# display_base_ctrl

File: src/rtl/display_base_ctrl.sv
// Base-select sequencer and result/remainder latch for the 7-segment display decoders.
// The base advances on a debounced button press or an auto-scroll tick, whichever comes first.
module display_base_ctrl #(
  parameter int          DEBOUNCE_CYCLES = 250000,
  parameter int          SCROLL_CYCLES   = 100000000,
  parameter logic [2:0]  OP_DIV          = 3'b011
) (
  input  logic        clk,
  input  logic        rst_n,
  input  logic        btn_base_n,
  input  logic        auto_scroll_en,
  input  logic        result_valid,
  input  logic [2:0]  op_code,
  input  logic [15:0] result_in,
  input  logic [7:0]  resto_in,
  output logic [15:0] data_out,
  output logic [7:0]  resto_out,
  output logic [1:0]  sel,
  output logic        resto_enable,
  output logic        base_changed
);

  localparam int DbW = $clog2(DEBOUNCE_CYCLES);
  localparam int ScW = $clog2(SCROLL_CYCLES);
  localparam logic [DbW-1:0] DbLast = DbW'(DEBOUNCE_CYCLES - 1);
  localparam logic [ScW-1:0] ScLast = ScW'(SCROLL_CYCLES - 1);

  // State encoding doubles as the sel code driven to the decoders.
  typedef enum logic [1:0] {
    DEC = 2'b11,
    HEX = 2'b01,
    OCT = 2'b10
  } base_e;

  logic           sync1_q, sync2_q;
  logic           db_q, db_d, dbPrev_q;
  logic [DbW-1:0] dbCnt_q, dbCnt_d;
  logic [ScW-1:0] scCnt_q, scCnt_d;
  base_e          state_q, state_d;
  logic           baseChanged_q;
  logic           press, terminal, advance;
  logic [15:0]    data_q;
  logic [7:0]     resto_q;
  logic           restoEn_q;

  always_comb begin
    db_d    = db_q;
    dbCnt_d = '0;
    if (sync2_q != db_q) begin
      if (dbCnt_q == DbLast) begin
        db_d = sync2_q;
      end else begin
        dbCnt_d = dbCnt_q + DbW'(1);
      end
    end
  end

  assign press    = dbPrev_q & ~db_q;
  assign terminal = auto_scroll_en && (scCnt_q == ScLast);
  assign advance  = press | terminal;

  // A manual press restarts the full scroll interval.
  always_comb begin
    scCnt_d = scCnt_q + ScW'(1);
    if (!auto_scroll_en || press || terminal) begin
      scCnt_d = '0;
    end
  end

  always_ff @(posedge clk) begin
    if (!rst_n) begin
      sync1_q  <= 1'b1;
      sync2_q  <= 1'b1;
      db_q     <= 1'b1;
      dbPrev_q <= 1'b1;
      dbCnt_q  <= '0;
      scCnt_q  <= '0;
    end else begin
      sync1_q  <= btn_base_n;
      sync2_q  <= sync1_q;
      db_q     <= db_d;
      dbPrev_q <= db_q;
      dbCnt_q  <= dbCnt_d;
      scCnt_q  <= scCnt_d;
    end
  end

  always_ff @(posedge clk) begin
    if (!rst_n) begin
      state_q       <= DEC;
      baseChanged_q <= 1'b0;
    end else begin
      state_q       <= state_d;
      baseChanged_q <= advance;
    end
  end

  always_comb begin
    state_d = state_q;
    if (advance) begin
      unique case (state_q)
        DEC:     state_d = HEX;
        HEX:     state_d = OCT;
        OCT:     state_d = DEC;
        default: state_d = DEC;
      endcase
    end
  end

  always_comb begin
    sel          = state_q;
    base_changed = baseChanged_q;
  end

  always_ff @(posedge clk) begin
    if (!rst_n) begin
      data_q    <= '0;
      resto_q   <= '0;
      restoEn_q <= 1'b0;
    end else if (result_valid) begin
      data_q    <= result_in;
      resto_q   <= resto_in;
      restoEn_q <= (op_code == OP_DIV);
    end
  end

  assign data_out     = data_q;
  assign resto_out    = resto_q;
  assign resto_enable = restoEn_q;

endmodule
File: config.mk
export PLATFORM = sky130hd
export DESIGN_NAME = display_base_ctrl
export DESIGN_NICKNAME = d
export VERILOG_FILES = /design/src/rtl/display_base_ctrl.sv
export SDC_FILE = /design/constraint.sdc
export NUM_CORES = 1
export LEC_CHECK = 0
export CAP_MARGIN = 20
export CORE_MARGIN = 3
export CORE_UTILIZATION = 35
export DETAILED_ROUTE_END_ITERATION = 8
export GPL_TIMING_DRIVEN = 0
export PLACE_DENSITY = 0.67
export SYNTH_ARGS = -nofsm -noshare
export SYNTH_HDL_FRONTEND = slang
export SYNTH_SLANG_ARGS = --single-unit
File: constraint.sdc
create_clock -name clk -period 1.9 [get_ports clk]
set_clock_uncertainty 0.2 [all_clocks]
set_input_delay 0.19 -clock clk [delete_from_list [all_inputs] [get_ports clk]]
set_output_delay 0.19 -clock clk [all_outputs]
set_load 0.1 [all_outputs]
# adder_stim_lfsr

### config.mk
export PLATFORM = sky130hd
export DESIGN_NAME = adder_stim_lfsr
export DESIGN_NICKNAME = d
export VERILOG_FILES = /design/src/rtl/adder_pkg.sv /design/src/rtl/adder_stim_lfsr.sv
export SDC_FILE = /design/constraint.sdc
export NUM_CORES = 1
export LEC_CHECK = 0
export CAP_MARGIN = 10
export CORE_MARGIN = 1
export CORE_UTILIZATION = 48
export DETAILED_ROUTE_END_ITERATION = 8
export GPL_TIMING_DRIVEN = 0
export HOLD_SLACK_MARGIN = 0.05
export PLACE_DENSITY = 0.83
export SYNTH_ARGS = -nofsm -noshare
export SYNTH_HDL_FRONTEND = slang
export SYNTH_SLANG_ARGS = --single-unit
### constraint.sdc
create_clock -name i_clk -period 1.8 [get_ports i_clk]
set_input_delay 0.36 -clock i_clk [delete_from_list [all_inputs] [get_ports i_clk]]
set_output_delay 0.36 -clock i_clk [all_outputs]
set_load 0.05 [all_outputs]
### src/rtl/adder_pkg.sv
// rtl/adder_pkg.sv - shared types and constants for the adder stimulus/checker
package adder_pkg;

  typedef enum logic [1:0] {IDLE, RUN, DRAIN, DONE} state_e;

  localparam int OPW  = 8;
  localparam int SUMW = 9;
  localparam int IDXW = 16;

  typedef struct packed {
    logic            valid;
    logic [IDXW-1:0] idx;
    logic [SUMW-1:0] exp;
  } exp_entry_t;

  // Fibonacci taps for x^16+x^14+x^13+x^11+1 (state bits 15,13,12,10)
  localparam logic [15:0] LFSR_TAPS = 16'hB400;

  localparam logic [OPW-1:0] CORNER_A [4] = '{8'h00, 8'hFF, 8'hFF, 8'h80};
  localparam logic [OPW-1:0] CORNER_B [4] = '{8'h00, 8'hFF, 8'h01, 8'h80};

endpackage

### src/rtl/adder_stim_lfsr.sv
// rtl/adder_stim_lfsr.sv - 16-bit Fibonacci LFSR with seed load and advance enable
// A zero seed would lock the register, so it is replaced by 16'h0001.
module adder_stim_lfsr
  import adder_pkg::*;
#(
  parameter logic [15:0] SEED = 16'hACE1
) (
  input  logic        i_clk,
  input  logic        i_rst_n,
  input  logic        i_load,
  input  logic        i_adv,
  output logic [15:0] o_state
);

  localparam logic [15:0] SEED_EFF = (SEED == 16'h0000) ? 16'h0001 : SEED;

  logic [15:0] r_state;
  logic        w_fb;

  assign w_fb    = ^(r_state & LFSR_TAPS);
  assign o_state = r_state;

  always_ff @(posedge i_clk or negedge i_rst_n) begin
    if (!i_rst_n) begin
      r_state <= SEED_EFF;
    end else if (i_load) begin
      r_state <= SEED_EFF;
    end else if (i_adv) begin
      r_state <= {r_state[14:0], w_fb};
    end
  end

endmodule

# sram_l1_req_ctrl

==> src/rtl/sram_l1_req_ctrl.sv <==
// sram_l1_req_ctrl: single-outstanding request sequencer in front of the L1 SRAM wrapper.
// Accepts one read or write at a time, drives the active-low csb/we strobes, waits for
// data_ready on reads (with timeout), and returns one in-order response per request.
// Optional build macro: SRAM_L1_REQ_CTRL_STATS_EN adds saturating response counters.
module sram_l1_req_ctrl #(
  parameter int unsigned ADDR_W     = 11,
  parameter int unsigned DATA_W     = 64,
  parameter int unsigned NUM_WMASKS = 8,
  parameter int unsigned WR_HOLD    = 2,
  parameter int unsigned RD_TIMEOUT = 80
) (
  input  logic                  clk,
  input  logic                  rst,
  input  logic                  req_valid,
  output logic                  req_ready,
  input  logic                  req_we,
  input  logic [ADDR_W-1:0]     req_addr,
  input  logic [DATA_W-1:0]     req_wdata,
  input  logic [NUM_WMASKS-1:0] req_wmask,
  output logic                  rsp_valid,
  input  logic                  rsp_ready,
  output logic [DATA_W-1:0]     rsp_rdata,
  output logic                  rsp_is_wr,
  output logic                  rsp_err,
  output logic                  sram_csb,
  output logic                  sram_we,
  output logic [ADDR_W-1:0]     sram_addr,
  output logic [NUM_WMASKS-1:0] sram_wmask,
  output logic [DATA_W-1:0]     sram_din,
  input  logic [DATA_W-1:0]     sram_dout,
  input  logic                  sram_data_ready
`ifdef SRAM_L1_REQ_CTRL_STATS_EN
  ,
  output logic [15:0]           stat_rd_cnt,
  output logic [15:0]           stat_wr_cnt,
  output logic [15:0]           stat_to_cnt
`endif
);

  localparam int unsigned CNT_W = $clog2(RD_TIMEOUT + 1);

  localparam logic [2:0] StIdle = 3'd0;
  localparam logic [2:0] StWr   = 3'd1;
  localparam logic [2:0] StRd   = 3'd2;
  localparam logic [2:0] StRsp  = 3'd3;
  localparam logic [2:0] StGap  = 3'd4;

  // Last counter value of the write hold window and of the read wait window.
  localparam logic [CNT_W-1:0] WrLast = CNT_W'(WR_HOLD - 1);
  localparam logic [CNT_W-1:0] RdLast = CNT_W'(RD_TIMEOUT - 1);

  logic [2:0]       state_q, state_d;
  logic [CNT_W-1:0] cnt_q;
  logic             accept;
  logic             wr_done;
  logic             rd_done;

  // Ready only while idle and out of reset, so nothing is accepted on a reset edge.
  assign req_ready = (state_q == StIdle) && !rst;
  assign accept    = req_valid && req_ready;
  assign wr_done   = (state_q == StWr) && (cnt_q == WrLast);
  // data_ready has priority over the timeout when both occur in the same cycle.
  assign rd_done   = (state_q == StRd) && (sram_data_ready || (cnt_q == RdLast));

  // Next-state decode for the IDLE -> WR|RD -> RSP -> GAP -> IDLE sequence.
  always_comb begin
    state_d = state_q;
    case (state_q)
      StIdle:  if (accept) state_d = req_we ? StWr : StRd;
      StWr:    if (wr_done) state_d = StRsp;
      StRd:    if (rd_done) state_d = StRsp;
      StRsp:   if (rsp_ready) state_d = StGap;
      StGap:   state_d = StIdle;
      default: state_d = StIdle;
    endcase
  end

  // State register and phase counter; the counter clears whenever the state changes.
  always_ff @(posedge clk) begin
    if (rst) begin
      state_q <= StIdle;
      cnt_q   <= '0;
    end else begin
      state_q <= state_d;
      if (state_d != state_q) begin
        cnt_q <= '0;
      end else if ((state_q == StWr) || (state_q == StRd)) begin
        cnt_q <= cnt_q + 1'b1;
      end
    end
  end

  // Strobes are registered from the next state so they change glitch-free on the edge.
  always_ff @(posedge clk) begin
    if (rst) begin
      sram_csb <= 1'b1;
      sram_we  <= 1'b1;
    end else begin
      sram_csb <= !((state_d == StWr) || (state_d == StRd));
      sram_we  <= (state_d != StWr);
    end
  end

  // Address/mask/data are captured on acceptance and held until the next acceptance.
  always_ff @(posedge clk) begin
    if (rst) begin
      sram_addr  <= '0;
      sram_wmask <= '0;
      sram_din   <= '0;
    end else if (accept) begin
      sram_addr  <= req_addr;
      sram_wmask <= req_wmask;
      sram_din   <= req_wdata;
    end
  end

  // Response register: loaded when a command completes, held stable until the handshake.
  always_ff @(posedge clk) begin
    if (rst) begin
      rsp_valid <= 1'b0;
      rsp_rdata <= '0;
      rsp_is_wr <= 1'b0;
      rsp_err   <= 1'b0;
    end else if (wr_done) begin
      rsp_valid <= 1'b1;
      rsp_rdata <= '0;
      rsp_is_wr <= 1'b1;
      rsp_err   <= 1'b0;
    end else if (rd_done) begin
      rsp_valid <= 1'b1;
      rsp_is_wr <= 1'b0;
      if (sram_data_ready) begin
        rsp_rdata <= sram_dout;
        rsp_err   <= 1'b0;
      end else begin
        rsp_rdata <= '0;
        rsp_err   <= 1'b1;
      end
    end else if ((state_q == StRsp) && rsp_ready) begin
      rsp_valid <= 1'b0;
    end
  end

`ifdef SRAM_L1_REQ_CTRL_STATS_EN
  logic rsp_hs;
  assign rsp_hs = (state_q == StRsp) && rsp_ready;

  // Saturating per-kind response counters, bumped on the response handshake.
  always_ff @(posedge clk) begin
    if (rst) begin
      stat_rd_cnt <= '0;
      stat_wr_cnt <= '0;
      stat_to_cnt <= '0;
    end else if (rsp_hs) begin
      if (rsp_is_wr) begin
        if (stat_wr_cnt != 16'hFFFF) stat_wr_cnt <= stat_wr_cnt + 16'd1;
      end else if (rsp_err) begin
        if (stat_to_cnt != 16'hFFFF) stat_to_cnt <= stat_to_cnt + 16'd1;
      end else begin
        if (stat_rd_cnt != 16'hFFFF) stat_rd_cnt <= stat_rd_cnt + 16'd1;
      end
    end
  end
`endif

endmodule

==> config.mk <==
export PLATFORM = sky130hd
export DESIGN_NAME = sram_l1_req_ctrl
export DESIGN_NICKNAME = d
export VERILOG_FILES = /design/src/rtl/sram_l1_req_ctrl.sv
export SDC_FILE = /design/constraint.sdc
export NUM_CORES = 1
export LEC_CHECK = 0
export CAP_MARGIN = 0
export CELL_PAD_IN_SITES_DETAIL_PLACEMENT = 1
export CELL_PAD_IN_SITES_GLOBAL_PLACEMENT = 2
export CORE_MARGIN = 8
export CORE_UTILIZATION = 20
export CTS_BUF_LIST = sky130_fd_sc_hd__clkbuf_4
export DETAILED_ROUTE_END_ITERATION = 6
export GPL_ROUTABILITY_DRIVEN = 0
export PLACE_DENSITY = 0.77
export SYNTH_ARGS = -nofsm -noshare
export SYNTH_HDL_FRONTEND = slang
export SYNTH_SLANG_ARGS = --single-unit
==> constraint.sdc <==
create_clock -name clk -period 1.5 [get_ports clk]
set_input_delay 0.15 -clock clk [delete_from_list [all_inputs] [get_ports clk]]
set_output_delay 0.15 -clock clk [all_outputs]
set_load 0.03 [all_outputs]
# lsq_index_recycler

<file path="config.mk">
export PLATFORM = sky130hd
export DESIGN_NAME = lsq_index_recycler
export DESIGN_NICKNAME = d
export VERILOG_FILES = /design/src/rtl/lsq_index_recycler.sv
export SDC_FILE = /design/constraint.sdc
export NUM_CORES = 1
export LEC_CHECK = 0
export CORE_MARGIN = 4
export CORE_UTILIZATION = 55
export CTS_BUF_LIST = sky130_fd_sc_hd__clkbuf_8
export DETAILED_ROUTE_END_ITERATION = 8
export HOLD_SLACK_MARGIN = 0.1
export PLACE_DENSITY = 0.91
export SYNTH_ARGS = -nofsm -noshare
export SYNTH_HDL_FRONTEND = slang
export SYNTH_SLANG_ARGS = --single-unit
</file>
<file path="constraint.sdc">
create_clock -name Clk -period 3.6 [get_ports Clk]
set_input_delay 0.72 -clock Clk [delete_from_list [all_inputs] [get_ports Clk]]
set_output_delay 0.72 -clock Clk [all_outputs]
set_load 0.1 [all_outputs]
</file>
<file path="src/rtl/lsq_index_recycler.sv">
// lsq_index_recycler: stages commit-freed LSQ indices and pushes one per cycle into the free-index queue.
// Define LSQ_RECYCLE_BYPASS_EN to forward a lone slot-A index straight to CriqDin when staging is empty.
module lsq_index_recycler #(
    parameter int IDXWIDE   = 4,
    parameter int STAGEDEEP = 4
) (
    input  logic                         Clk,
    input  logic                         Rest,
    input  logic                         RetAValid,
    input  logic [IDXWIDE-1:0]           RetAIdx,
    input  logic                         RetBValid,
    input  logic [IDXWIDE-1:0]           RetBIdx,
    output logic                         RetReady,
    input  logic                         CriqFull,
    output logic                         CriqWable,
    output logic [IDXWIDE-1:0]           CriqDin,
    input  logic                         FlushReq,
    output logic                         CriqClean,
    output logic [$clog2(STAGEDEEP):0]   StageCount,
    output logic                         RecyclerEmpty
);
    localparam int PW = $clog2(STAGEDEEP);
    localparam int CW = PW + 1;

    typedef enum logic [1:0] {RUN, FLUSH, HOLD} state_t;

    state_t             state_q, state_d;
    logic [IDXWIDE-1:0] mem_q [STAGEDEEP];
    logic [PW-1:0]      rd_q, wr_q, wr_d;
    logic [CW-1:0]      cnt_q, cnt_d;
    logic               clean_q;
    logic               run, byp, pop, wa, wb;

    assign run      = state_q == RUN && !FlushReq;
    assign RetReady = run && (CW'(STAGEDEEP) - cnt_q >= CW'(2));
`ifdef LSQ_RECYCLE_BYPASS_EN
    assign byp = run && cnt_q == '0 && RetAValid && !RetBValid && !CriqFull;
`else
    assign byp = 1'b0;
`endif
    assign pop           = run && cnt_q != '0 && !CriqFull;
    assign CriqWable     = pop || byp;
    assign CriqDin       = byp ? RetAIdx : mem_q[rd_q];
    assign wa            = RetReady && RetAValid && !byp;
    assign wb            = RetReady && RetBValid;
    assign CriqClean     = clean_q;
    assign StageCount    = cnt_q;
    assign RecyclerEmpty = cnt_q == '0;
    assign state_d       = state_q == FLUSH ? HOLD : FlushReq ? FLUSH : RUN;
    assign wr_d          = wr_q + PW'(wa) + PW'(wb);
    assign cnt_d         = cnt_q + CW'(wa) + CW'(wb) - CW'(pop);

    always_ff @(posedge Clk) begin
        if (!Rest) begin
            state_q <= RUN;
            clean_q <= 1'b0;
            rd_q    <= '0;
            wr_q    <= '0;
            cnt_q   <= '0;
            for (int i = 0; i < STAGEDEEP; i++) mem_q[i] <= '0;
        end else begin
            state_q <= state_d;
            clean_q <= state_d == FLUSH;
            if (state_q == FLUSH) begin
                rd_q  <= '0;
                wr_q  <= '0;
                cnt_q <= '0;
            end else begin
                if (wa) mem_q[wr_q] <= RetAIdx;
                if (wb) mem_q[wr_q + PW'(wa)] <= RetBIdx;
                wr_q  <= wr_d;
                rd_q  <= rd_q + PW'(pop);
                cnt_q <= cnt_d;
            end
        end
    end
endmodule
</file>
# conv_window_gen3x3_flat

[src/rtl/conv_window_gen3x3_if.sv]
// Pixel-in / window-out stream bundle for the 3x3 window generator.
// slave = the window generator, master = pixel source plus window consumer.
interface conv_window_gen3x3_if #(
  parameter int IMG_W  = 28,
  parameter int IMG_H  = 28,
  parameter int DATA_W = 8
);
  localparam int COL_W = $clog2(IMG_W);
  localparam int ROW_W = $clog2(IMG_H);

  logic                  in_valid;
  logic                  in_ready;
  logic [DATA_W-1:0]     in_data;
  logic                  win_valid;
  logic                  win_ready;
  logic [9*DATA_W-1:0]   win_data;
  logic [ROW_W-1:0]      win_row;
  logic [COL_W-1:0]      win_col;
  logic                  frame_done;

  modport master (
    output in_valid, in_data, win_ready,
    input  in_ready, win_valid, win_data, win_row, win_col, frame_done
  );

  modport slave (
    input  in_valid, in_data, win_ready,
    output in_ready, win_valid, win_data, win_row, win_col, frame_done
  );
endinterface

[src/rtl/conv_window_gen3x3.sv]
// Raster pixel stream -> valid-mode 3x3 windows using two line buffers and a 3x3 shift array.
// The shift array doubles as the single output register; it only moves on an accepted pixel.
module conv_window_gen3x3 #(
  parameter int IMG_W  = 28,
  parameter int IMG_H  = 28,
  parameter int DATA_W = 8
) (
  input  logic                  clk,
  input  logic                  rst,
  input  logic                  frame_clr,
  conv_window_gen3x3_if.slave   bus
);
  localparam int COL_W = $clog2(IMG_W);
  localparam int ROW_W = $clog2(IMG_H);
  localparam logic [COL_W-1:0] COL_LAST = COL_W'(IMG_W - 1);
  localparam logic [ROW_W-1:0] ROW_LAST = ROW_W'(IMG_H - 1);

  typedef enum logic [1:0] {
    FILL  = 2'd0,
    RUN   = 2'd1,
    DRAIN = 2'd2
  } state_t;

  state_t            state, state_nxt;
  logic [COL_W-1:0]  col;
  logic [ROW_W-1:0]  row;
  logic [DATA_W-1:0] lb0 [IMG_W];
  logic [DATA_W-1:0] lb1 [IMG_W];
  logic [DATA_W-1:0] sh  [3][3];
  logic              win_valid_q;
  logic [ROW_W-1:0]  win_row_q;
  logic [COL_W-1:0]  win_col_q;

  logic accept, emit, row_end, frame_end, win_take;

  assign bus.in_ready = !win_valid_q || bus.win_ready;
  assign accept       = bus.in_valid && bus.in_ready && !frame_clr;
  assign row_end      = (col == COL_LAST);
  assign frame_end    = row_end && (row == ROW_LAST);
  assign emit         = accept && (row >= ROW_W'(2)) && (col >= COL_W'(2));
  assign win_take     = win_valid_q && bus.win_ready && !frame_clr;

  // FSM only tracks where the frame's last window is, so frame_done can fire on its handshake.
  always_comb begin
    // NOTE: every output of a combinational block gets a default first, otherwise a latch is inferred.
    state_nxt      = state;
    bus.frame_done = 1'b0;
    case (state)
      FILL:    if (accept && row_end && row == ROW_W'(1)) state_nxt = RUN;
      RUN:     if (accept && frame_end) state_nxt = DRAIN;
      DRAIN: begin
        if (win_take) begin
          state_nxt      = FILL;
          bus.frame_done = 1'b1;
        end
      end
      default: state_nxt = FILL;
    endcase
    if (frame_clr) state_nxt = FILL;
  end

  always_ff @(posedge clk or posedge rst) begin
    if (rst) begin
      state <= FILL;
      col   <= '0;
      row   <= '0;
    end else begin
      // NOTE: sequential state uses <= so every register samples pre-edge values of its neighbours.
      state <= state_nxt;
      if (frame_clr) begin
        col <= '0;
        row <= '0;
      end else if (accept) begin
        if (row_end) begin
          col <= '0;
          row <= (row == ROW_LAST) ? '0 : row + ROW_W'(1);
        end else begin
          col <= col + COL_W'(1);
        end
      end
    end
  end

  // NOTE: line-buffer RAM is deliberately not reset so it maps onto RAM; rows 0 and 1 of a
  // frame always rewrite both buffers before any window reads them.
  always_ff @(posedge clk) begin
    if (accept) begin
      lb1[col] <= lb0[col];
      lb0[col] <= bus.in_data;
    end
  end

  always_ff @(posedge clk or posedge rst) begin
    if (rst) begin
      for (int i = 0; i < 3; i++)
        for (int j = 0; j < 3; j++)
          sh[i][j] <= '0;
      win_valid_q <= 1'b0;
      win_row_q   <= '0;
      win_col_q   <= '0;
    end else begin
      if (accept) begin
        for (int i = 0; i < 3; i++) begin
          sh[i][0] <= sh[i][1];
          sh[i][1] <= sh[i][2];
        end
        sh[0][2] <= lb1[col];
        sh[1][2] <= lb0[col];
        sh[2][2] <= bus.in_data;
      end
      if (frame_clr) begin
        win_valid_q <= 1'b0;
      end else if (emit) begin
        win_valid_q <= 1'b1;
        win_row_q   <= row - ROW_W'(2);
        win_col_q   <= col - COL_W'(2);
      end else if (bus.win_ready) begin
        win_valid_q <= 1'b0;
      end
    end
  end

  for (genvar gi = 0; gi < 3; gi++) begin : g_row
    for (genvar gj = 0; gj < 3; gj++) begin : g_col
      assign bus.win_data[(gi*3+gj)*DATA_W +: DATA_W] = sh[gi][gj];
    end
  end

  assign bus.win_valid = win_valid_q;
  assign bus.win_row   = win_row_q;
  assign bus.win_col   = win_col_q;
endmodule
[src/flat_wrapper.sv]
// flat-port wrapper written by rule: the top's interface ports become plain ports
module conv_window_gen3x3_flat 
#(
  parameter int IMG_W  = 28,
  parameter int IMG_H  = 28,
  parameter int DATA_W = 8
)
  (clk, rst, frame_clr, bus_in_valid, bus_in_data, bus_win_ready, bus_in_ready, bus_win_valid, bus_win_data, bus_win_row, bus_win_col, bus_frame_done);
  conv_window_gen3x3_if #(.IMG_W(IMG_W), .IMG_H(IMG_H), .DATA_W(DATA_W)) bus_i ();
  input  logic clk;
  input  logic rst;
  input  logic frame_clr;
  input wire logic [$bits(bus_i.in_valid)-1:0] bus_in_valid;
  input wire logic [$bits(bus_i.in_data)-1:0] bus_in_data;
  input wire logic [$bits(bus_i.win_ready)-1:0] bus_win_ready;
  output wire logic [$bits(bus_i.in_ready)-1:0] bus_in_ready;
  output wire logic [$bits(bus_i.win_valid)-1:0] bus_win_valid;
  output wire logic [$bits(bus_i.win_data)-1:0] bus_win_data;
  output wire logic [$bits(bus_i.win_row)-1:0] bus_win_row;
  output wire logic [$bits(bus_i.win_col)-1:0] bus_win_col;
  output wire logic [$bits(bus_i.frame_done)-1:0] bus_frame_done;
  assign bus_i.in_valid = bus_in_valid;
  assign bus_i.in_data = bus_in_data;
  assign bus_i.win_ready = bus_win_ready;
  assign bus_in_ready = bus_i.in_ready;
  assign bus_win_valid = bus_i.win_valid;
  assign bus_win_data = bus_i.win_data;
  assign bus_win_row = bus_i.win_row;
  assign bus_win_col = bus_i.win_col;
  assign bus_frame_done = bus_i.frame_done;
  conv_window_gen3x3 #(.IMG_W(IMG_W), .IMG_H(IMG_H), .DATA_W(DATA_W)) u_core (.clk(clk), .rst(rst), .frame_clr(frame_clr), .bus(bus_i));
endmodule
[config.mk]
export PLATFORM = sky130hd
export DESIGN_NAME = conv_window_gen3x3_flat
export DESIGN_NICKNAME = d
export VERILOG_FILES = /design/src/rtl/conv_window_gen3x3_if.sv /design/src/rtl/conv_window_gen3x3.sv /design/src/flat_wrapper.sv
export SDC_FILE = /design/constraint.sdc
export NUM_CORES = 1
export LEC_CHECK = 0
export CORE_UTILIZATION = 60
export DETAILED_ROUTE_END_ITERATION = 16
export PLACE_DENSITY = 0.79
export SLEW_MARGIN = 0
export SYNTH_ARGS = -nofsm -noshare
export SYNTH_HDL_FRONTEND = slang
export SYNTH_SLANG_ARGS = --single-unit
[constraint.sdc]
create_clock -name clk -period 3.8 [get_ports clk]
set_input_delay 0.76 -clock clk [delete_from_list [all_inputs] [get_ports clk]]
set_output_delay 0.76 -clock clk [all_outputs]
set_load 0.02 [all_outputs]

==> gallery <==
The clock network.
panel A
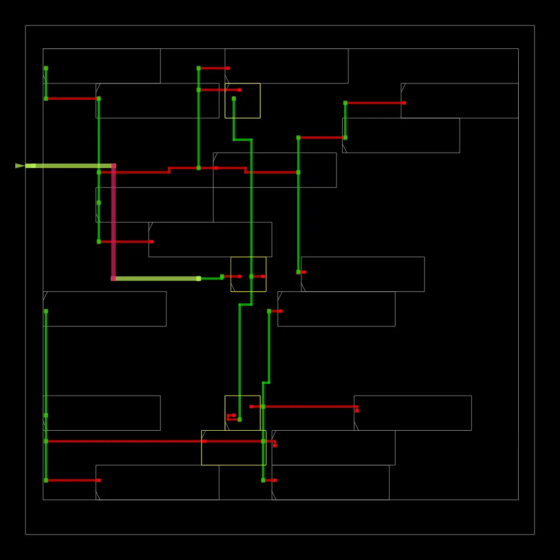
panel B
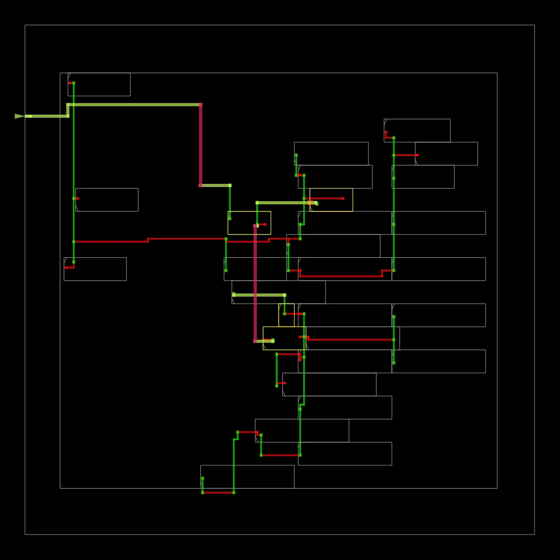
panel C
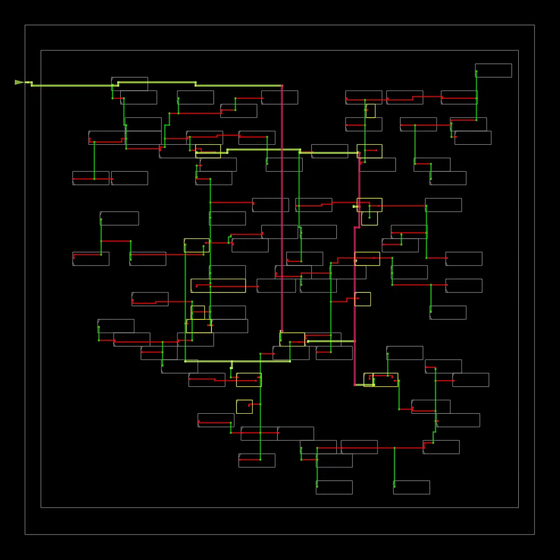
panel D
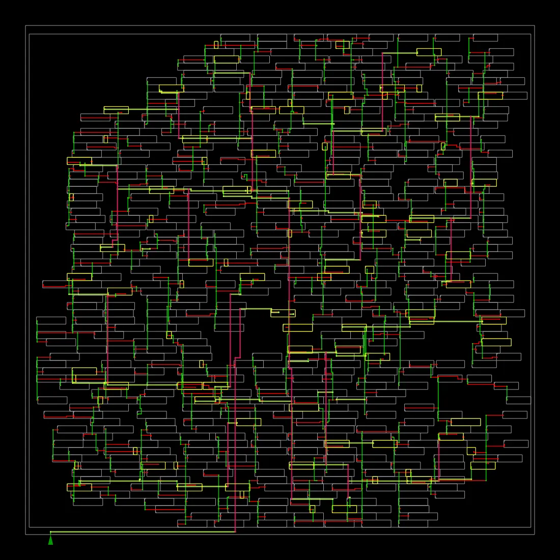
panel E
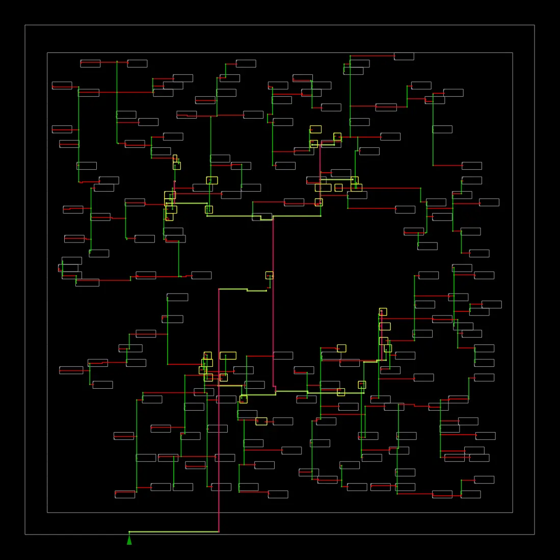
- conv_window_gen3x3_flat = panel D
- adder_stim_lfsr = panel A
- lsq_index_recycler = panel B
- display_base_ctrl = panel C
- sram_l1_req_ctrl = panel E

### Met1 routing, adder_stim_lfsr

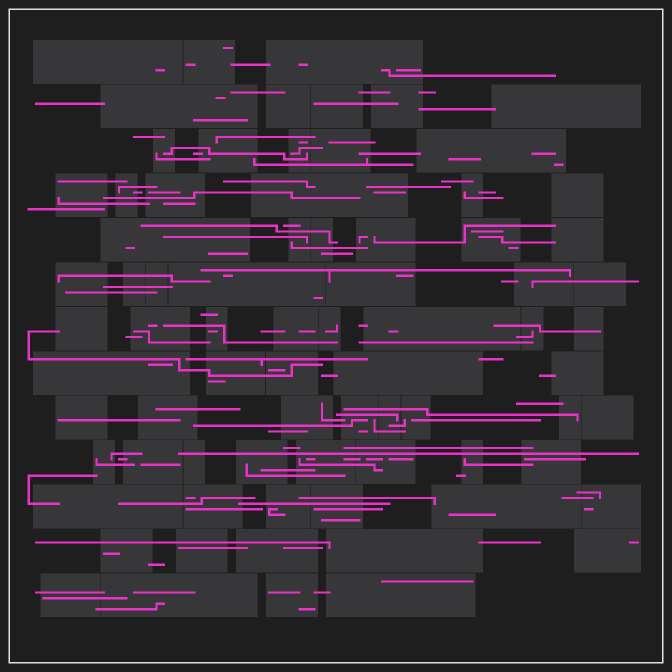
The wires run mostly horizontal. 65 nets have wire on it. The layer carries 579 um of wire. The layer holds 47% of the routed length.

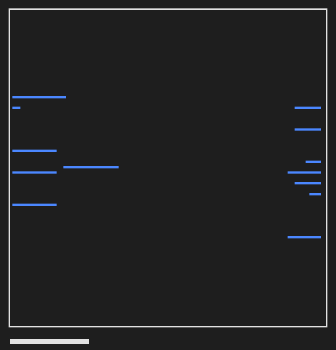
*The metal 3 layer, adder_stim_lfsr*
Bar = 10 um.
The layer holds 4.0% of the routed length. 12 nets have wire on it.

==> metrics.csv, adder_stim_lfsr <==
stage,metric,value,unit
grt,largest net degree at the start of global routing,17,
clock_network,Insertion Delay late pin,0.28,ns
drt,top layer in use,met4,
power,Comb pwr share,23.4,%
power,dominant power group,registers,
layout,non-clk buf share,20.3,%
power,total power,0.846,mW
drt,met2 wire len,595,um
worst_setup_path,slowest cell delay on critical path,0.58,ns
layout,sequential portion of the cell area,45.9,%
place,pre-CTS setup slack,0.0869,ns
synth,"Seq share, synth",59.5,%
layout,Comb area share,27.3,%
timing,RSZ-0062 raised after global routing,no,
layout,storage element area,410,um2
layout,share of layout cells above drive strength 1,19.7,%
floorplanning,num ports,20,
synth,Top logic family,multiplexers,
layout,top cell category,sequential cells,
floorplanning,Tap Count,15,
worst_setup_path,"CP delay by family, top",flip-flops,
timing,period utilization,97.2,%
status,status,finished clean,
grt,GR Overflow Total,0,
synth,Yosys warning count,0,
clock_network,TritonCTS Buffers,3,
worst_setup_path,R2R Setup Slk,0.75,ns
timing,Final min period,1.75,ns
timing,final worst slack,0.0498,ns
power,Seq pwr share,49.1,%
power,comb pwr,0.198,mW
worst_setup_path,reg-to-reg startpoint,o_state[15],
clock_network,CTS tree,done,
layout,Clock buf/inv share,4.06,%
drt,DRT iter0 DRCs,6,
worst_setup_path,slowest CP cell,dfstp_2,
synth,most common cell in the netlist,mux2i_1,
[adder_stim_lfsr: worst max path at each step]
stage | startpoint | endpoint | slack, ns | cells after the start
6_report | o_state[10] | o_state[10] | 0.05 | 1
3_5_place_dp | o_state[13] | o_state[13] | 0.09 | 1
4_1_cts | o_state[10] | o_state[10] | 0.04 | 1
2_1_floorplan | o_state[13] | o_state[0] | 0.62 | 3
3_3_place_gp | o_state[10] | o_state[10] | 0.09 | 1
5_1_grt | o_state[10] | o_state[10] | 0.02 | 1
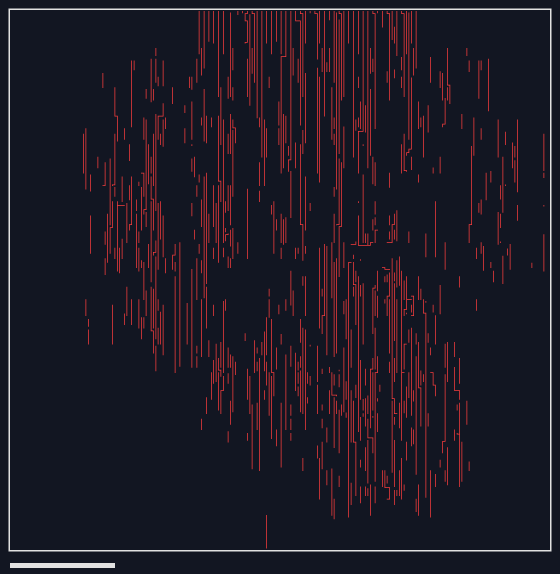
*The metal 2 layer, display_base_ctrl*
Bar = 20 um.
The layer holds 50% of the routed length. The longest straight run is 48.6 um. The wires run mostly vertical. The layer carries 3580 um of wire. 385 nets have wire on it.
vias post-DR: 2614
GR met2 Demand/Resource: 22.3%
final wirelength: 7.17 mm

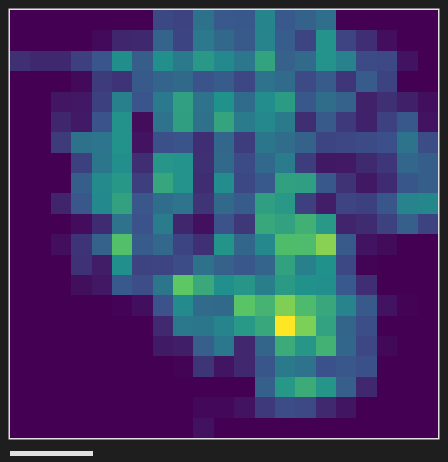
*Wiring heat map, display_base_ctrl*
Bar = 20 um. The die is cut into 21 by 21 equal tiles; dark purple is low, yellow is high, scaled to the fullest tile. Values are wire area over tile area, all layers added.
The mean over all tiles is 0.11. 12% of the tiles are over half the peak. The fullest tile reaches 0.50. 33% of the tiles are nearly empty. The emptiest ninth of the die: lower left.
drt wl/cell: 13.4 um
GRT Total Usage: 13.9%

==> metrics.csv, display_base_ctrl <==
stage,metric,value,unit
drt,DRT antenna net count,0,
worst_setup_path,Worst Setup EP,scCnt_q[15],
status,status,"finished, violations left",
timing,Hold Fails Final Rpt,0,
worst_setup_path,R2R Setup Slk,-0.10,ns
timing,final worst slack,-0.104,ns
grt,initial antenna violation count,0,
synth,number of enable flip-flop cells,0,
power,Clock Power,1.23,mW
layout,Clock buf/inv share,4.46,%
layout,number of logic gates,248,
floorplanning,total die area,10600,um2
layout,max FFs per register,27,
worst_setup_path,WP data arrival,2.05,ns
worst_setup_path,Critical Path Sink Type,flip-flop,
floorplanning,num ports,60,
layout,sequential portion of the cell area,34.9,%
synth,Top logic family,simple AND/OR/NAND/NOR gates,
clock_network,Insertion Delay late pin,0.35,ns
worst_setup_path,CP required,1.94,ns
power,cell internal pwr,2.41,mW
timing,hold_ws,0.0226,ns
grt,vias in the first global route,2484,
timing,slew of the pin with the lowest slew margin,0.638,ns
clock_network,Clock Sinks,77,
synth,ys flop type,dfxtp_1,
flow_run,max-cap violations,0,
layout,Layout clock buffers,9,
layout,flip-flops,77,
layout,non-clk buf share,17.0,%
place,DP Area,4000,um2
grt,largest net degree at the start of global routing,15,
clock_network,clk root buf,clkbuf_8,
timing,# setup viols final,28,
layout,Layout area overhead,34.5,%
place,# port buffers,57,
floorplanning,Die Span Y,103,um
floorplanning,Initial Util,36.9,%
worst_setup_path,slowest cell delay on critical path,0.54,ns
status,failing checks,setup timing,
synth,Post-synth regs,77,
synth,XOR/XNOR Area Share,10.1,%
synth,"Net Count, Synth",377,
-- display_base_ctrl: cells in the mapped netlist, types with 6 or more instances --
cell type | number | area [um2]
nor2b_1 | 24 | 150
xnor2_1 | 13 | 114
nand4_1 | 14 | 87.6
inv_1 | 6 | 22.5
dfxtp_1 | 77 | 1540
nor3_1 | 6 | 30.0
mux2i_1 | 25 | 250
xor2_1 | 25 | 219
nor2_1 | 40 | 150
nand3_1 | 25 | 125
nand2_1 | 19 | 71.3
nor2_2 | 11 | 68.8
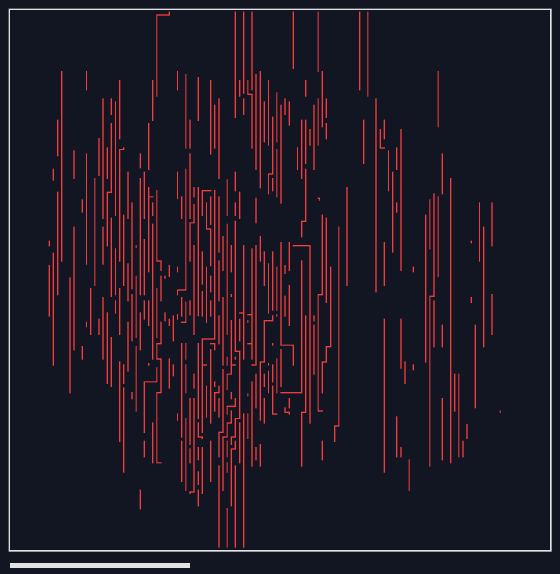
*The metal 2 layer, lsq_index_recycler*
Bar = 20 um.
The wires run mostly vertical. The longest straight run is 31.6 um.
final wirelength: 3.35 mm
GR met2 Demand/Resource: 34.0%

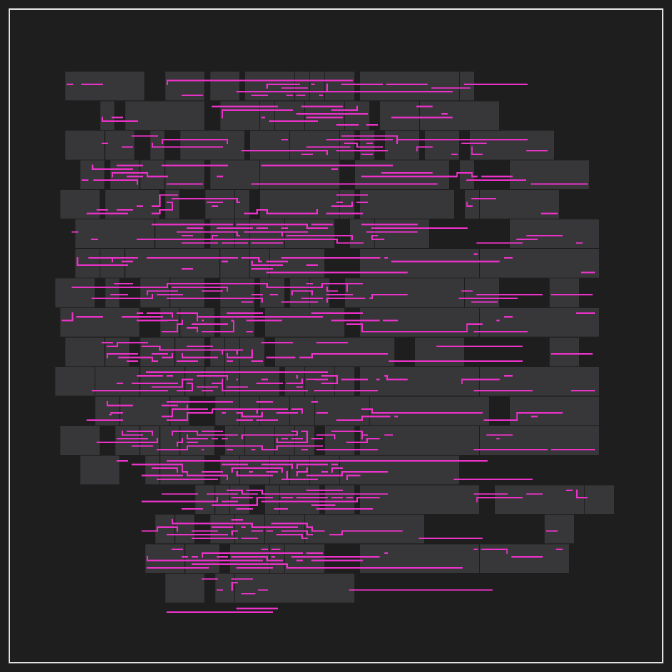
*Met1 routing, lsq_index_recycler*
The layer carries 1340 um of wire. The longest straight run is 29.4 um.

==> metrics.csv, lsq_index_recycler <==
stage,metric,value,unit
status,status,finished clean,
synth,yosys cell count,133,
synth,XOR/XNOR Area Share,3.53,%
floorplanning,total die area,3610,um2
min_path,Hold WC Path Type,reg -> reg,
power,Leak Pwr,0.725,nW
grt,global-route wire length before repair,5.31,mm
grt,largest net degree at the start of global routing,15,
timing,Fmax,0.323,GHz
clock_network,Clock Sinks,25,
timing,slew of the pin with the lowest slew margin,0.980,ns
synth,Unique cell types,38,
synth,Post-synth ARST share,0,%
clock_network,Insertion Delay late pin,0.27,ns
clock_network,Worst-path clk slew,0.09,ns
drt,DRT iter0 DRCs,52,
drt,metal3 WL,326,um
drt,vias post-DR,1211,
timing,Final min period,3.10,ns
floorplanning,num ports,25,
synth,"Seq share, synth",44.3,%
grt,global routing usage on met3,2.59,%
clock_network,TritonCTS Buffers,3,
floorplanning,Horiz. Die Dim,60.1,um
place,DP Area,1820,um2
timing,# setup viols final,0,
grt,GR Overflow Total,0,
power,VDD IR max,0.943,mV
grt,initial antenna violation count,0,
synth,mapped cell area,1490,um2
clock_network,Resized Gates After CTS,0,
lsq_index_recycler: cell type report:
class | instances | area [um2]
clock inverters | 1 | 5.00
repair buffers | 29 | 285
well taps | 30 | 37.5
clock buffers | 3 | 41.3
flip-flops and latches | 25 | 669
multi-input cells | 94 | 788
inverters | 10 | 37.5
fillers | 162 | 658
lsq_index_recycler: path summary, 6_finish.rpt:
check / end / start / slack [ns] / cells past startpoint
max: StageCount[1] / FlushReq / 0.50 / 9
min: StageCount[2] / StageCount[1] / 0.55 / 2
max reg2reg: StageCount[1] / StageCount[0] / 0.65 / 12
min reg2reg: StageCount[2] / StageCount[1] / 0.55 / 2
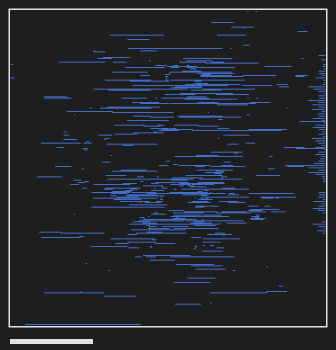
*The metal 3 layer, conv_window_gen3x3_flat*
Bar = 50 um.
The wires run mostly horizontal. The layer carries 4750 um of wire.
vias post-DR: 12395
global routing usage on met3: 4.88%
final wirelength: 49.3 mm

==> metrics.csv, conv_window_gen3x3_flat <==
stage,metric,value,unit
drt,routed vias/inst,6.28,
min_path,Worst Hold End,u_core.bus.win_data[0],
synth,post-synthesis simple-gate area fraction,7.24,%
timing,slew of the pin with the lowest slew margin,1.22,ns
clock_network,CTS tree,done,
drt,DRT iter0 DRCs,1374,
worst_setup_path,FF-to-FF End,u_core.lb1[15][4],
timing,hold_ws,0.477,ns
worst_setup_path,"CP delay by family, top",flip-flops,
synth,adder share,0.643,%
drt,DRC errors left,0,
worst_setup_path,CP dominant cell by count,buf_4,
layout,Layout area overhead,16.2,%
power,comb pwr,1.18,mW
status,status,finished clean,
layout,diode count,0,
drt,DRT antenna net count,0,
clock_network,Worst-path clk slew,0.06,ns
timing,setup TNS,0,ns
place,GPL Wtd Cong,0.923,
timing,period utilization,84.9,%
power,cell internal pwr,10.2,mW
place,pre-CTS setup slack,0.645,ns
floorplanning,Die Span Y,191,um
layout,share of layout cells above drive strength 1,13.9,%
conv_window_gen3x3_flat: cell type report:
cell class | instances | area [um2]
sequential | 543 | 15800
fill | 2088 | 9910
multi-input combinational | 700 | 5130
timing repair buffer | 174 | 1600
clock buffer | 70 | 1470
tap | 455 | 569
clock inverter | 23 | 240
inverter | 10 | 40.0
conv_window_gen3x3_flat: worst reg2reg max path: stages, from the launching register on:
cell,delay [ns]
dfrtp_4,0.99
buf_4,0.48
mux2i_1,0.27
o22a_1,0.16
o21ai_0,0.09
nor4_1,0.57
nand2_1,0.10
buf_4,0.26
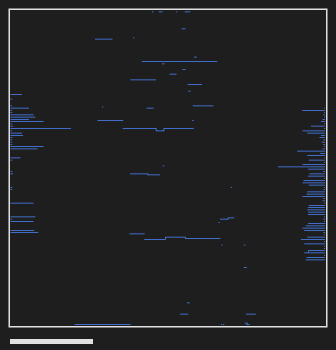
*The metal 3 layer, sram_l1_req_ctrl*
Bar = 50 um.
120 nets have wire on it. The wires run mostly horizontal. The layer holds 3.2% of the routed length. The layer carries 981 um of wire. The longest straight run is 45.1 um.

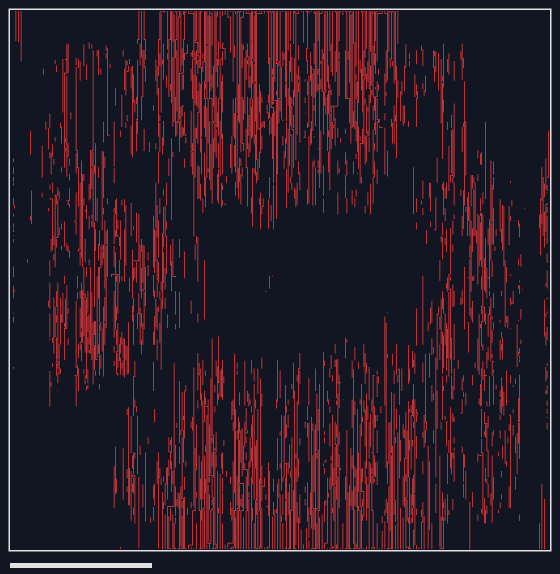
*The metal 2 layer, sram_l1_req_ctrl*
Bar = 50 um.
The longest straight run is 61.4 um. The layer carries 16400 um of wire. The wires run mostly vertical. The layer holds 53% of the routed length. 1167 nets have wire on it.
GR met2 Demand/Resource: 26.6%
final wirelength: 31.1 mm

==> metrics.csv, sram_l1_req_ctrl <==
stage,metric,value,unit
synth,Post-Synthesis Cells,733,
worst_setup_path,slowest CP cell,dfxtp_4,
floorplanning,Core ar.,29700,um2
timing,final worst slack,-0.171,ns
status,status,"finished, violations left",
floorplanning,std cell rows,63,
grt,vias in the first global route,6785,
synth,"Avg Cell Area, Syn",8.25,um2
clock_network,post-CTS setup buffer count,20,
place,pre-CTS setup slack,-0.204,ns
place,DP Cell Count,1417,
synth,top cell types by occurrence after synthesis,"nand2_1 (237), dfxtp_1 (162), a21oi_1 (149)",
synth,"top cells, area","dfxtp_1 (54%), nand2_1 (15%), a21oi_1 (12%), o21ai_0 (5.0%), buf_6 (2.8%)",
synth,most common cell in the netlist,nand2_1,
timing,# setup viols final,142,
synth,Post-synth ARST share,0,%
grt,GR Overflow Total,0,
clock_network,Clock H-tree levels,4,
synth,Max-area cell share,53.7,%
synth,adder share,0.414,%
worst_setup_path,slowest cell delay on critical path,0.39,ns
min_path,Hold Crit Depth,3,
layout,post-layout util,41.6,%
synth,"Seq share, synth",53.7,%
status,failing checks,setup timing,
grt,global-route wire length before repair,42.0,mm
floorplanning,Initial Util,20.3,%
clock_network,"Hold-fix buffers, CTS",7,
-- sram_l1_req_ctrl: cell type report --
cell class	instances	area [um2]	share of cell area, %
Timing Repair Buffer	419	4350	35.2
Multi-Input combinational cell	510	3950	32.0
Sequential cell	162	3260	26.4
Tap cell	390	488	3.95
Clock inverter	15	160	1.30
Clock buffer	17	128	1.03
Inverter	2	10.0	0.0810
Antenna cell	2	5.00	0.0405
-- sram_l1_req_ctrl: power by group --
group	internal, mW	switching, mW
clock	0.781	2.04
sequential	4.49	0.103
combinational	1.29	1.49
total	6.56	3.63

# i2c_target_ctrl_flat

### The metal 2 layer, i2c_target_ctrl_flat

Bar = 20 um.
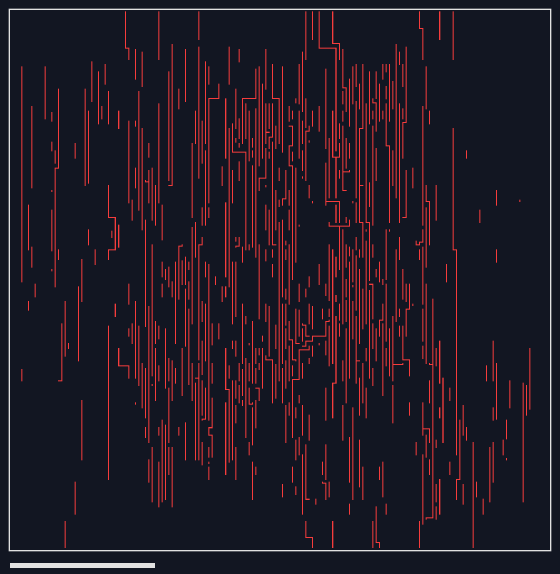

<file path="src/rtl/i2c_target_if.sv">
// I2C pin and memory-port bundle between the target controller
// and its surroundings (pins, 128x8 memory).
interface i2c_target_if;
  logic       scl_in;
  logic       sda_in;
  logic       sda_oe;
  logic [6:0] mem_addr;
  logic [7:0] mem_wdata;
  logic [7:0] mem_rdata;
  logic       mem_we;
  logic       mem_re;
  logic       busy;

  modport master (
    output scl_in, sda_in, mem_rdata,
    input  sda_oe, mem_addr, mem_wdata,
    input  mem_we, mem_re, busy
  );

  modport slave (
    input  scl_in, sda_in, mem_rdata,
    output sda_oe, mem_addr, mem_wdata,
    output mem_we, mem_re, busy
  );
endinterface

</file>
<file path="src/rtl/i2c_target_ctrl.sv">
// I2C target with 7-bit register pointer into a 128x8 memory.
// Pins are synchronized; all protocol decisions use clock-domain edges.
module i2c_target_ctrl #(
  parameter logic [6:0] DEV_ADDR = 7'h50
) (
  input logic clock,
  input logic reset_n,
  i2c_target_if.slave bus
);
  typedef enum logic [3:0] {
    IDLE, DEVADDR, DEVACK, PTR, PTRACK,
    WRDATA, WRACK, RDDATA, RDACK, IGNORE
  } state_t;

  state_t     state_q, state_d;
  logic [2:0] scl_sync_q, scl_sync_d;
  logic [2:0] sda_sync_q, sda_sync_d;
  logic [2:0] cnt_q, cnt_d;
  logic [6:0] rx_q, rx_d;
  logic [6:0] tx_q, tx_d;
  logic [6:0] ptr_q, ptr_d;
  logic [7:0] wdata_q, wdata_d;
  logic       rw_q, rw_d;
  logic       oe_q, oe_d;
  logic       we_q, we_d;
  logic       re_q, re_d;
  logic       busy_q, busy_d;

  logic scl_rise, scl_fall, start, stop, sda;

  always_comb begin
    scl_sync_d = {scl_sync_q[1:0], bus.scl_in};
    sda_sync_d = {sda_sync_q[1:0], bus.sda_in};
    sda      = sda_sync_q[1];
    scl_rise = scl_sync_q[1] & ~scl_sync_q[2];
    scl_fall = ~scl_sync_q[1] & scl_sync_q[2];
    start    = sda_sync_q[2] & ~sda & scl_sync_q[1];
    stop     = ~sda_sync_q[2] & sda & scl_sync_q[1];
  end

  always_comb begin
    state_d = state_q;
    cnt_d   = cnt_q;
    rx_d    = rx_q;
    tx_d    = tx_q;
    ptr_d   = ptr_q;
    wdata_d = wdata_q;
    rw_d    = rw_q;
    oe_d    = oe_q;
    we_d    = 1'b0;
    re_d    = 1'b0;
    busy_d  = busy_q;
    // pointer advances once the write strobe has been seen
    if (we_q) ptr_d = ptr_q + 7'd1;
    unique case (1'b1)
      start: begin
        state_d = DEVADDR;
        cnt_d   = '0;
        oe_d    = 1'b0;
        busy_d  = 1'b0;
      end
      stop: begin
        state_d = IDLE;
        cnt_d   = '0;
        oe_d    = 1'b0;
        busy_d  = 1'b0;
      end
      default: begin
        unique case (state_q)
          DEVADDR: if (scl_rise) begin
            rx_d  = {rx_q[5:0], sda};
            cnt_d = cnt_q + 3'd1;
            if (cnt_q == 3'd7) begin
              rw_d = sda;
              if (rx_q == DEV_ADDR) begin
                state_d = DEVACK;
                busy_d  = 1'b1;
              end else begin
                state_d = IGNORE;
              end
            end
          end
          DEVACK, PTRACK, WRACK: if (scl_fall) begin
            // first fall starts the ACK, second one ends it
            if (!oe_q) begin
              oe_d = 1'b1;
            end else begin
              oe_d  = 1'b0;
              cnt_d = '0;
              if (state_q != DEVACK) begin
                state_d = WRDATA;
              end else if (rw_q) begin
                state_d = RDDATA;
                re_d    = 1'b1;
              end else begin
                state_d = PTR;
              end
            end
          end
          PTR: if (scl_rise) begin
            rx_d  = {rx_q[5:0], sda};
            cnt_d = cnt_q + 3'd1;
            if (cnt_q == 3'd7) begin
              ptr_d   = {rx_q[5:0], sda};
              state_d = PTRACK;
            end
          end
          WRDATA: if (scl_rise) begin
            rx_d  = {rx_q[5:0], sda};
            cnt_d = cnt_q + 3'd1;
            if (cnt_q == 3'd7) begin
              wdata_d = {rx_q, sda};
              we_d    = 1'b1;
              state_d = WRACK;
            end
          end
          RDDATA: begin
            if (re_q) begin
              tx_d = bus.mem_rdata[6:0];
              oe_d = ~bus.mem_rdata[7];
            end else if (scl_fall) begin
              if (cnt_q == 3'd7) begin
                oe_d    = 1'b0;
                cnt_d   = '0;
                state_d = RDACK;
              end else begin
                cnt_d = cnt_q + 3'd1;
                oe_d  = ~tx_q[6];
                tx_d  = {tx_q[5:0], 1'b0};
              end
            end
          end
          RDACK: begin
            if (scl_rise && cnt_q == 3'd0) begin
              ptr_d = ptr_q + 7'd1;
              if (sda) begin
                state_d = IGNORE;
                busy_d  = 1'b0;
              end else begin
                cnt_d = 3'd1;
              end
            end else if (scl_fall && cnt_q == 3'd1) begin
              re_d    = 1'b1;
              cnt_d   = '0;
              state_d = RDDATA;
            end
          end
          IDLE, IGNORE: ;
          default: state_d = IDLE;
        endcase
      end
    endcase
  end

  always_ff @(posedge clock or negedge reset_n) begin
    if (!reset_n) begin
      state_q    <= IDLE;
      scl_sync_q <= 3'b111;
      sda_sync_q <= 3'b111;
      cnt_q      <= '0;
      rx_q       <= '0;
      tx_q       <= '0;
      ptr_q      <= '0;
      wdata_q    <= '0;
      rw_q       <= 1'b0;
      oe_q       <= 1'b0;
      we_q       <= 1'b0;
      re_q       <= 1'b0;
      busy_q     <= 1'b0;
    end else begin
      state_q    <= state_d;
      scl_sync_q <= scl_sync_d;
      sda_sync_q <= sda_sync_d;
      cnt_q      <= cnt_d;
      rx_q       <= rx_d;
      tx_q       <= tx_d;
      ptr_q      <= ptr_d;
      wdata_q    <= wdata_d;
      rw_q       <= rw_d;
      oe_q       <= oe_d;
      we_q       <= we_d;
      re_q       <= re_d;
      busy_q     <= busy_d;
    end
  end

  assign bus.sda_oe    = oe_q;
  assign bus.mem_addr  = ptr_q;
  assign bus.mem_wdata = wdata_q;
  assign bus.mem_we    = we_q;
  assign bus.mem_re    = re_q;
  assign bus.busy      = busy_q;
endmodule
</file>
<file path="src/flat_wrapper.sv">
// flat-port wrapper written by rule: the top's interface ports become plain ports
module i2c_target_ctrl_flat 
#(
  parameter logic [6:0] DEV_ADDR = 7'h50
)
  (clock, reset_n, bus_scl_in, bus_sda_in, bus_mem_rdata, bus_sda_oe, bus_mem_addr, bus_mem_wdata, bus_mem_we, bus_mem_re, bus_busy);
  i2c_target_if bus_i ();
  input logic clock;
  input logic reset_n;
  input wire logic [$bits(bus_i.scl_in)-1:0] bus_scl_in;
  input wire logic [$bits(bus_i.sda_in)-1:0] bus_sda_in;
  input wire logic [$bits(bus_i.mem_rdata)-1:0] bus_mem_rdata;
  output wire logic [$bits(bus_i.sda_oe)-1:0] bus_sda_oe;
  output wire logic [$bits(bus_i.mem_addr)-1:0] bus_mem_addr;
  output wire logic [$bits(bus_i.mem_wdata)-1:0] bus_mem_wdata;
  output wire logic [$bits(bus_i.mem_we)-1:0] bus_mem_we;
  output wire logic [$bits(bus_i.mem_re)-1:0] bus_mem_re;
  output wire logic [$bits(bus_i.busy)-1:0] bus_busy;
  assign bus_i.scl_in = bus_scl_in;
  assign bus_i.sda_in = bus_sda_in;
  assign bus_i.mem_rdata = bus_mem_rdata;
  assign bus_sda_oe = bus_i.sda_oe;
  assign bus_mem_addr = bus_i.mem_addr;
  assign bus_mem_wdata = bus_i.mem_wdata;
  assign bus_mem_we = bus_i.mem_we;
  assign bus_mem_re = bus_i.mem_re;
  assign bus_busy = bus_i.busy;
  i2c_target_ctrl #(.DEV_ADDR(DEV_ADDR)) u_core (.clock(clock), .reset_n(reset_n), .bus(bus_i));
endmodule
</file>
<file path="config.mk">
export PLATFORM = sky130hd
export DESIGN_NAME = i2c_target_ctrl_flat
export DESIGN_NICKNAME = d
export VERILOG_FILES = /design/src/rtl/i2c_target_if.sv /design/src/rtl/i2c_target_ctrl.sv /design/src/flat_wrapper.sv
export SDC_FILE = /design/constraint.sdc
export NUM_CORES = 1
export LEC_CHECK = 0
export CORE_MARGIN = 1
export CORE_UTILIZATION = 51
export CTS_BUF_LIST = sky130_fd_sc_hd__clkbuf_8
export DETAILED_ROUTE_END_ITERATION = 6
export GPL_TIMING_DRIVEN = 0
export PLACE_DENSITY = 0.82
export SYNTH_ARGS = -nofsm -noshare
export SYNTH_HDL_FRONTEND = slang
export SYNTH_SLANG_ARGS = --single-unit
export TNS_END_PERCENT = 100
</file>
<file path="constraint.sdc">
create_clock -name clock -period 5.55 [get_ports clock]
set_clock_uncertainty 0.15 [all_clocks]
set_input_delay 0.8325 -clock clock [delete_from_list [all_inputs] [get_ports clock]]
set_output_delay 0.8325 -clock clock [all_outputs]
set_load 0.01 [all_outputs]
</file>
# dac_smoothing_filter

## src/rtl/dac_smoothing_filter.sv

```systemverilog
`default_nettype none
// +----------------------------------------------------------------------------+
// | dac_smoothing_filter: boxcar average of 2^LOG2_TAPS mixer samples into DAC |
// | Optional FILTER_ROUND_EN: round-half-up with saturation.  Revision: 1.0    |
// +----------------------------------------------------------------------------+
module dac_smoothing_filter #(
  parameter int DATA_W    = 8,
  parameter int LOG2_TAPS = 2
) (
  input  logic              clk,
  input  logic              rst_n,
  input  logic              filter_on,
  input  logic              in_valid,
  input  logic [DATA_W-1:0] in_sample,
  output logic              out_valid,
  output logic [DATA_W-1:0] out_sample,
  output logic              primed
);

  localparam int c_taps  = 1 << LOG2_TAPS;
  localparam int c_sum_w = DATA_W + LOG2_TAPS;
  localparam logic [DATA_W-1:0]  c_mid       = {1'b0, {(DATA_W-1){1'b1}}};
  localparam logic [LOG2_TAPS:0] c_fill_full = {1'b1, {LOG2_TAPS{1'b0}}};

  typedef enum logic [1:0] {
    ST_BYPASS = 2'd0,
    ST_FILL   = 2'd1,
    ST_RUN    = 2'd2
  } state_t;

  state_t                 state_q, state_d;
  logic [LOG2_TAPS-1:0]   wptr_q, wptr_d;
  logic [LOG2_TAPS:0]     fill_cnt_q, fill_cnt_d;
  logic [c_sum_w-1:0]     sum_q, sum_d;
  logic [DATA_W-1:0]      smp_buf_q [c_taps];
  logic [DATA_W-1:0]      smp_buf_d [c_taps];
  logic [DATA_W-1:0]      out_sample_q, out_sample_d;
  logic                   out_valid_q, out_valid_d;

  logic [c_sum_w-1:0]     w_in_ext;
  logic [c_sum_w-1:0]     w_old_ext;
  logic [c_sum_w-1:0]     w_sum_next;
  logic [DATA_W-1:0]      w_avg;

  assign w_in_ext   = {{LOG2_TAPS{1'b0}}, in_sample};
  assign w_old_ext  = {{LOG2_TAPS{1'b0}}, smp_buf_q[wptr_q]};
  // The evicted sample is part of sum_q, so this subtraction never underflows.
  assign w_sum_next = sum_q + w_in_ext - w_old_ext;

`ifdef FILTER_ROUND_EN
  localparam logic [c_sum_w:0] c_half = {{c_sum_w{1'b0}}, 1'b1} << (LOG2_TAPS - 1);
  logic [c_sum_w:0] w_rnd_sum;
  logic [c_sum_w:0] w_rnd_shift;
  assign w_rnd_sum   = {1'b0, w_sum_next} + c_half;
  assign w_rnd_shift = w_rnd_sum >> LOG2_TAPS;
  assign w_avg       = (w_rnd_shift[c_sum_w:DATA_W] != '0) ? {DATA_W{1'b1}}
                                                           : w_rnd_shift[DATA_W-1:0];
`else
  assign w_avg = w_sum_next[c_sum_w-1:LOG2_TAPS];
`endif

  always_comb begin
    state_d      = state_q;
    wptr_d       = wptr_q;
    fill_cnt_d   = fill_cnt_q;
    sum_d        = sum_q;
    smp_buf_d    = smp_buf_q;
    out_sample_d = out_sample_q;
    out_valid_d  = in_valid;

    if (!filter_on) begin
      state_d    = ST_BYPASS;
      wptr_d     = '0;
      fill_cnt_d = '0;
      sum_d      = '0;
      smp_buf_d  = '{default: '0};
      if (in_valid) out_sample_d = in_sample;
    end else begin
      case (state_q)
        ST_BYPASS: begin
          state_d = ST_FILL;
          if (in_valid) out_sample_d = in_sample;
        end
        ST_FILL: begin
          if (in_valid) begin
            smp_buf_d[wptr_q] = in_sample;
            sum_d             = sum_q + w_in_ext;
            wptr_d            = wptr_q + 1'b1;
            fill_cnt_d        = fill_cnt_q + 1'b1;
            out_sample_d      = in_sample;
            if (fill_cnt_d == c_fill_full) state_d = ST_RUN;
          end
        end
        ST_RUN: begin
          if (in_valid) begin
            smp_buf_d[wptr_q] = in_sample;
            sum_d             = w_sum_next;
            wptr_d            = wptr_q + 1'b1;
            out_sample_d      = w_avg;
          end
        end
        default: state_d = ST_BYPASS;
      endcase
    end
  end

  always_ff @(posedge clk) begin
    if (!rst_n) begin
      state_q      <= ST_BYPASS;
      wptr_q       <= '0;
      fill_cnt_q   <= '0;
      sum_q        <= '0;
      smp_buf_q    <= '{default: '0};
      out_sample_q <= c_mid;
      out_valid_q  <= 1'b0;
    end else begin
      state_q      <= state_d;
      wptr_q       <= wptr_d;
      fill_cnt_q   <= fill_cnt_d;
      sum_q        <= sum_d;
      smp_buf_q    <= smp_buf_d;
      out_sample_q <= out_sample_d;
      out_valid_q  <= out_valid_d;
    end
  end

  assign out_sample = out_sample_q;
  assign out_valid  = out_valid_q;
  assign primed     = (state_q == ST_RUN);

endmodule
`default_nettype wire

```

## config.mk

```make
export PLATFORM = sky130hd
export DESIGN_NAME = dac_smoothing_filter
export DESIGN_NICKNAME = d
export VERILOG_FILES = /design/src/rtl/dac_smoothing_filter.sv
export SDC_FILE = /design/constraint.sdc
export NUM_CORES = 1
export LEC_CHECK = 0
export CAP_MARGIN = 20
export CORE_UTILIZATION = 46
export DETAILED_ROUTE_END_ITERATION = 10
export GPL_ROUTABILITY_DRIVEN = 0
export PLACE_DENSITY = 0.64
export RECOVER_POWER = 100
export SLEW_MARGIN = 20
export SYNTH_ARGS = -nofsm -noshare
export SYNTH_HDL_FRONTEND = slang
export SYNTH_SLANG_ARGS = --single-unit
```

## constraint.sdc

```tcl
create_clock -name clk -period 7.55 [get_ports clk]
set_clock_uncertainty 0.15 [all_clocks]
set_input_delay 1.1325 -clock clk [delete_from_list [all_inputs] [get_ports clk]]
set_output_delay 1.1325 -clock clk [all_outputs]
set_load 0.02 [all_outputs]
```

# thor2022_mpu_bus_arb

[src/rtl/thor2022_mpu_bus_pkg.sv]
// Shared types and constants for the MPU internal bus arbiter.
//   state_e : arbiter tenure states (IDLE, ACCESS, RESP, HOLD)
//   sel_e   : slave select produced by the address decoder
//   PIT_BASE_DEF / PIC_BASE_DEF : default adr[31:12] matches for PIT / PIC
//   TO_W    : width of the access timeout counter
package thor2022_mpu_bus_pkg;

  typedef enum logic [1:0] {
    IDLE   = 2'd0,
    ACCESS = 2'd1,
    RESP   = 2'd2,
    HOLD   = 2'd3
  } state_e;

  typedef enum logic [1:0] {
    SEL_PIT = 2'd0,
    SEL_PIC = 2'd1,
    SEL_EXT = 2'd2
  } sel_e;

  localparam logic [19:0] PIT_BASE_DEF = 20'hFF960;
  localparam logic [19:0] PIC_BASE_DEF = 20'hFF9C0;
  localparam int unsigned TO_W         = 8;

endpackage

[src/rtl/thor2022_mpu_bus_decode.sv]
// Combinational address decoder: adr[31:12] -> slave select.
//   adr_hi  : in  20  upper address bits adr[31:12]
//   slv_sel : out 2   sel_e encoding (PIT, else PIC, else external bus)
// Also instantiated stand-alone by the MPU top for debug visibility.
module thor2022_mpu_bus_decode
  import thor2022_mpu_bus_pkg::*;
#(
  parameter logic [19:0] PIT_BASE = PIT_BASE_DEF,
  parameter logic [19:0] PIC_BASE = PIC_BASE_DEF
) (
  input  logic [19:0] adr_hi,
  output logic [1:0]  slv_sel
);

  always_comb begin
    slv_sel = SEL_EXT;
    if (adr_hi == PIT_BASE) begin
      slv_sel = SEL_PIT;
    end else if (adr_hi == PIC_BASE) begin
      slv_sel = SEL_PIC;
    end
  end

endmodule

[src/rtl/thor2022_mpu_bus_arb.sv]
// Two-master round-robin arbiter and slave router for the MPU's 128-bit
// Wishbone-classic bus. m0 = CPU, m1 = DMA/debug.
//   clk_i, rst_i (async, active-low)
//   m{0,1}_cyc/stb/we/sel/adr/dat_i : master requests (cyc held = lock)
//   m{0,1}_ack/err_o, m{0,1}_dat_o  : registered one-cycle responses
//   s_cyc/stb/we/sel/adr/dat_o      : registered slave-side bus
//   pit/pic/ext_cs_o                : one-hot select, valid with s_stb_o
//   pit/pic/ext_ack_i, ext_err_i, pit/pic/ext_dat_i : slave responses
// Optional (macro MPU_BUS_ERRLOG_EN): err_clr_i, err_adr_o, err_mst_o,
// err_vld_o -- sticky capture of the first bus error.
module thor2022_mpu_bus_arb
  import thor2022_mpu_bus_pkg::*;
#(
  parameter logic [19:0] PIT_BASE = PIT_BASE_DEF,
  parameter logic [19:0] PIC_BASE = PIC_BASE_DEF,
  parameter int unsigned TIMEOUT  = 255
) (
  input  logic         clk_i,
  input  logic         rst_i,
  input  logic         m0_cyc_i,
  input  logic         m1_cyc_i,
  input  logic         m0_stb_i,
  input  logic         m1_stb_i,
  input  logic         m0_we_i,
  input  logic         m1_we_i,
  input  logic [15:0]  m0_sel_i,
  input  logic [15:0]  m1_sel_i,
  input  logic [31:0]  m0_adr_i,
  input  logic [31:0]  m1_adr_i,
  input  logic [127:0] m0_dat_i,
  input  logic [127:0] m1_dat_i,
  output logic         m0_ack_o,
  output logic         m1_ack_o,
  output logic         m0_err_o,
  output logic         m1_err_o,
  output logic [127:0] m0_dat_o,
  output logic [127:0] m1_dat_o,
  output logic         s_cyc_o,
  output logic         s_stb_o,
  output logic         s_we_o,
  output logic [15:0]  s_sel_o,
  output logic [31:0]  s_adr_o,
  output logic [127:0] s_dat_o,
  output logic         pit_cs_o,
  output logic         pic_cs_o,
  output logic         ext_cs_o,
  input  logic         pit_ack_i,
  input  logic         pic_ack_i,
  input  logic         ext_ack_i,
  input  logic         ext_err_i,
  input  logic [31:0]  pit_dat_i,
  input  logic [31:0]  pic_dat_i,
`ifdef MPU_BUS_ERRLOG_EN
  input  logic         err_clr_i,
  output logic [31:0]  err_adr_o,
  output logic         err_mst_o,
  output logic         err_vld_o,
`endif
  input  logic [127:0] ext_dat_i
);

  state_e          state_q, state_d;
  sel_e            sel_q, sel_d;
  logic            gnt_q, gnt_d;
  logic            rr_q, rr_d;
  logic [TO_W-1:0] cnt_q, cnt_d;
  logic            s_cyc_q, s_cyc_d;
  logic            s_stb_q, s_stb_d;
  logic            s_we_q, s_we_d;
  logic [15:0]     s_sel_q, s_sel_d;
  logic [31:0]     s_adr_q, s_adr_d;
  logic [127:0]    s_dat_q, s_dat_d;
  logic            ack0_q, ack0_d, ack1_q, ack1_d;
  logic            err0_q, err0_d, err1_q, err1_d;
  logic [127:0]    dat0_q, dat0_d, dat1_q, dat1_d;

  logic            req0, req1, pick;
  logic            lat_mst, lat_we;
  logic [15:0]     lat_sel;
  logic [31:0]     lat_adr;
  logic [127:0]    lat_dat;
  logic [1:0]      dec_sel;
  sel_e            dec_sel_e;
  logic            g_cyc, g_stb;
  logic            slv_ack, ext_err_hit, to_hit;
  logic [127:0]    rd_dat, resp_dat;

  assign req0 = m0_cyc_i & m0_stb_i;
  assign req1 = m1_cyc_i & m1_stb_i;
  // Contention goes to rr_q; otherwise the only requester (req1 decides).
  assign pick = (req0 & req1) ? rr_q : req1;

  // In HOLD the locked master is relatched without re-arbitration.
  assign lat_mst = (state_q == HOLD) ? gnt_q : pick;
  assign lat_we  = lat_mst ? m1_we_i  : m0_we_i;
  assign lat_sel = lat_mst ? m1_sel_i : m0_sel_i;
  assign lat_adr = lat_mst ? m1_adr_i : m0_adr_i;
  assign lat_dat = lat_mst ? m1_dat_i : m0_dat_i;

  assign g_cyc = gnt_q ? m1_cyc_i : m0_cyc_i;
  assign g_stb = gnt_q ? m1_stb_i : m0_stb_i;

  thor2022_mpu_bus_decode #(
    .PIT_BASE (PIT_BASE),
    .PIC_BASE (PIC_BASE)
  ) u_decode (
    .adr_hi  (lat_adr[31:12]),
    .slv_sel (dec_sel)
  );

  assign dec_sel_e = sel_e'(dec_sel);

  always_comb begin
    slv_ack = 1'b0;
    rd_dat  = ext_dat_i;
    case (sel_q)
      SEL_PIT: begin
        slv_ack = pit_ack_i;
        rd_dat  = {4{pit_dat_i}};
      end
      SEL_PIC: begin
        slv_ack = pic_ack_i;
        rd_dat  = {4{pic_dat_i}};
      end
      default: begin
        slv_ack = ext_ack_i;
        rd_dat  = ext_dat_i;
      end
    endcase
  end

  assign ext_err_hit = (sel_q == SEL_EXT) & ext_err_i;
  assign to_hit      = (cnt_q == TO_W'(TIMEOUT));
  assign resp_dat    = s_we_q ? '0 : rd_dat;

  always_comb begin
    state_d = state_q;
    sel_d   = sel_q;
    gnt_d   = gnt_q;
    rr_d    = rr_q;
    cnt_d   = cnt_q;
    s_cyc_d = s_cyc_q;
    s_stb_d = s_stb_q;
    s_we_d  = s_we_q;
    s_sel_d = s_sel_q;
    s_adr_d = s_adr_q;
    s_dat_d = s_dat_q;
    ack0_d  = 1'b0;
    ack1_d  = 1'b0;
    err0_d  = 1'b0;
    err1_d  = 1'b0;
    dat0_d  = '0;
    dat1_d  = '0;

    case (state_q)
      IDLE: begin
        if (req0 | req1) begin
          state_d = ACCESS;
          gnt_d   = pick;
          sel_d   = dec_sel_e;
          cnt_d   = '0;
          s_cyc_d = 1'b1;
          s_stb_d = 1'b1;
          s_we_d  = lat_we;
          s_sel_d = lat_sel;
          s_adr_d = lat_adr;
          s_dat_d = lat_dat;
        end
      end

      ACCESS: begin
        cnt_d = cnt_q + TO_W'(1);
        if (slv_ack) begin
          state_d = RESP;
          s_stb_d = 1'b0;
          if (gnt_q) begin
            ack1_d = 1'b1;
            dat1_d = resp_dat;
          end else begin
            ack0_d = 1'b1;
            dat0_d = resp_dat;
          end
        end else if (ext_err_hit | to_hit) begin
          state_d = RESP;
          s_stb_d = 1'b0;
          err1_d  = gnt_q;
          err0_d  = ~gnt_q;
        end
      end

      RESP: begin
        state_d = HOLD;
      end

      HOLD: begin
        if (!g_cyc) begin
          state_d = IDLE;
          s_cyc_d = 1'b0;
          rr_d    = ~gnt_q;
        end else if (g_stb) begin
          state_d = ACCESS;
          sel_d   = dec_sel_e;
          cnt_d   = '0;
          s_stb_d = 1'b1;
          s_we_d  = lat_we;
          s_sel_d = lat_sel;
          s_adr_d = lat_adr;
          s_dat_d = lat_dat;
        end
      end

      default: begin
        state_d = IDLE;
      end
    endcase
  end

  always_ff @(posedge clk_i or negedge rst_i) begin
    if (!rst_i) begin
      state_q <= IDLE;
      sel_q   <= SEL_PIT;
      gnt_q   <= 1'b0;
      rr_q    <= 1'b0;
      cnt_q   <= '0;
      s_cyc_q <= 1'b0;
      s_stb_q <= 1'b0;
      s_we_q  <= 1'b0;
      s_sel_q <= '0;
      s_adr_q <= '0;
      s_dat_q <= '0;
      ack0_q  <= 1'b0;
      ack1_q  <= 1'b0;
      err0_q  <= 1'b0;
      err1_q  <= 1'b0;
      dat0_q  <= '0;
      dat1_q  <= '0;
    end else begin
      state_q <= state_d;
      sel_q   <= sel_d;
      gnt_q   <= gnt_d;
      rr_q    <= rr_d;
      cnt_q   <= cnt_d;
      s_cyc_q <= s_cyc_d;
      s_stb_q <= s_stb_d;
      s_we_q  <= s_we_d;
      s_sel_q <= s_sel_d;
      s_adr_q <= s_adr_d;
      s_dat_q <= s_dat_d;
      ack0_q  <= ack0_d;
      ack1_q  <= ack1_d;
      err0_q  <= err0_d;
      err1_q  <= err1_d;
      dat0_q  <= dat0_d;
      dat1_q  <= dat1_d;
    end
  end

`ifdef MPU_BUS_ERRLOG_EN
  logic        err_evt;
  logic [31:0] log_adr_q;
  logic        log_mst_q, log_vld_q;

  assign err_evt = (state_q == ACCESS) & ~slv_ack & (ext_err_hit | to_hit);

  // A clear coinciding with a new error still captures that error.
  always_ff @(posedge clk_i or negedge rst_i) begin
    if (!rst_i) begin
      log_adr_q <= '0;
      log_mst_q <= 1'b0;
      log_vld_q <= 1'b0;
    end else if (err_evt && (!log_vld_q || err_clr_i)) begin
      log_adr_q <= s_adr_q;
      log_mst_q <= gnt_q;
      log_vld_q <= 1'b1;
    end else if (err_clr_i) begin
      log_vld_q <= 1'b0;
    end
  end

  assign err_adr_o = log_adr_q;
  assign err_mst_o = log_mst_q;
  assign err_vld_o = log_vld_q;
`endif

  assign m0_ack_o = ack0_q;
  assign m1_ack_o = ack1_q;
  assign m0_err_o = err0_q;
  assign m1_err_o = err1_q;
  assign m0_dat_o = dat0_q;
  assign m1_dat_o = dat1_q;
  assign s_cyc_o  = s_cyc_q;
  assign s_stb_o  = s_stb_q;
  assign s_we_o   = s_we_q;
  assign s_sel_o  = s_sel_q;
  assign s_adr_o  = s_adr_q;
  assign s_dat_o  = s_dat_q;
  assign pit_cs_o = s_stb_q & (sel_q == SEL_PIT);
  assign pic_cs_o = s_stb_q & (sel_q == SEL_PIC);
  assign ext_cs_o = s_stb_q & (sel_q == SEL_EXT);

endmodule

[config.mk]
export PLATFORM = sky130hd
export DESIGN_NAME = thor2022_mpu_bus_arb
export DESIGN_NICKNAME = d
export VERILOG_FILES = /design/src/rtl/thor2022_mpu_bus_pkg.sv /design/src/rtl/thor2022_mpu_bus_decode.sv /design/src/rtl/thor2022_mpu_bus_arb.sv
export SDC_FILE = /design/constraint.sdc
export NUM_CORES = 1
export LEC_CHECK = 0
export CORE_AREA = 2 2 384 386
export DETAILED_ROUTE_END_ITERATION = 8
export DIE_AREA = 0 0 386 388
export HOLD_SLACK_MARGIN = 0.02
export MAX_ROUTING_LAYER = met4
export PLACE_DENSITY = 0.42
export SYNTH_ARGS = -nofsm -noshare
export SYNTH_HDL_FRONTEND = slang
export SYNTH_SLANG_ARGS = --single-unit
[constraint.sdc]
create_clock -name clk_i -period 2.1 [get_ports clk_i]
set_input_delay 0.42 -clock clk_i [delete_from_list [all_inputs] [get_ports clk_i]]
set_output_delay 0.42 -clock clk_i [all_outputs]
set_load 0.02 [all_outputs]
# ifu_fetch

**src/rtl/ifu_fetch_pkg.sv**
```systemverilog
// ============================================================================
// Module      : ifu_fetch_pkg
// Description : Shared definitions for the instruction fetch unit: reset PC,
//               FSM state encoding, instruction field positions, opcode/funct
//               values and immediate helpers.
// Revision    : 1.0  initial release
// ============================================================================
`default_nettype none

package ifu_fetch_pkg;

  // Default PC loaded on reset
  localparam logic [31:0] RESET_PC_DEFAULT = 32'h0000_3000;

  // Fetch FSM states
  typedef enum logic [0:0] {
    ST_REQ   = 1'b0,
    ST_ISSUE = 1'b1
  } state_t;

  // Instruction field bit positions
  localparam int OP_MSB     = 31;
  localparam int OP_LSB     = 26;
  localparam int RS_MSB     = 25;
  localparam int RS_LSB     = 21;
  localparam int RT_MSB     = 20;
  localparam int RT_LSB     = 16;
  localparam int RD_MSB     = 15;
  localparam int RD_LSB     = 11;
  localparam int SHAMT_MSB  = 10;
  localparam int SHAMT_LSB  = 6;
  localparam int FUNCT_MSB  = 5;
  localparam int FUNCT_LSB  = 0;
  localparam int IMM_MSB    = 15;
  localparam int IMM_LSB    = 0;
  localparam int INDEX_MSB  = 25;
  localparam int INDEX_LSB  = 0;

  // Opcode and funct values seen by the control decoder
  localparam logic [5:0] OP_RTYPE   = 6'h00;
  localparam logic [5:0] OP_J       = 6'h02;
  localparam logic [5:0] OP_BEQ     = 6'h04;
  localparam logic [5:0] OP_BNE     = 6'h05;
  localparam logic [5:0] OP_ORI     = 6'h0D;
  localparam logic [5:0] OP_LW      = 6'h23;
  localparam logic [5:0] OP_SW      = 6'h2B;
  localparam logic [5:0] FUNCT_ADDU = 6'h21;
  localparam logic [5:0] FUNCT_SUBU = 6'h23;

  // Sign-extend a 16-bit word offset and convert it to a byte offset
  function automatic logic [31:0] sext_imm_x4(input logic [15:0] imm);
    return {{14{imm[15]}}, imm, 2'b00};
  endfunction

endpackage

`default_nettype wire

```
**src/rtl/ifu_fetch_npc.sv**
```systemverilog
// ============================================================================
// Module      : ifu_fetch_npc
// Description : Combinational next-PC selection: jump target, taken branch
//               target or sequential PC+4, all modulo 2^32.
// Revision    : 1.0  initial release
// ============================================================================
`default_nettype none

module ifu_fetch_npc
  import ifu_fetch_pkg::*;
(
  input  logic [31:0] pc,
  input  logic [25:0] instr_index,
  input  logic        jump,
  input  logic        branch,
  input  logic        zero,
  output logic [31:0] npc
);

  logic [31:0] pc4;
  logic [31:0] target;

  assign pc4 = pc + 32'd4;

  // Jump beats branch; branch needs both the control and the condition flag
  always_comb begin
    target = pc4;
    if (jump) begin
      target = {pc4[31:28], instr_index, 2'b00};
    end else if (branch && zero) begin
      target = pc4 + sext_imm_x4(instr_index[15:0]);
    end
  end

  // Instruction addresses are word aligned whatever the reset PC was
  assign npc = {target[31:2], 2'b00};

endmodule

`default_nettype wire

```
**src/rtl/ifu_fetch.sv**
```systemverilog
// ============================================================================
// Module      : ifu_fetch
// Description : Two-state instruction fetch unit. REQ requests the word at PC
//               and latches it into IR on ack; ISSUE presents the decoded
//               fields until the instruction retires and PC advances.
// Revision    : 1.0  initial release
// ============================================================================
`default_nettype none

module ifu_fetch
  import ifu_fetch_pkg::*;
#(
  parameter logic [31:0] RESET_PC = RESET_PC_DEFAULT,
  parameter int          CNT_W    = 32
) (
  input  logic             clk,
  input  logic             rst,
  output logic             imem_req,
  output logic [31:0]      imem_addr,
  input  logic             imem_ack,
  input  logic [31:0]      imem_rdata,
  output logic [5:0]       OpCode,
  output logic [5:0]       funct,
  output logic [4:0]       rs,
  output logic [4:0]       rt,
  output logic [4:0]       rd,
  output logic [4:0]       shamt,
  output logic [15:0]      imm16,
  output logic [31:0]      pc,
  output logic             instr_valid,
  input  logic             jump,
  input  logic             Branch,
  input  logic             Zero,
  input  logic             stall,
  output logic [CNT_W-1:0] retired
);

  state_t      state;
  logic [31:0] ir;
  logic [31:0] next_pc;

  ifu_fetch_npc u_npc (
    .pc          (pc),
    .instr_index (ir[INDEX_MSB:INDEX_LSB]),
    .jump        (jump),
    .branch      (Branch),
    .zero        (Zero),
    .npc         (next_pc)
  );

  // Fetch FSM: capture IR on ack, advance PC and count on unstalled issue
  always_ff @(posedge clk) begin
    if (rst) begin
      state   <= ST_REQ;
      pc      <= RESET_PC;
      ir      <= 32'h0;
      retired <= '0;
    end else begin
      case (state)
        ST_REQ: begin
          if (imem_ack) begin
            ir    <= imem_rdata;
            state <= ST_ISSUE;
          end
        end
        ST_ISSUE: begin
          if (!stall) begin
            pc      <= next_pc;
            retired <= retired + CNT_W'(1);
            state   <= ST_REQ;
          end
        end
        default: state <= ST_REQ;
      endcase
    end
  end

  assign imem_req    = (state == ST_REQ);
  assign instr_valid = (state == ST_ISSUE);
  assign imem_addr   = pc;

  assign OpCode = ir[OP_MSB:OP_LSB];
  assign rs     = ir[RS_MSB:RS_LSB];
  assign rt     = ir[RT_MSB:RT_LSB];
  assign rd     = ir[RD_MSB:RD_LSB];
  assign shamt  = ir[SHAMT_MSB:SHAMT_LSB];
  assign funct  = ir[FUNCT_MSB:FUNCT_LSB];
  assign imm16  = ir[IMM_MSB:IMM_LSB];

endmodule

`default_nettype wire

```
**config.mk**
```make
export PLATFORM = sky130hd
export DESIGN_NAME = ifu_fetch
export DESIGN_NICKNAME = d
export VERILOG_FILES = /design/src/rtl/ifu_fetch_pkg.sv /design/src/rtl/ifu_fetch_npc.sv /design/src/rtl/ifu_fetch.sv
export SDC_FILE = /design/constraint.sdc
export NUM_CORES = 1
export LEC_CHECK = 0
export CAP_MARGIN = 10
export CORE_MARGIN = 2
export CORE_UTILIZATION = 53
export DETAILED_ROUTE_END_ITERATION = 16
export PLACE_DENSITY_LB_ADDON = 0.15
export REMOVE_ABC_BUFFERS = 1
export SYNTH_ARGS = -nofsm -noshare
export SYNTH_HDL_FRONTEND = slang
export SYNTH_SLANG_ARGS = --single-unit
```
**constraint.sdc**
```tcl
create_clock -name clk -period 8.5 [get_ports clk]
set_input_delay 1.7 -clock clk [delete_from_list [all_inputs] [get_ports clk]]
set_output_delay 1.7 -clock clk [all_outputs]
set_load 0.02 [all_outputs]
```
### M4 wires, thor2022_mpu_bus_arb

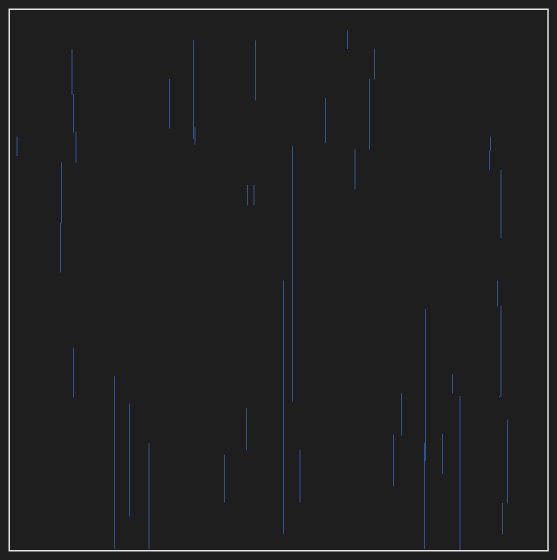
The wires run mostly vertical. The longest straight run is 183 um. 15 nets have wire on it. The layer holds 1.7% of the routed length. The layer carries 1930 um of wire.

==> metrics.csv, thor2022_mpu_bus_arb <==
stage,metric,value,unit
synth,Top logic family,simple AND/OR/NAND/NOR gates,
worst_setup_path,Worst Setup EP,ext_cs_o,
timing,Max-Slew Margin vs Limit,64.5,%
drt,DRT iter0 DRCs,871,
floorplanning,total die area,150000,um2
power,Comb pwr share,44.9,%
worst_setup_path,Worst Path Max Fanout,3,
floorplanning,Tap Count,1917,
min_path,Hold WC Path Type,in -> async,
layout,sequential portion of the cell area,33.0,%
worst_setup_path,R2R cell count,7,
power,cell internal pwr,24.3,mW
status,status,finished clean,
layout,flip-flops,453,
clock_network,CTS tree,done,
grt,GR Overflow Total,0,
synth,XOR/XNOR Area Share,0.0928,%
place,dpl hpwl,91.7,mm
clock_network,clk root buf,clkbuf_16,
clock_network,"Hold-fix buffers, CTS",1,
worst_setup_path,FF-to-FF End,s_dat_o[23],
synth,"Avg Cell Area, Syn",11.3,um2
place,# port buffers,997,
synth,Max-area cell share,60.0,%
grt,GR met2 Demand/Resource,25.5,%
timing,Fmax,0.483,GHz
-- thor2022_mpu_bus_arb: critical path: stages (launching register included) --
cell and delay (ns):
dfrtp_4 0.51, buf_6 0.14, and3b_2 0.22, buf_12 0.14
-- thor2022_mpu_bus_arb: cells by family after synthesis --
kind of cell,count (synthesis)
adder cells (fa/ha/maj),5
flip-flops,453
XOR/XNOR,2
multiplexers,212
AND/OR/NAND/NOR,627
buffers and inverters,125
AND-OR/OR-AND,248
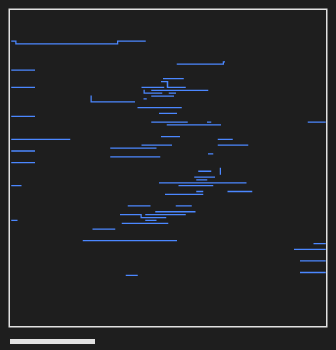
*The metal 3 layer, i2c_target_ctrl_flat*
Bar = 20 um.
The layer carries 380 um of wire. 43 nets have wire on it. The layer holds 6.5% of the routed length. The longest straight run is 23.9 um. The wires run mostly horizontal.
global routing usage on met3: 5.56%
final wirelength: 5.81 mm
vias post-DR: 2194

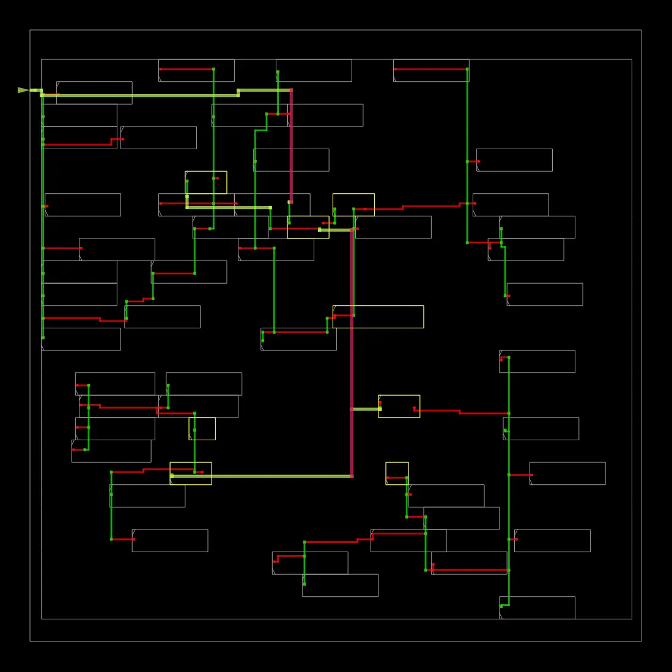
*The clock network, i2c_target_ctrl_flat*
Insertion Delay late pin: 0.31 ns
Layout clock buffers: 5
Clock Sinks: 47
flip-flops: 47
TritonCTS Buffers: 5

Notes on 'The metal 2 layer' of i2c_target_ctrl_flat above:
The wires run mostly vertical. The layer carries 2680 um of wire. The longest straight run is 30.1 um. 277 nets have wire on it.

==> metrics.csv, i2c_target_ctrl_flat <==
stage,metric,value,unit
synth,"Seq share, synth",44.4,%
layout,Nets,315,
layout,nonclk inv count,7,
synth,"Net Count, Synth",277,
floorplanning,Die Span Y,74.3,um
worst_setup_path,CP dominant cell by count,ha_1,
grt,routing usage on met1,33.5,%
clock_network,CTS tree,done,
synth,"Avg Cell Area, Syn",10.3,um2
power,cell internal pwr,0.696,mW
layout,post-layout util,65.2,%
timing,Pins Over Slew Limit,0,
layout,fin cells,366,
grt,global route hottest layer,met2,
status,status,finished clean,
synth,Max-area cell share,38.5,%
synth,ys flop type,dfrtp_1,
power,total power,1.10,mW
clock_network,Resized Gates After CTS,0,
synth,Post-synth regs,47,
synth,most common cell in the netlist,dfrtp_1,
layout,Non-Clock Buffer Count,47,
floorplanning,num ports,31,
layout,Layout Cell Area excl Fill,3180,um2
worst_setup_path,Worst Setup EP,u_core.state_q[2],
synth,Post-Synthesis Cells,260,
power,dominant power group,registers,
worst_setup_path,R2R cell count,7,
drt,metal1 wirelength,2.68,mm
timing,Max-Slew Margin vs Limit,63.6,%
worst_setup_path,"CP delay by family, top",simple AND/OR/NAND/NOR gates,
grt,GR Overflow Total,0,
drt,DRT antenna net count,0,
worst_setup_path,Worst Path Max Fanout,6,
layout,Top cell excl fill/tap,dfrtp_1,
power,Clock Power,0.257,mW
worst_setup_path,critical path cell sequence,"ha_1, ha_1, nand3b_1, nor3b_1, a211oi_1, a31oi_2, mux2_2",
synth,yosys cell count,260,
synth,Unique cell types,53,
i2c_target_ctrl_flat: worst min-delay path by stage:
stage / end / cells after the start
3_5_place_dp: u_core.scl_sync_q[1] / 0
6_report: u_core.scl_sync_q[1] / 0
5_1_grt: u_core.scl_sync_q[1] / 0
2_1_floorplan: u_core.scl_sync_q[1] / 0
4_1_cts: u_core.scl_sync_q[1] / 0
3_3_place_gp: u_core.scl_sync_q[1] / 0
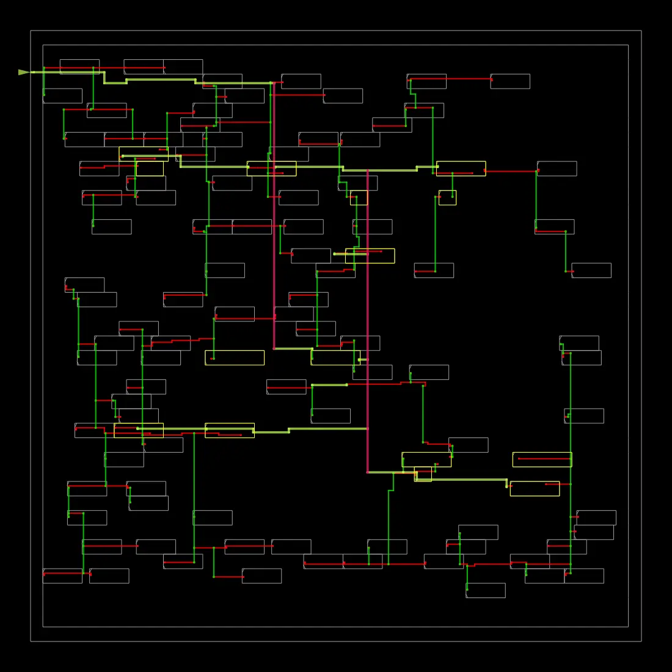
*The clock network, ifu_fetch*
Clock Power: 0.453 mW
Insertion Delay late pin: 0.35 ns
Clock Sinks: 95
flip-flops: 95

==> metrics.csv, ifu_fetch <==
stage,metric,value,unit
min_path,Hold WC Path Type,reg -> reg,
min_path,Hold Crit Depth,2,
drt,DRC errors left,0,
clock_network,deepest clock path buffer count,2,
synth,"top cells, area","dfxtp_1 (30%), ha_1 (7.4%), nand2_1 (7.3%), a21oi_1 (6.8%), buf_4 (5.8%)",
layout,storage element area,1900,um2
layout,most numerous logic cells after layout,"clkdlybuf4s50_1 (179), nand2_1 (126), dfxtp_1 (95)",
synth,ys flop type,dfxtp_1,
clock_network,clk root buf,clkbuf_16,
floorplanning,Tap Count,147,
synth,Yosys warning count,0,
layout,logic area,4010,um2
synth,most common cell in the netlist,nand2_1,
timing,Pins Over Slew Limit,0,
synth,"Seq share, synth",29.5,%
floorplanning,num ports,185,
synth,post-synthesis simple-gate area fraction,23.1,%
status,status,finished clean,
timing,RSZ-0062 raised after global routing,no,
drt,metal1 wirelength,8.06,mm
grt,GR Overflow Total,0,
power,Leak Pwr,3.35,nW
flow_run,max-cap violations,0,
worst_setup_path,CP dominant cell by count,o21ai_0,
layout,top cell category,multi-input combinational cells,
drt,routed vias/inst,5.78,
layout,Top cell excl fill/tap,clkdlybuf4s50_1,
layout,diode count,0,
clock_network,post-CTS setup buffer count,0,
worst_setup_path,Worst Setup SP,jump,
drt,met2 wire len,8.35,mm
worst_setup_path,critical path cell sequence,"clkdlybuf4s50_1, inv_2, nand3_1, o221ai_1, nor2_1, o21ai_0, o21ai_0",
min_path,Worst Hold End,ir[28],
timing,Hold Fails Final Rpt,0,
worst_setup_path,Worst setup SP type,input port,
floorplanning,Horiz. Die Dim,114,um
==> ifu_fetch: metrics by stage <==
stage	worst slack, ns	area, um2
floorplan	4.62	5940
global placement	3.96	7980
detailed placement	3.90	7980
CTS	4.25	8310
global route	3.92	8310
finish	4.16	8310
==> ifu_fetch: report_power, final <==
group	leakage, nW	switching, mW	internal [mW]
sequential	0.773	0.0270	0.461
combinational	2.42	0.130	0.103
clock	0.160	0.185	0.268
==> ifu_fetch: registers in the layout, indices dropped and copies added (netlist names) <==
register,cells
instr_valid,1
ir,32
retired,32
imem_addr,30
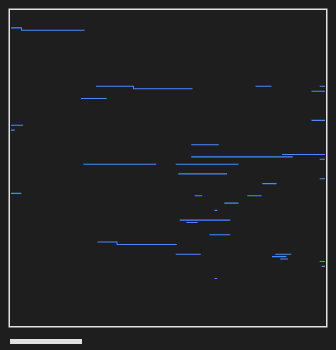
*The metal 3 layer, dac_smoothing_filter*
Bar = 20 um.
The wires run mostly horizontal. The layer carries 250 um of wire.

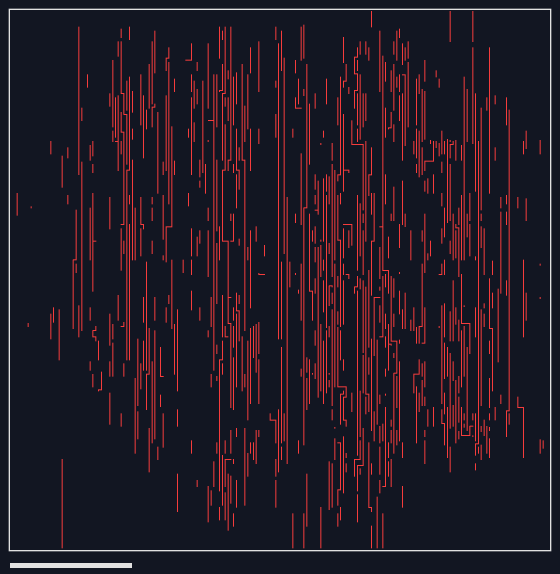
*The metal 2 layer, dac_smoothing_filter*
Bar = 20 um.
The longest straight run is 49.5 um. 364 nets have wire on it. The wires run mostly vertical. The layer holds 47% of the routed length. The layer carries 3640 um of wire.
final wirelength: 7.74 mm
GR met2 Demand/Resource: 34.8%
vias post-DR: 2794

==> metrics.csv, dac_smoothing_filter <==
stage,metric,value,unit
synth,post-synthesis simple-gate area fraction,16.0,%
layout,nonclk inv count,19,
power,Clock power frac,44.0,%
synth,Unique cell types,61,
power,Clock Power,0.326,mW
grt,largest net degree at the start of global routing,43,
worst_setup_path,R2R Setup Slk,3.92,ns
layout,logic area,2100,um2
worst_setup_path,Worst Setup SP,in_sample[0],
power,dominant power group,the clock network,
layout,post-layout util,54.1,%
drt,DRC errors left,0,
grt,routing usage on met1,28.3,%
layout,Layout area overhead,14.0,%
power,comb pwr,0.0997,mW
layout,Comb area share,53.7,%
clock_network,Worst-path clk slew,0.08,ns
layout,Non-Clock Buffer Count,23,
synth,"Seq share, synth",33.9,%
worst_setup_path,WP data arrival,4.88,ns
worst_setup_path,CP required,7.64,ns
synth,"Net Count, Synth",418,
status,status,finished clean,
place,pre-CTS setup slack,2.56,ns
timing,hold_ws,0.332,ns
clock_network,Resized Gates After CTS,0,
layout,storage element area,1160,um2
worst_setup_path,critical path cell sequence,"dlygate4sd3_1, ha_1, inv_1, fa_1, and2b_1, o21a_1, nor2_1, xnor2_1, ha_1, o21a_1, o31a_1, o22a_2, a31o_1, a311o_1, and3_1, o311ai_0",
synth,yosys cell count,380,
synth,Yosys warning count,0,
grt,GR Overflow Total,0,
power,VDD IR max,0.125,mV
==> dac_smoothing_filter: cell usage in the layout (no fill, tap or decap), types with 3 or more instances in the layout <==
master,Yosys,layout
ha_1,24,24
a311oi_1,3,3
a21oi_1,20,20
and2_1,3,3
o211ai_1,6,6
nor2_1,58,58
o21a_1,7,7
clkdlybuf4s50_1,0,9
xor2_1,4,4
nand3_1,10,10
nor3_1,7,7
mux2i_1,31,31
clkbuf_8,1,9
o21ai_0,14,16
dfxtp_1,58,58
o21ai_1,6,4
nand2_1,24,24
inv_1,19,19
mux4_2,8,8
xnor2_1,12,12
dlygate4sd3_1,0,12
a31oi_1,5,5


==> gallery <==
The metal 3 layer.
picture 1
Bar = 20 um.
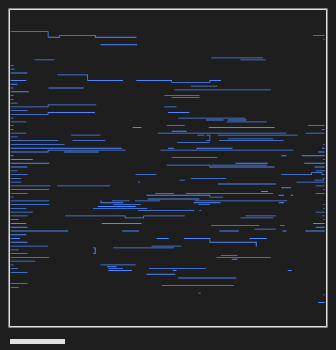
picture 2
Bar = 20 um.
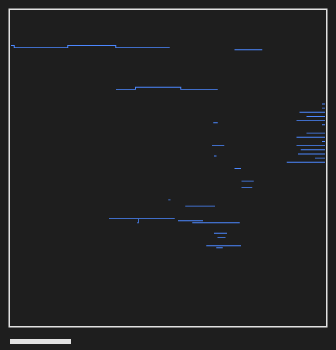
picture 3
Bar = 20 um.
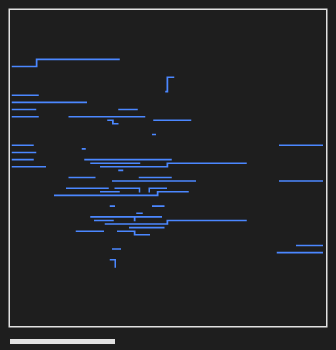
picture 4
Bar = 100 um.
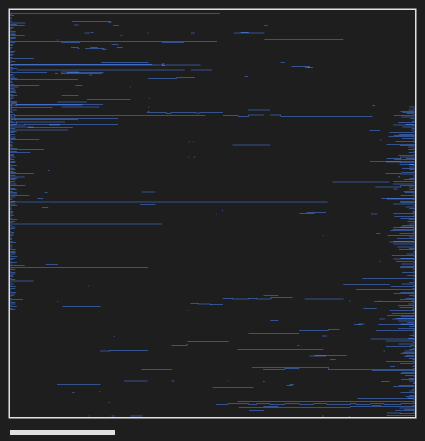
Of these, smallest die: picture 3
Of these, largest die: picture 4
Picture 3 comes from lsq_index_recycler.
Picture 4 comes from thor2022_mpu_bus_arb.
Picture 2 comes from display_base_ctrl.
Picture 1 comes from ifu_fetch.

Key to picture 1:
150 nets have wire on it. The layer carries 1820 um of wire. The wires run mostly horizontal. The longest straight run is 46.2 um.


## Gallery

Met1 routing.
image #1
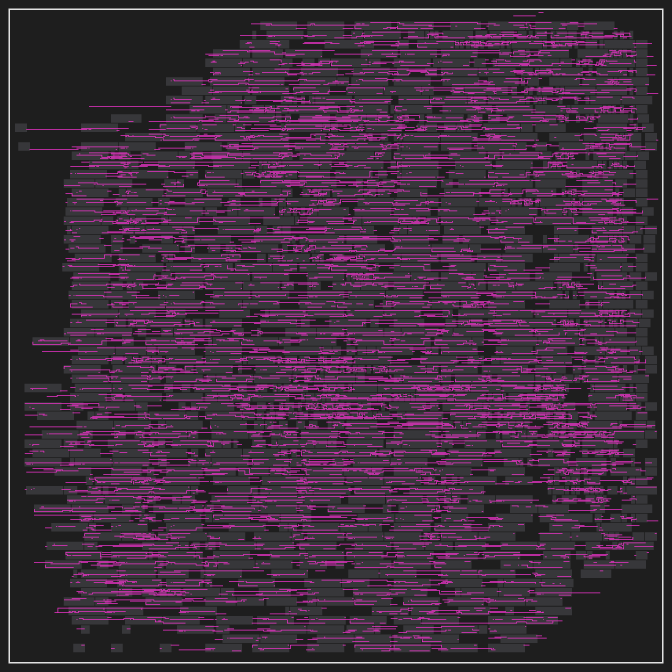
image #2
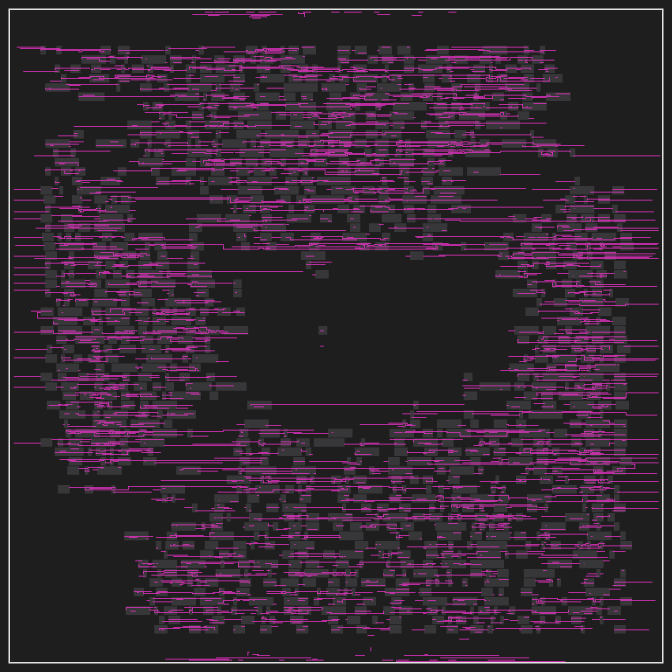
image #3
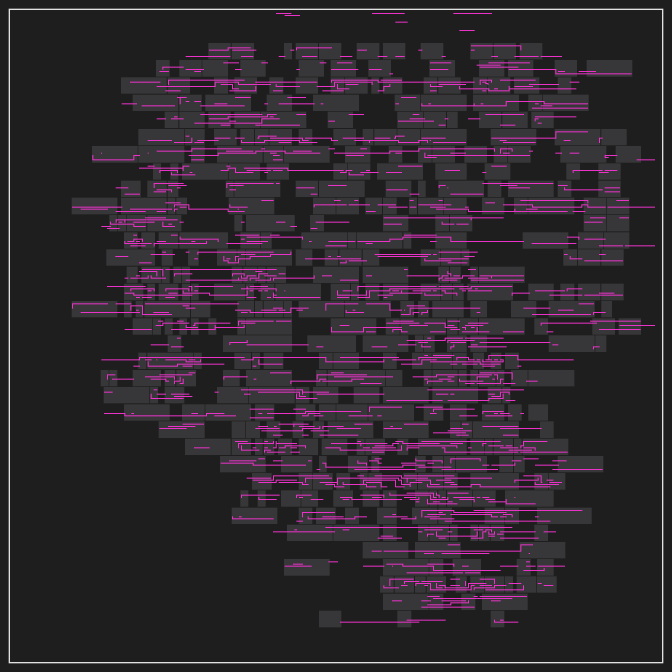
image #4
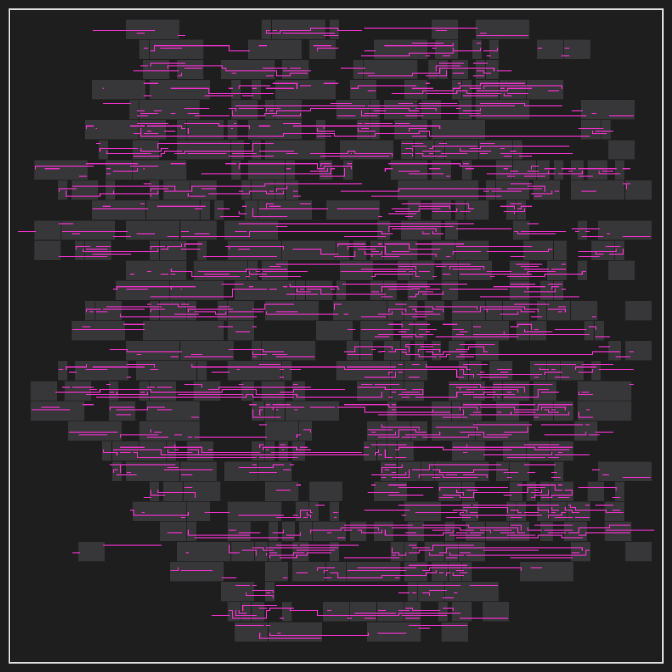
image #5
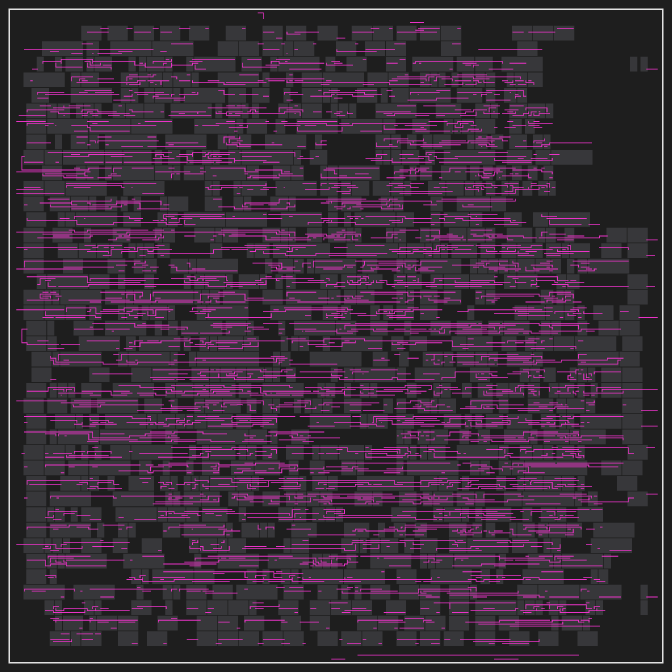
image #6
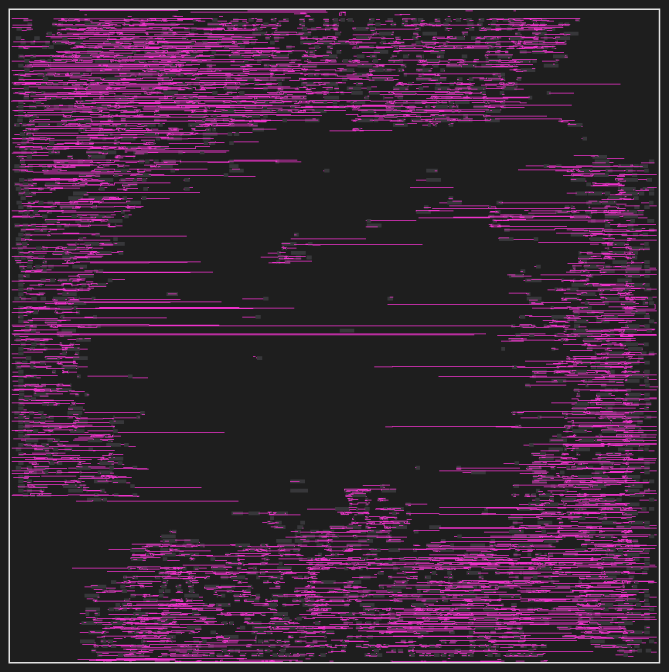
| from | picture |
|---|---|
| dac_smoothing_filter | image #4 |
| ifu_fetch | image #5 |
| conv_window_gen3x3_flat | image #1 |
| thor2022_mpu_bus_arb | image #6 |
| sram_l1_req_ctrl | image #2 |
| display_base_ctrl | image #3 |

No activity file was given, so power comes from the tool's default toggle rates.
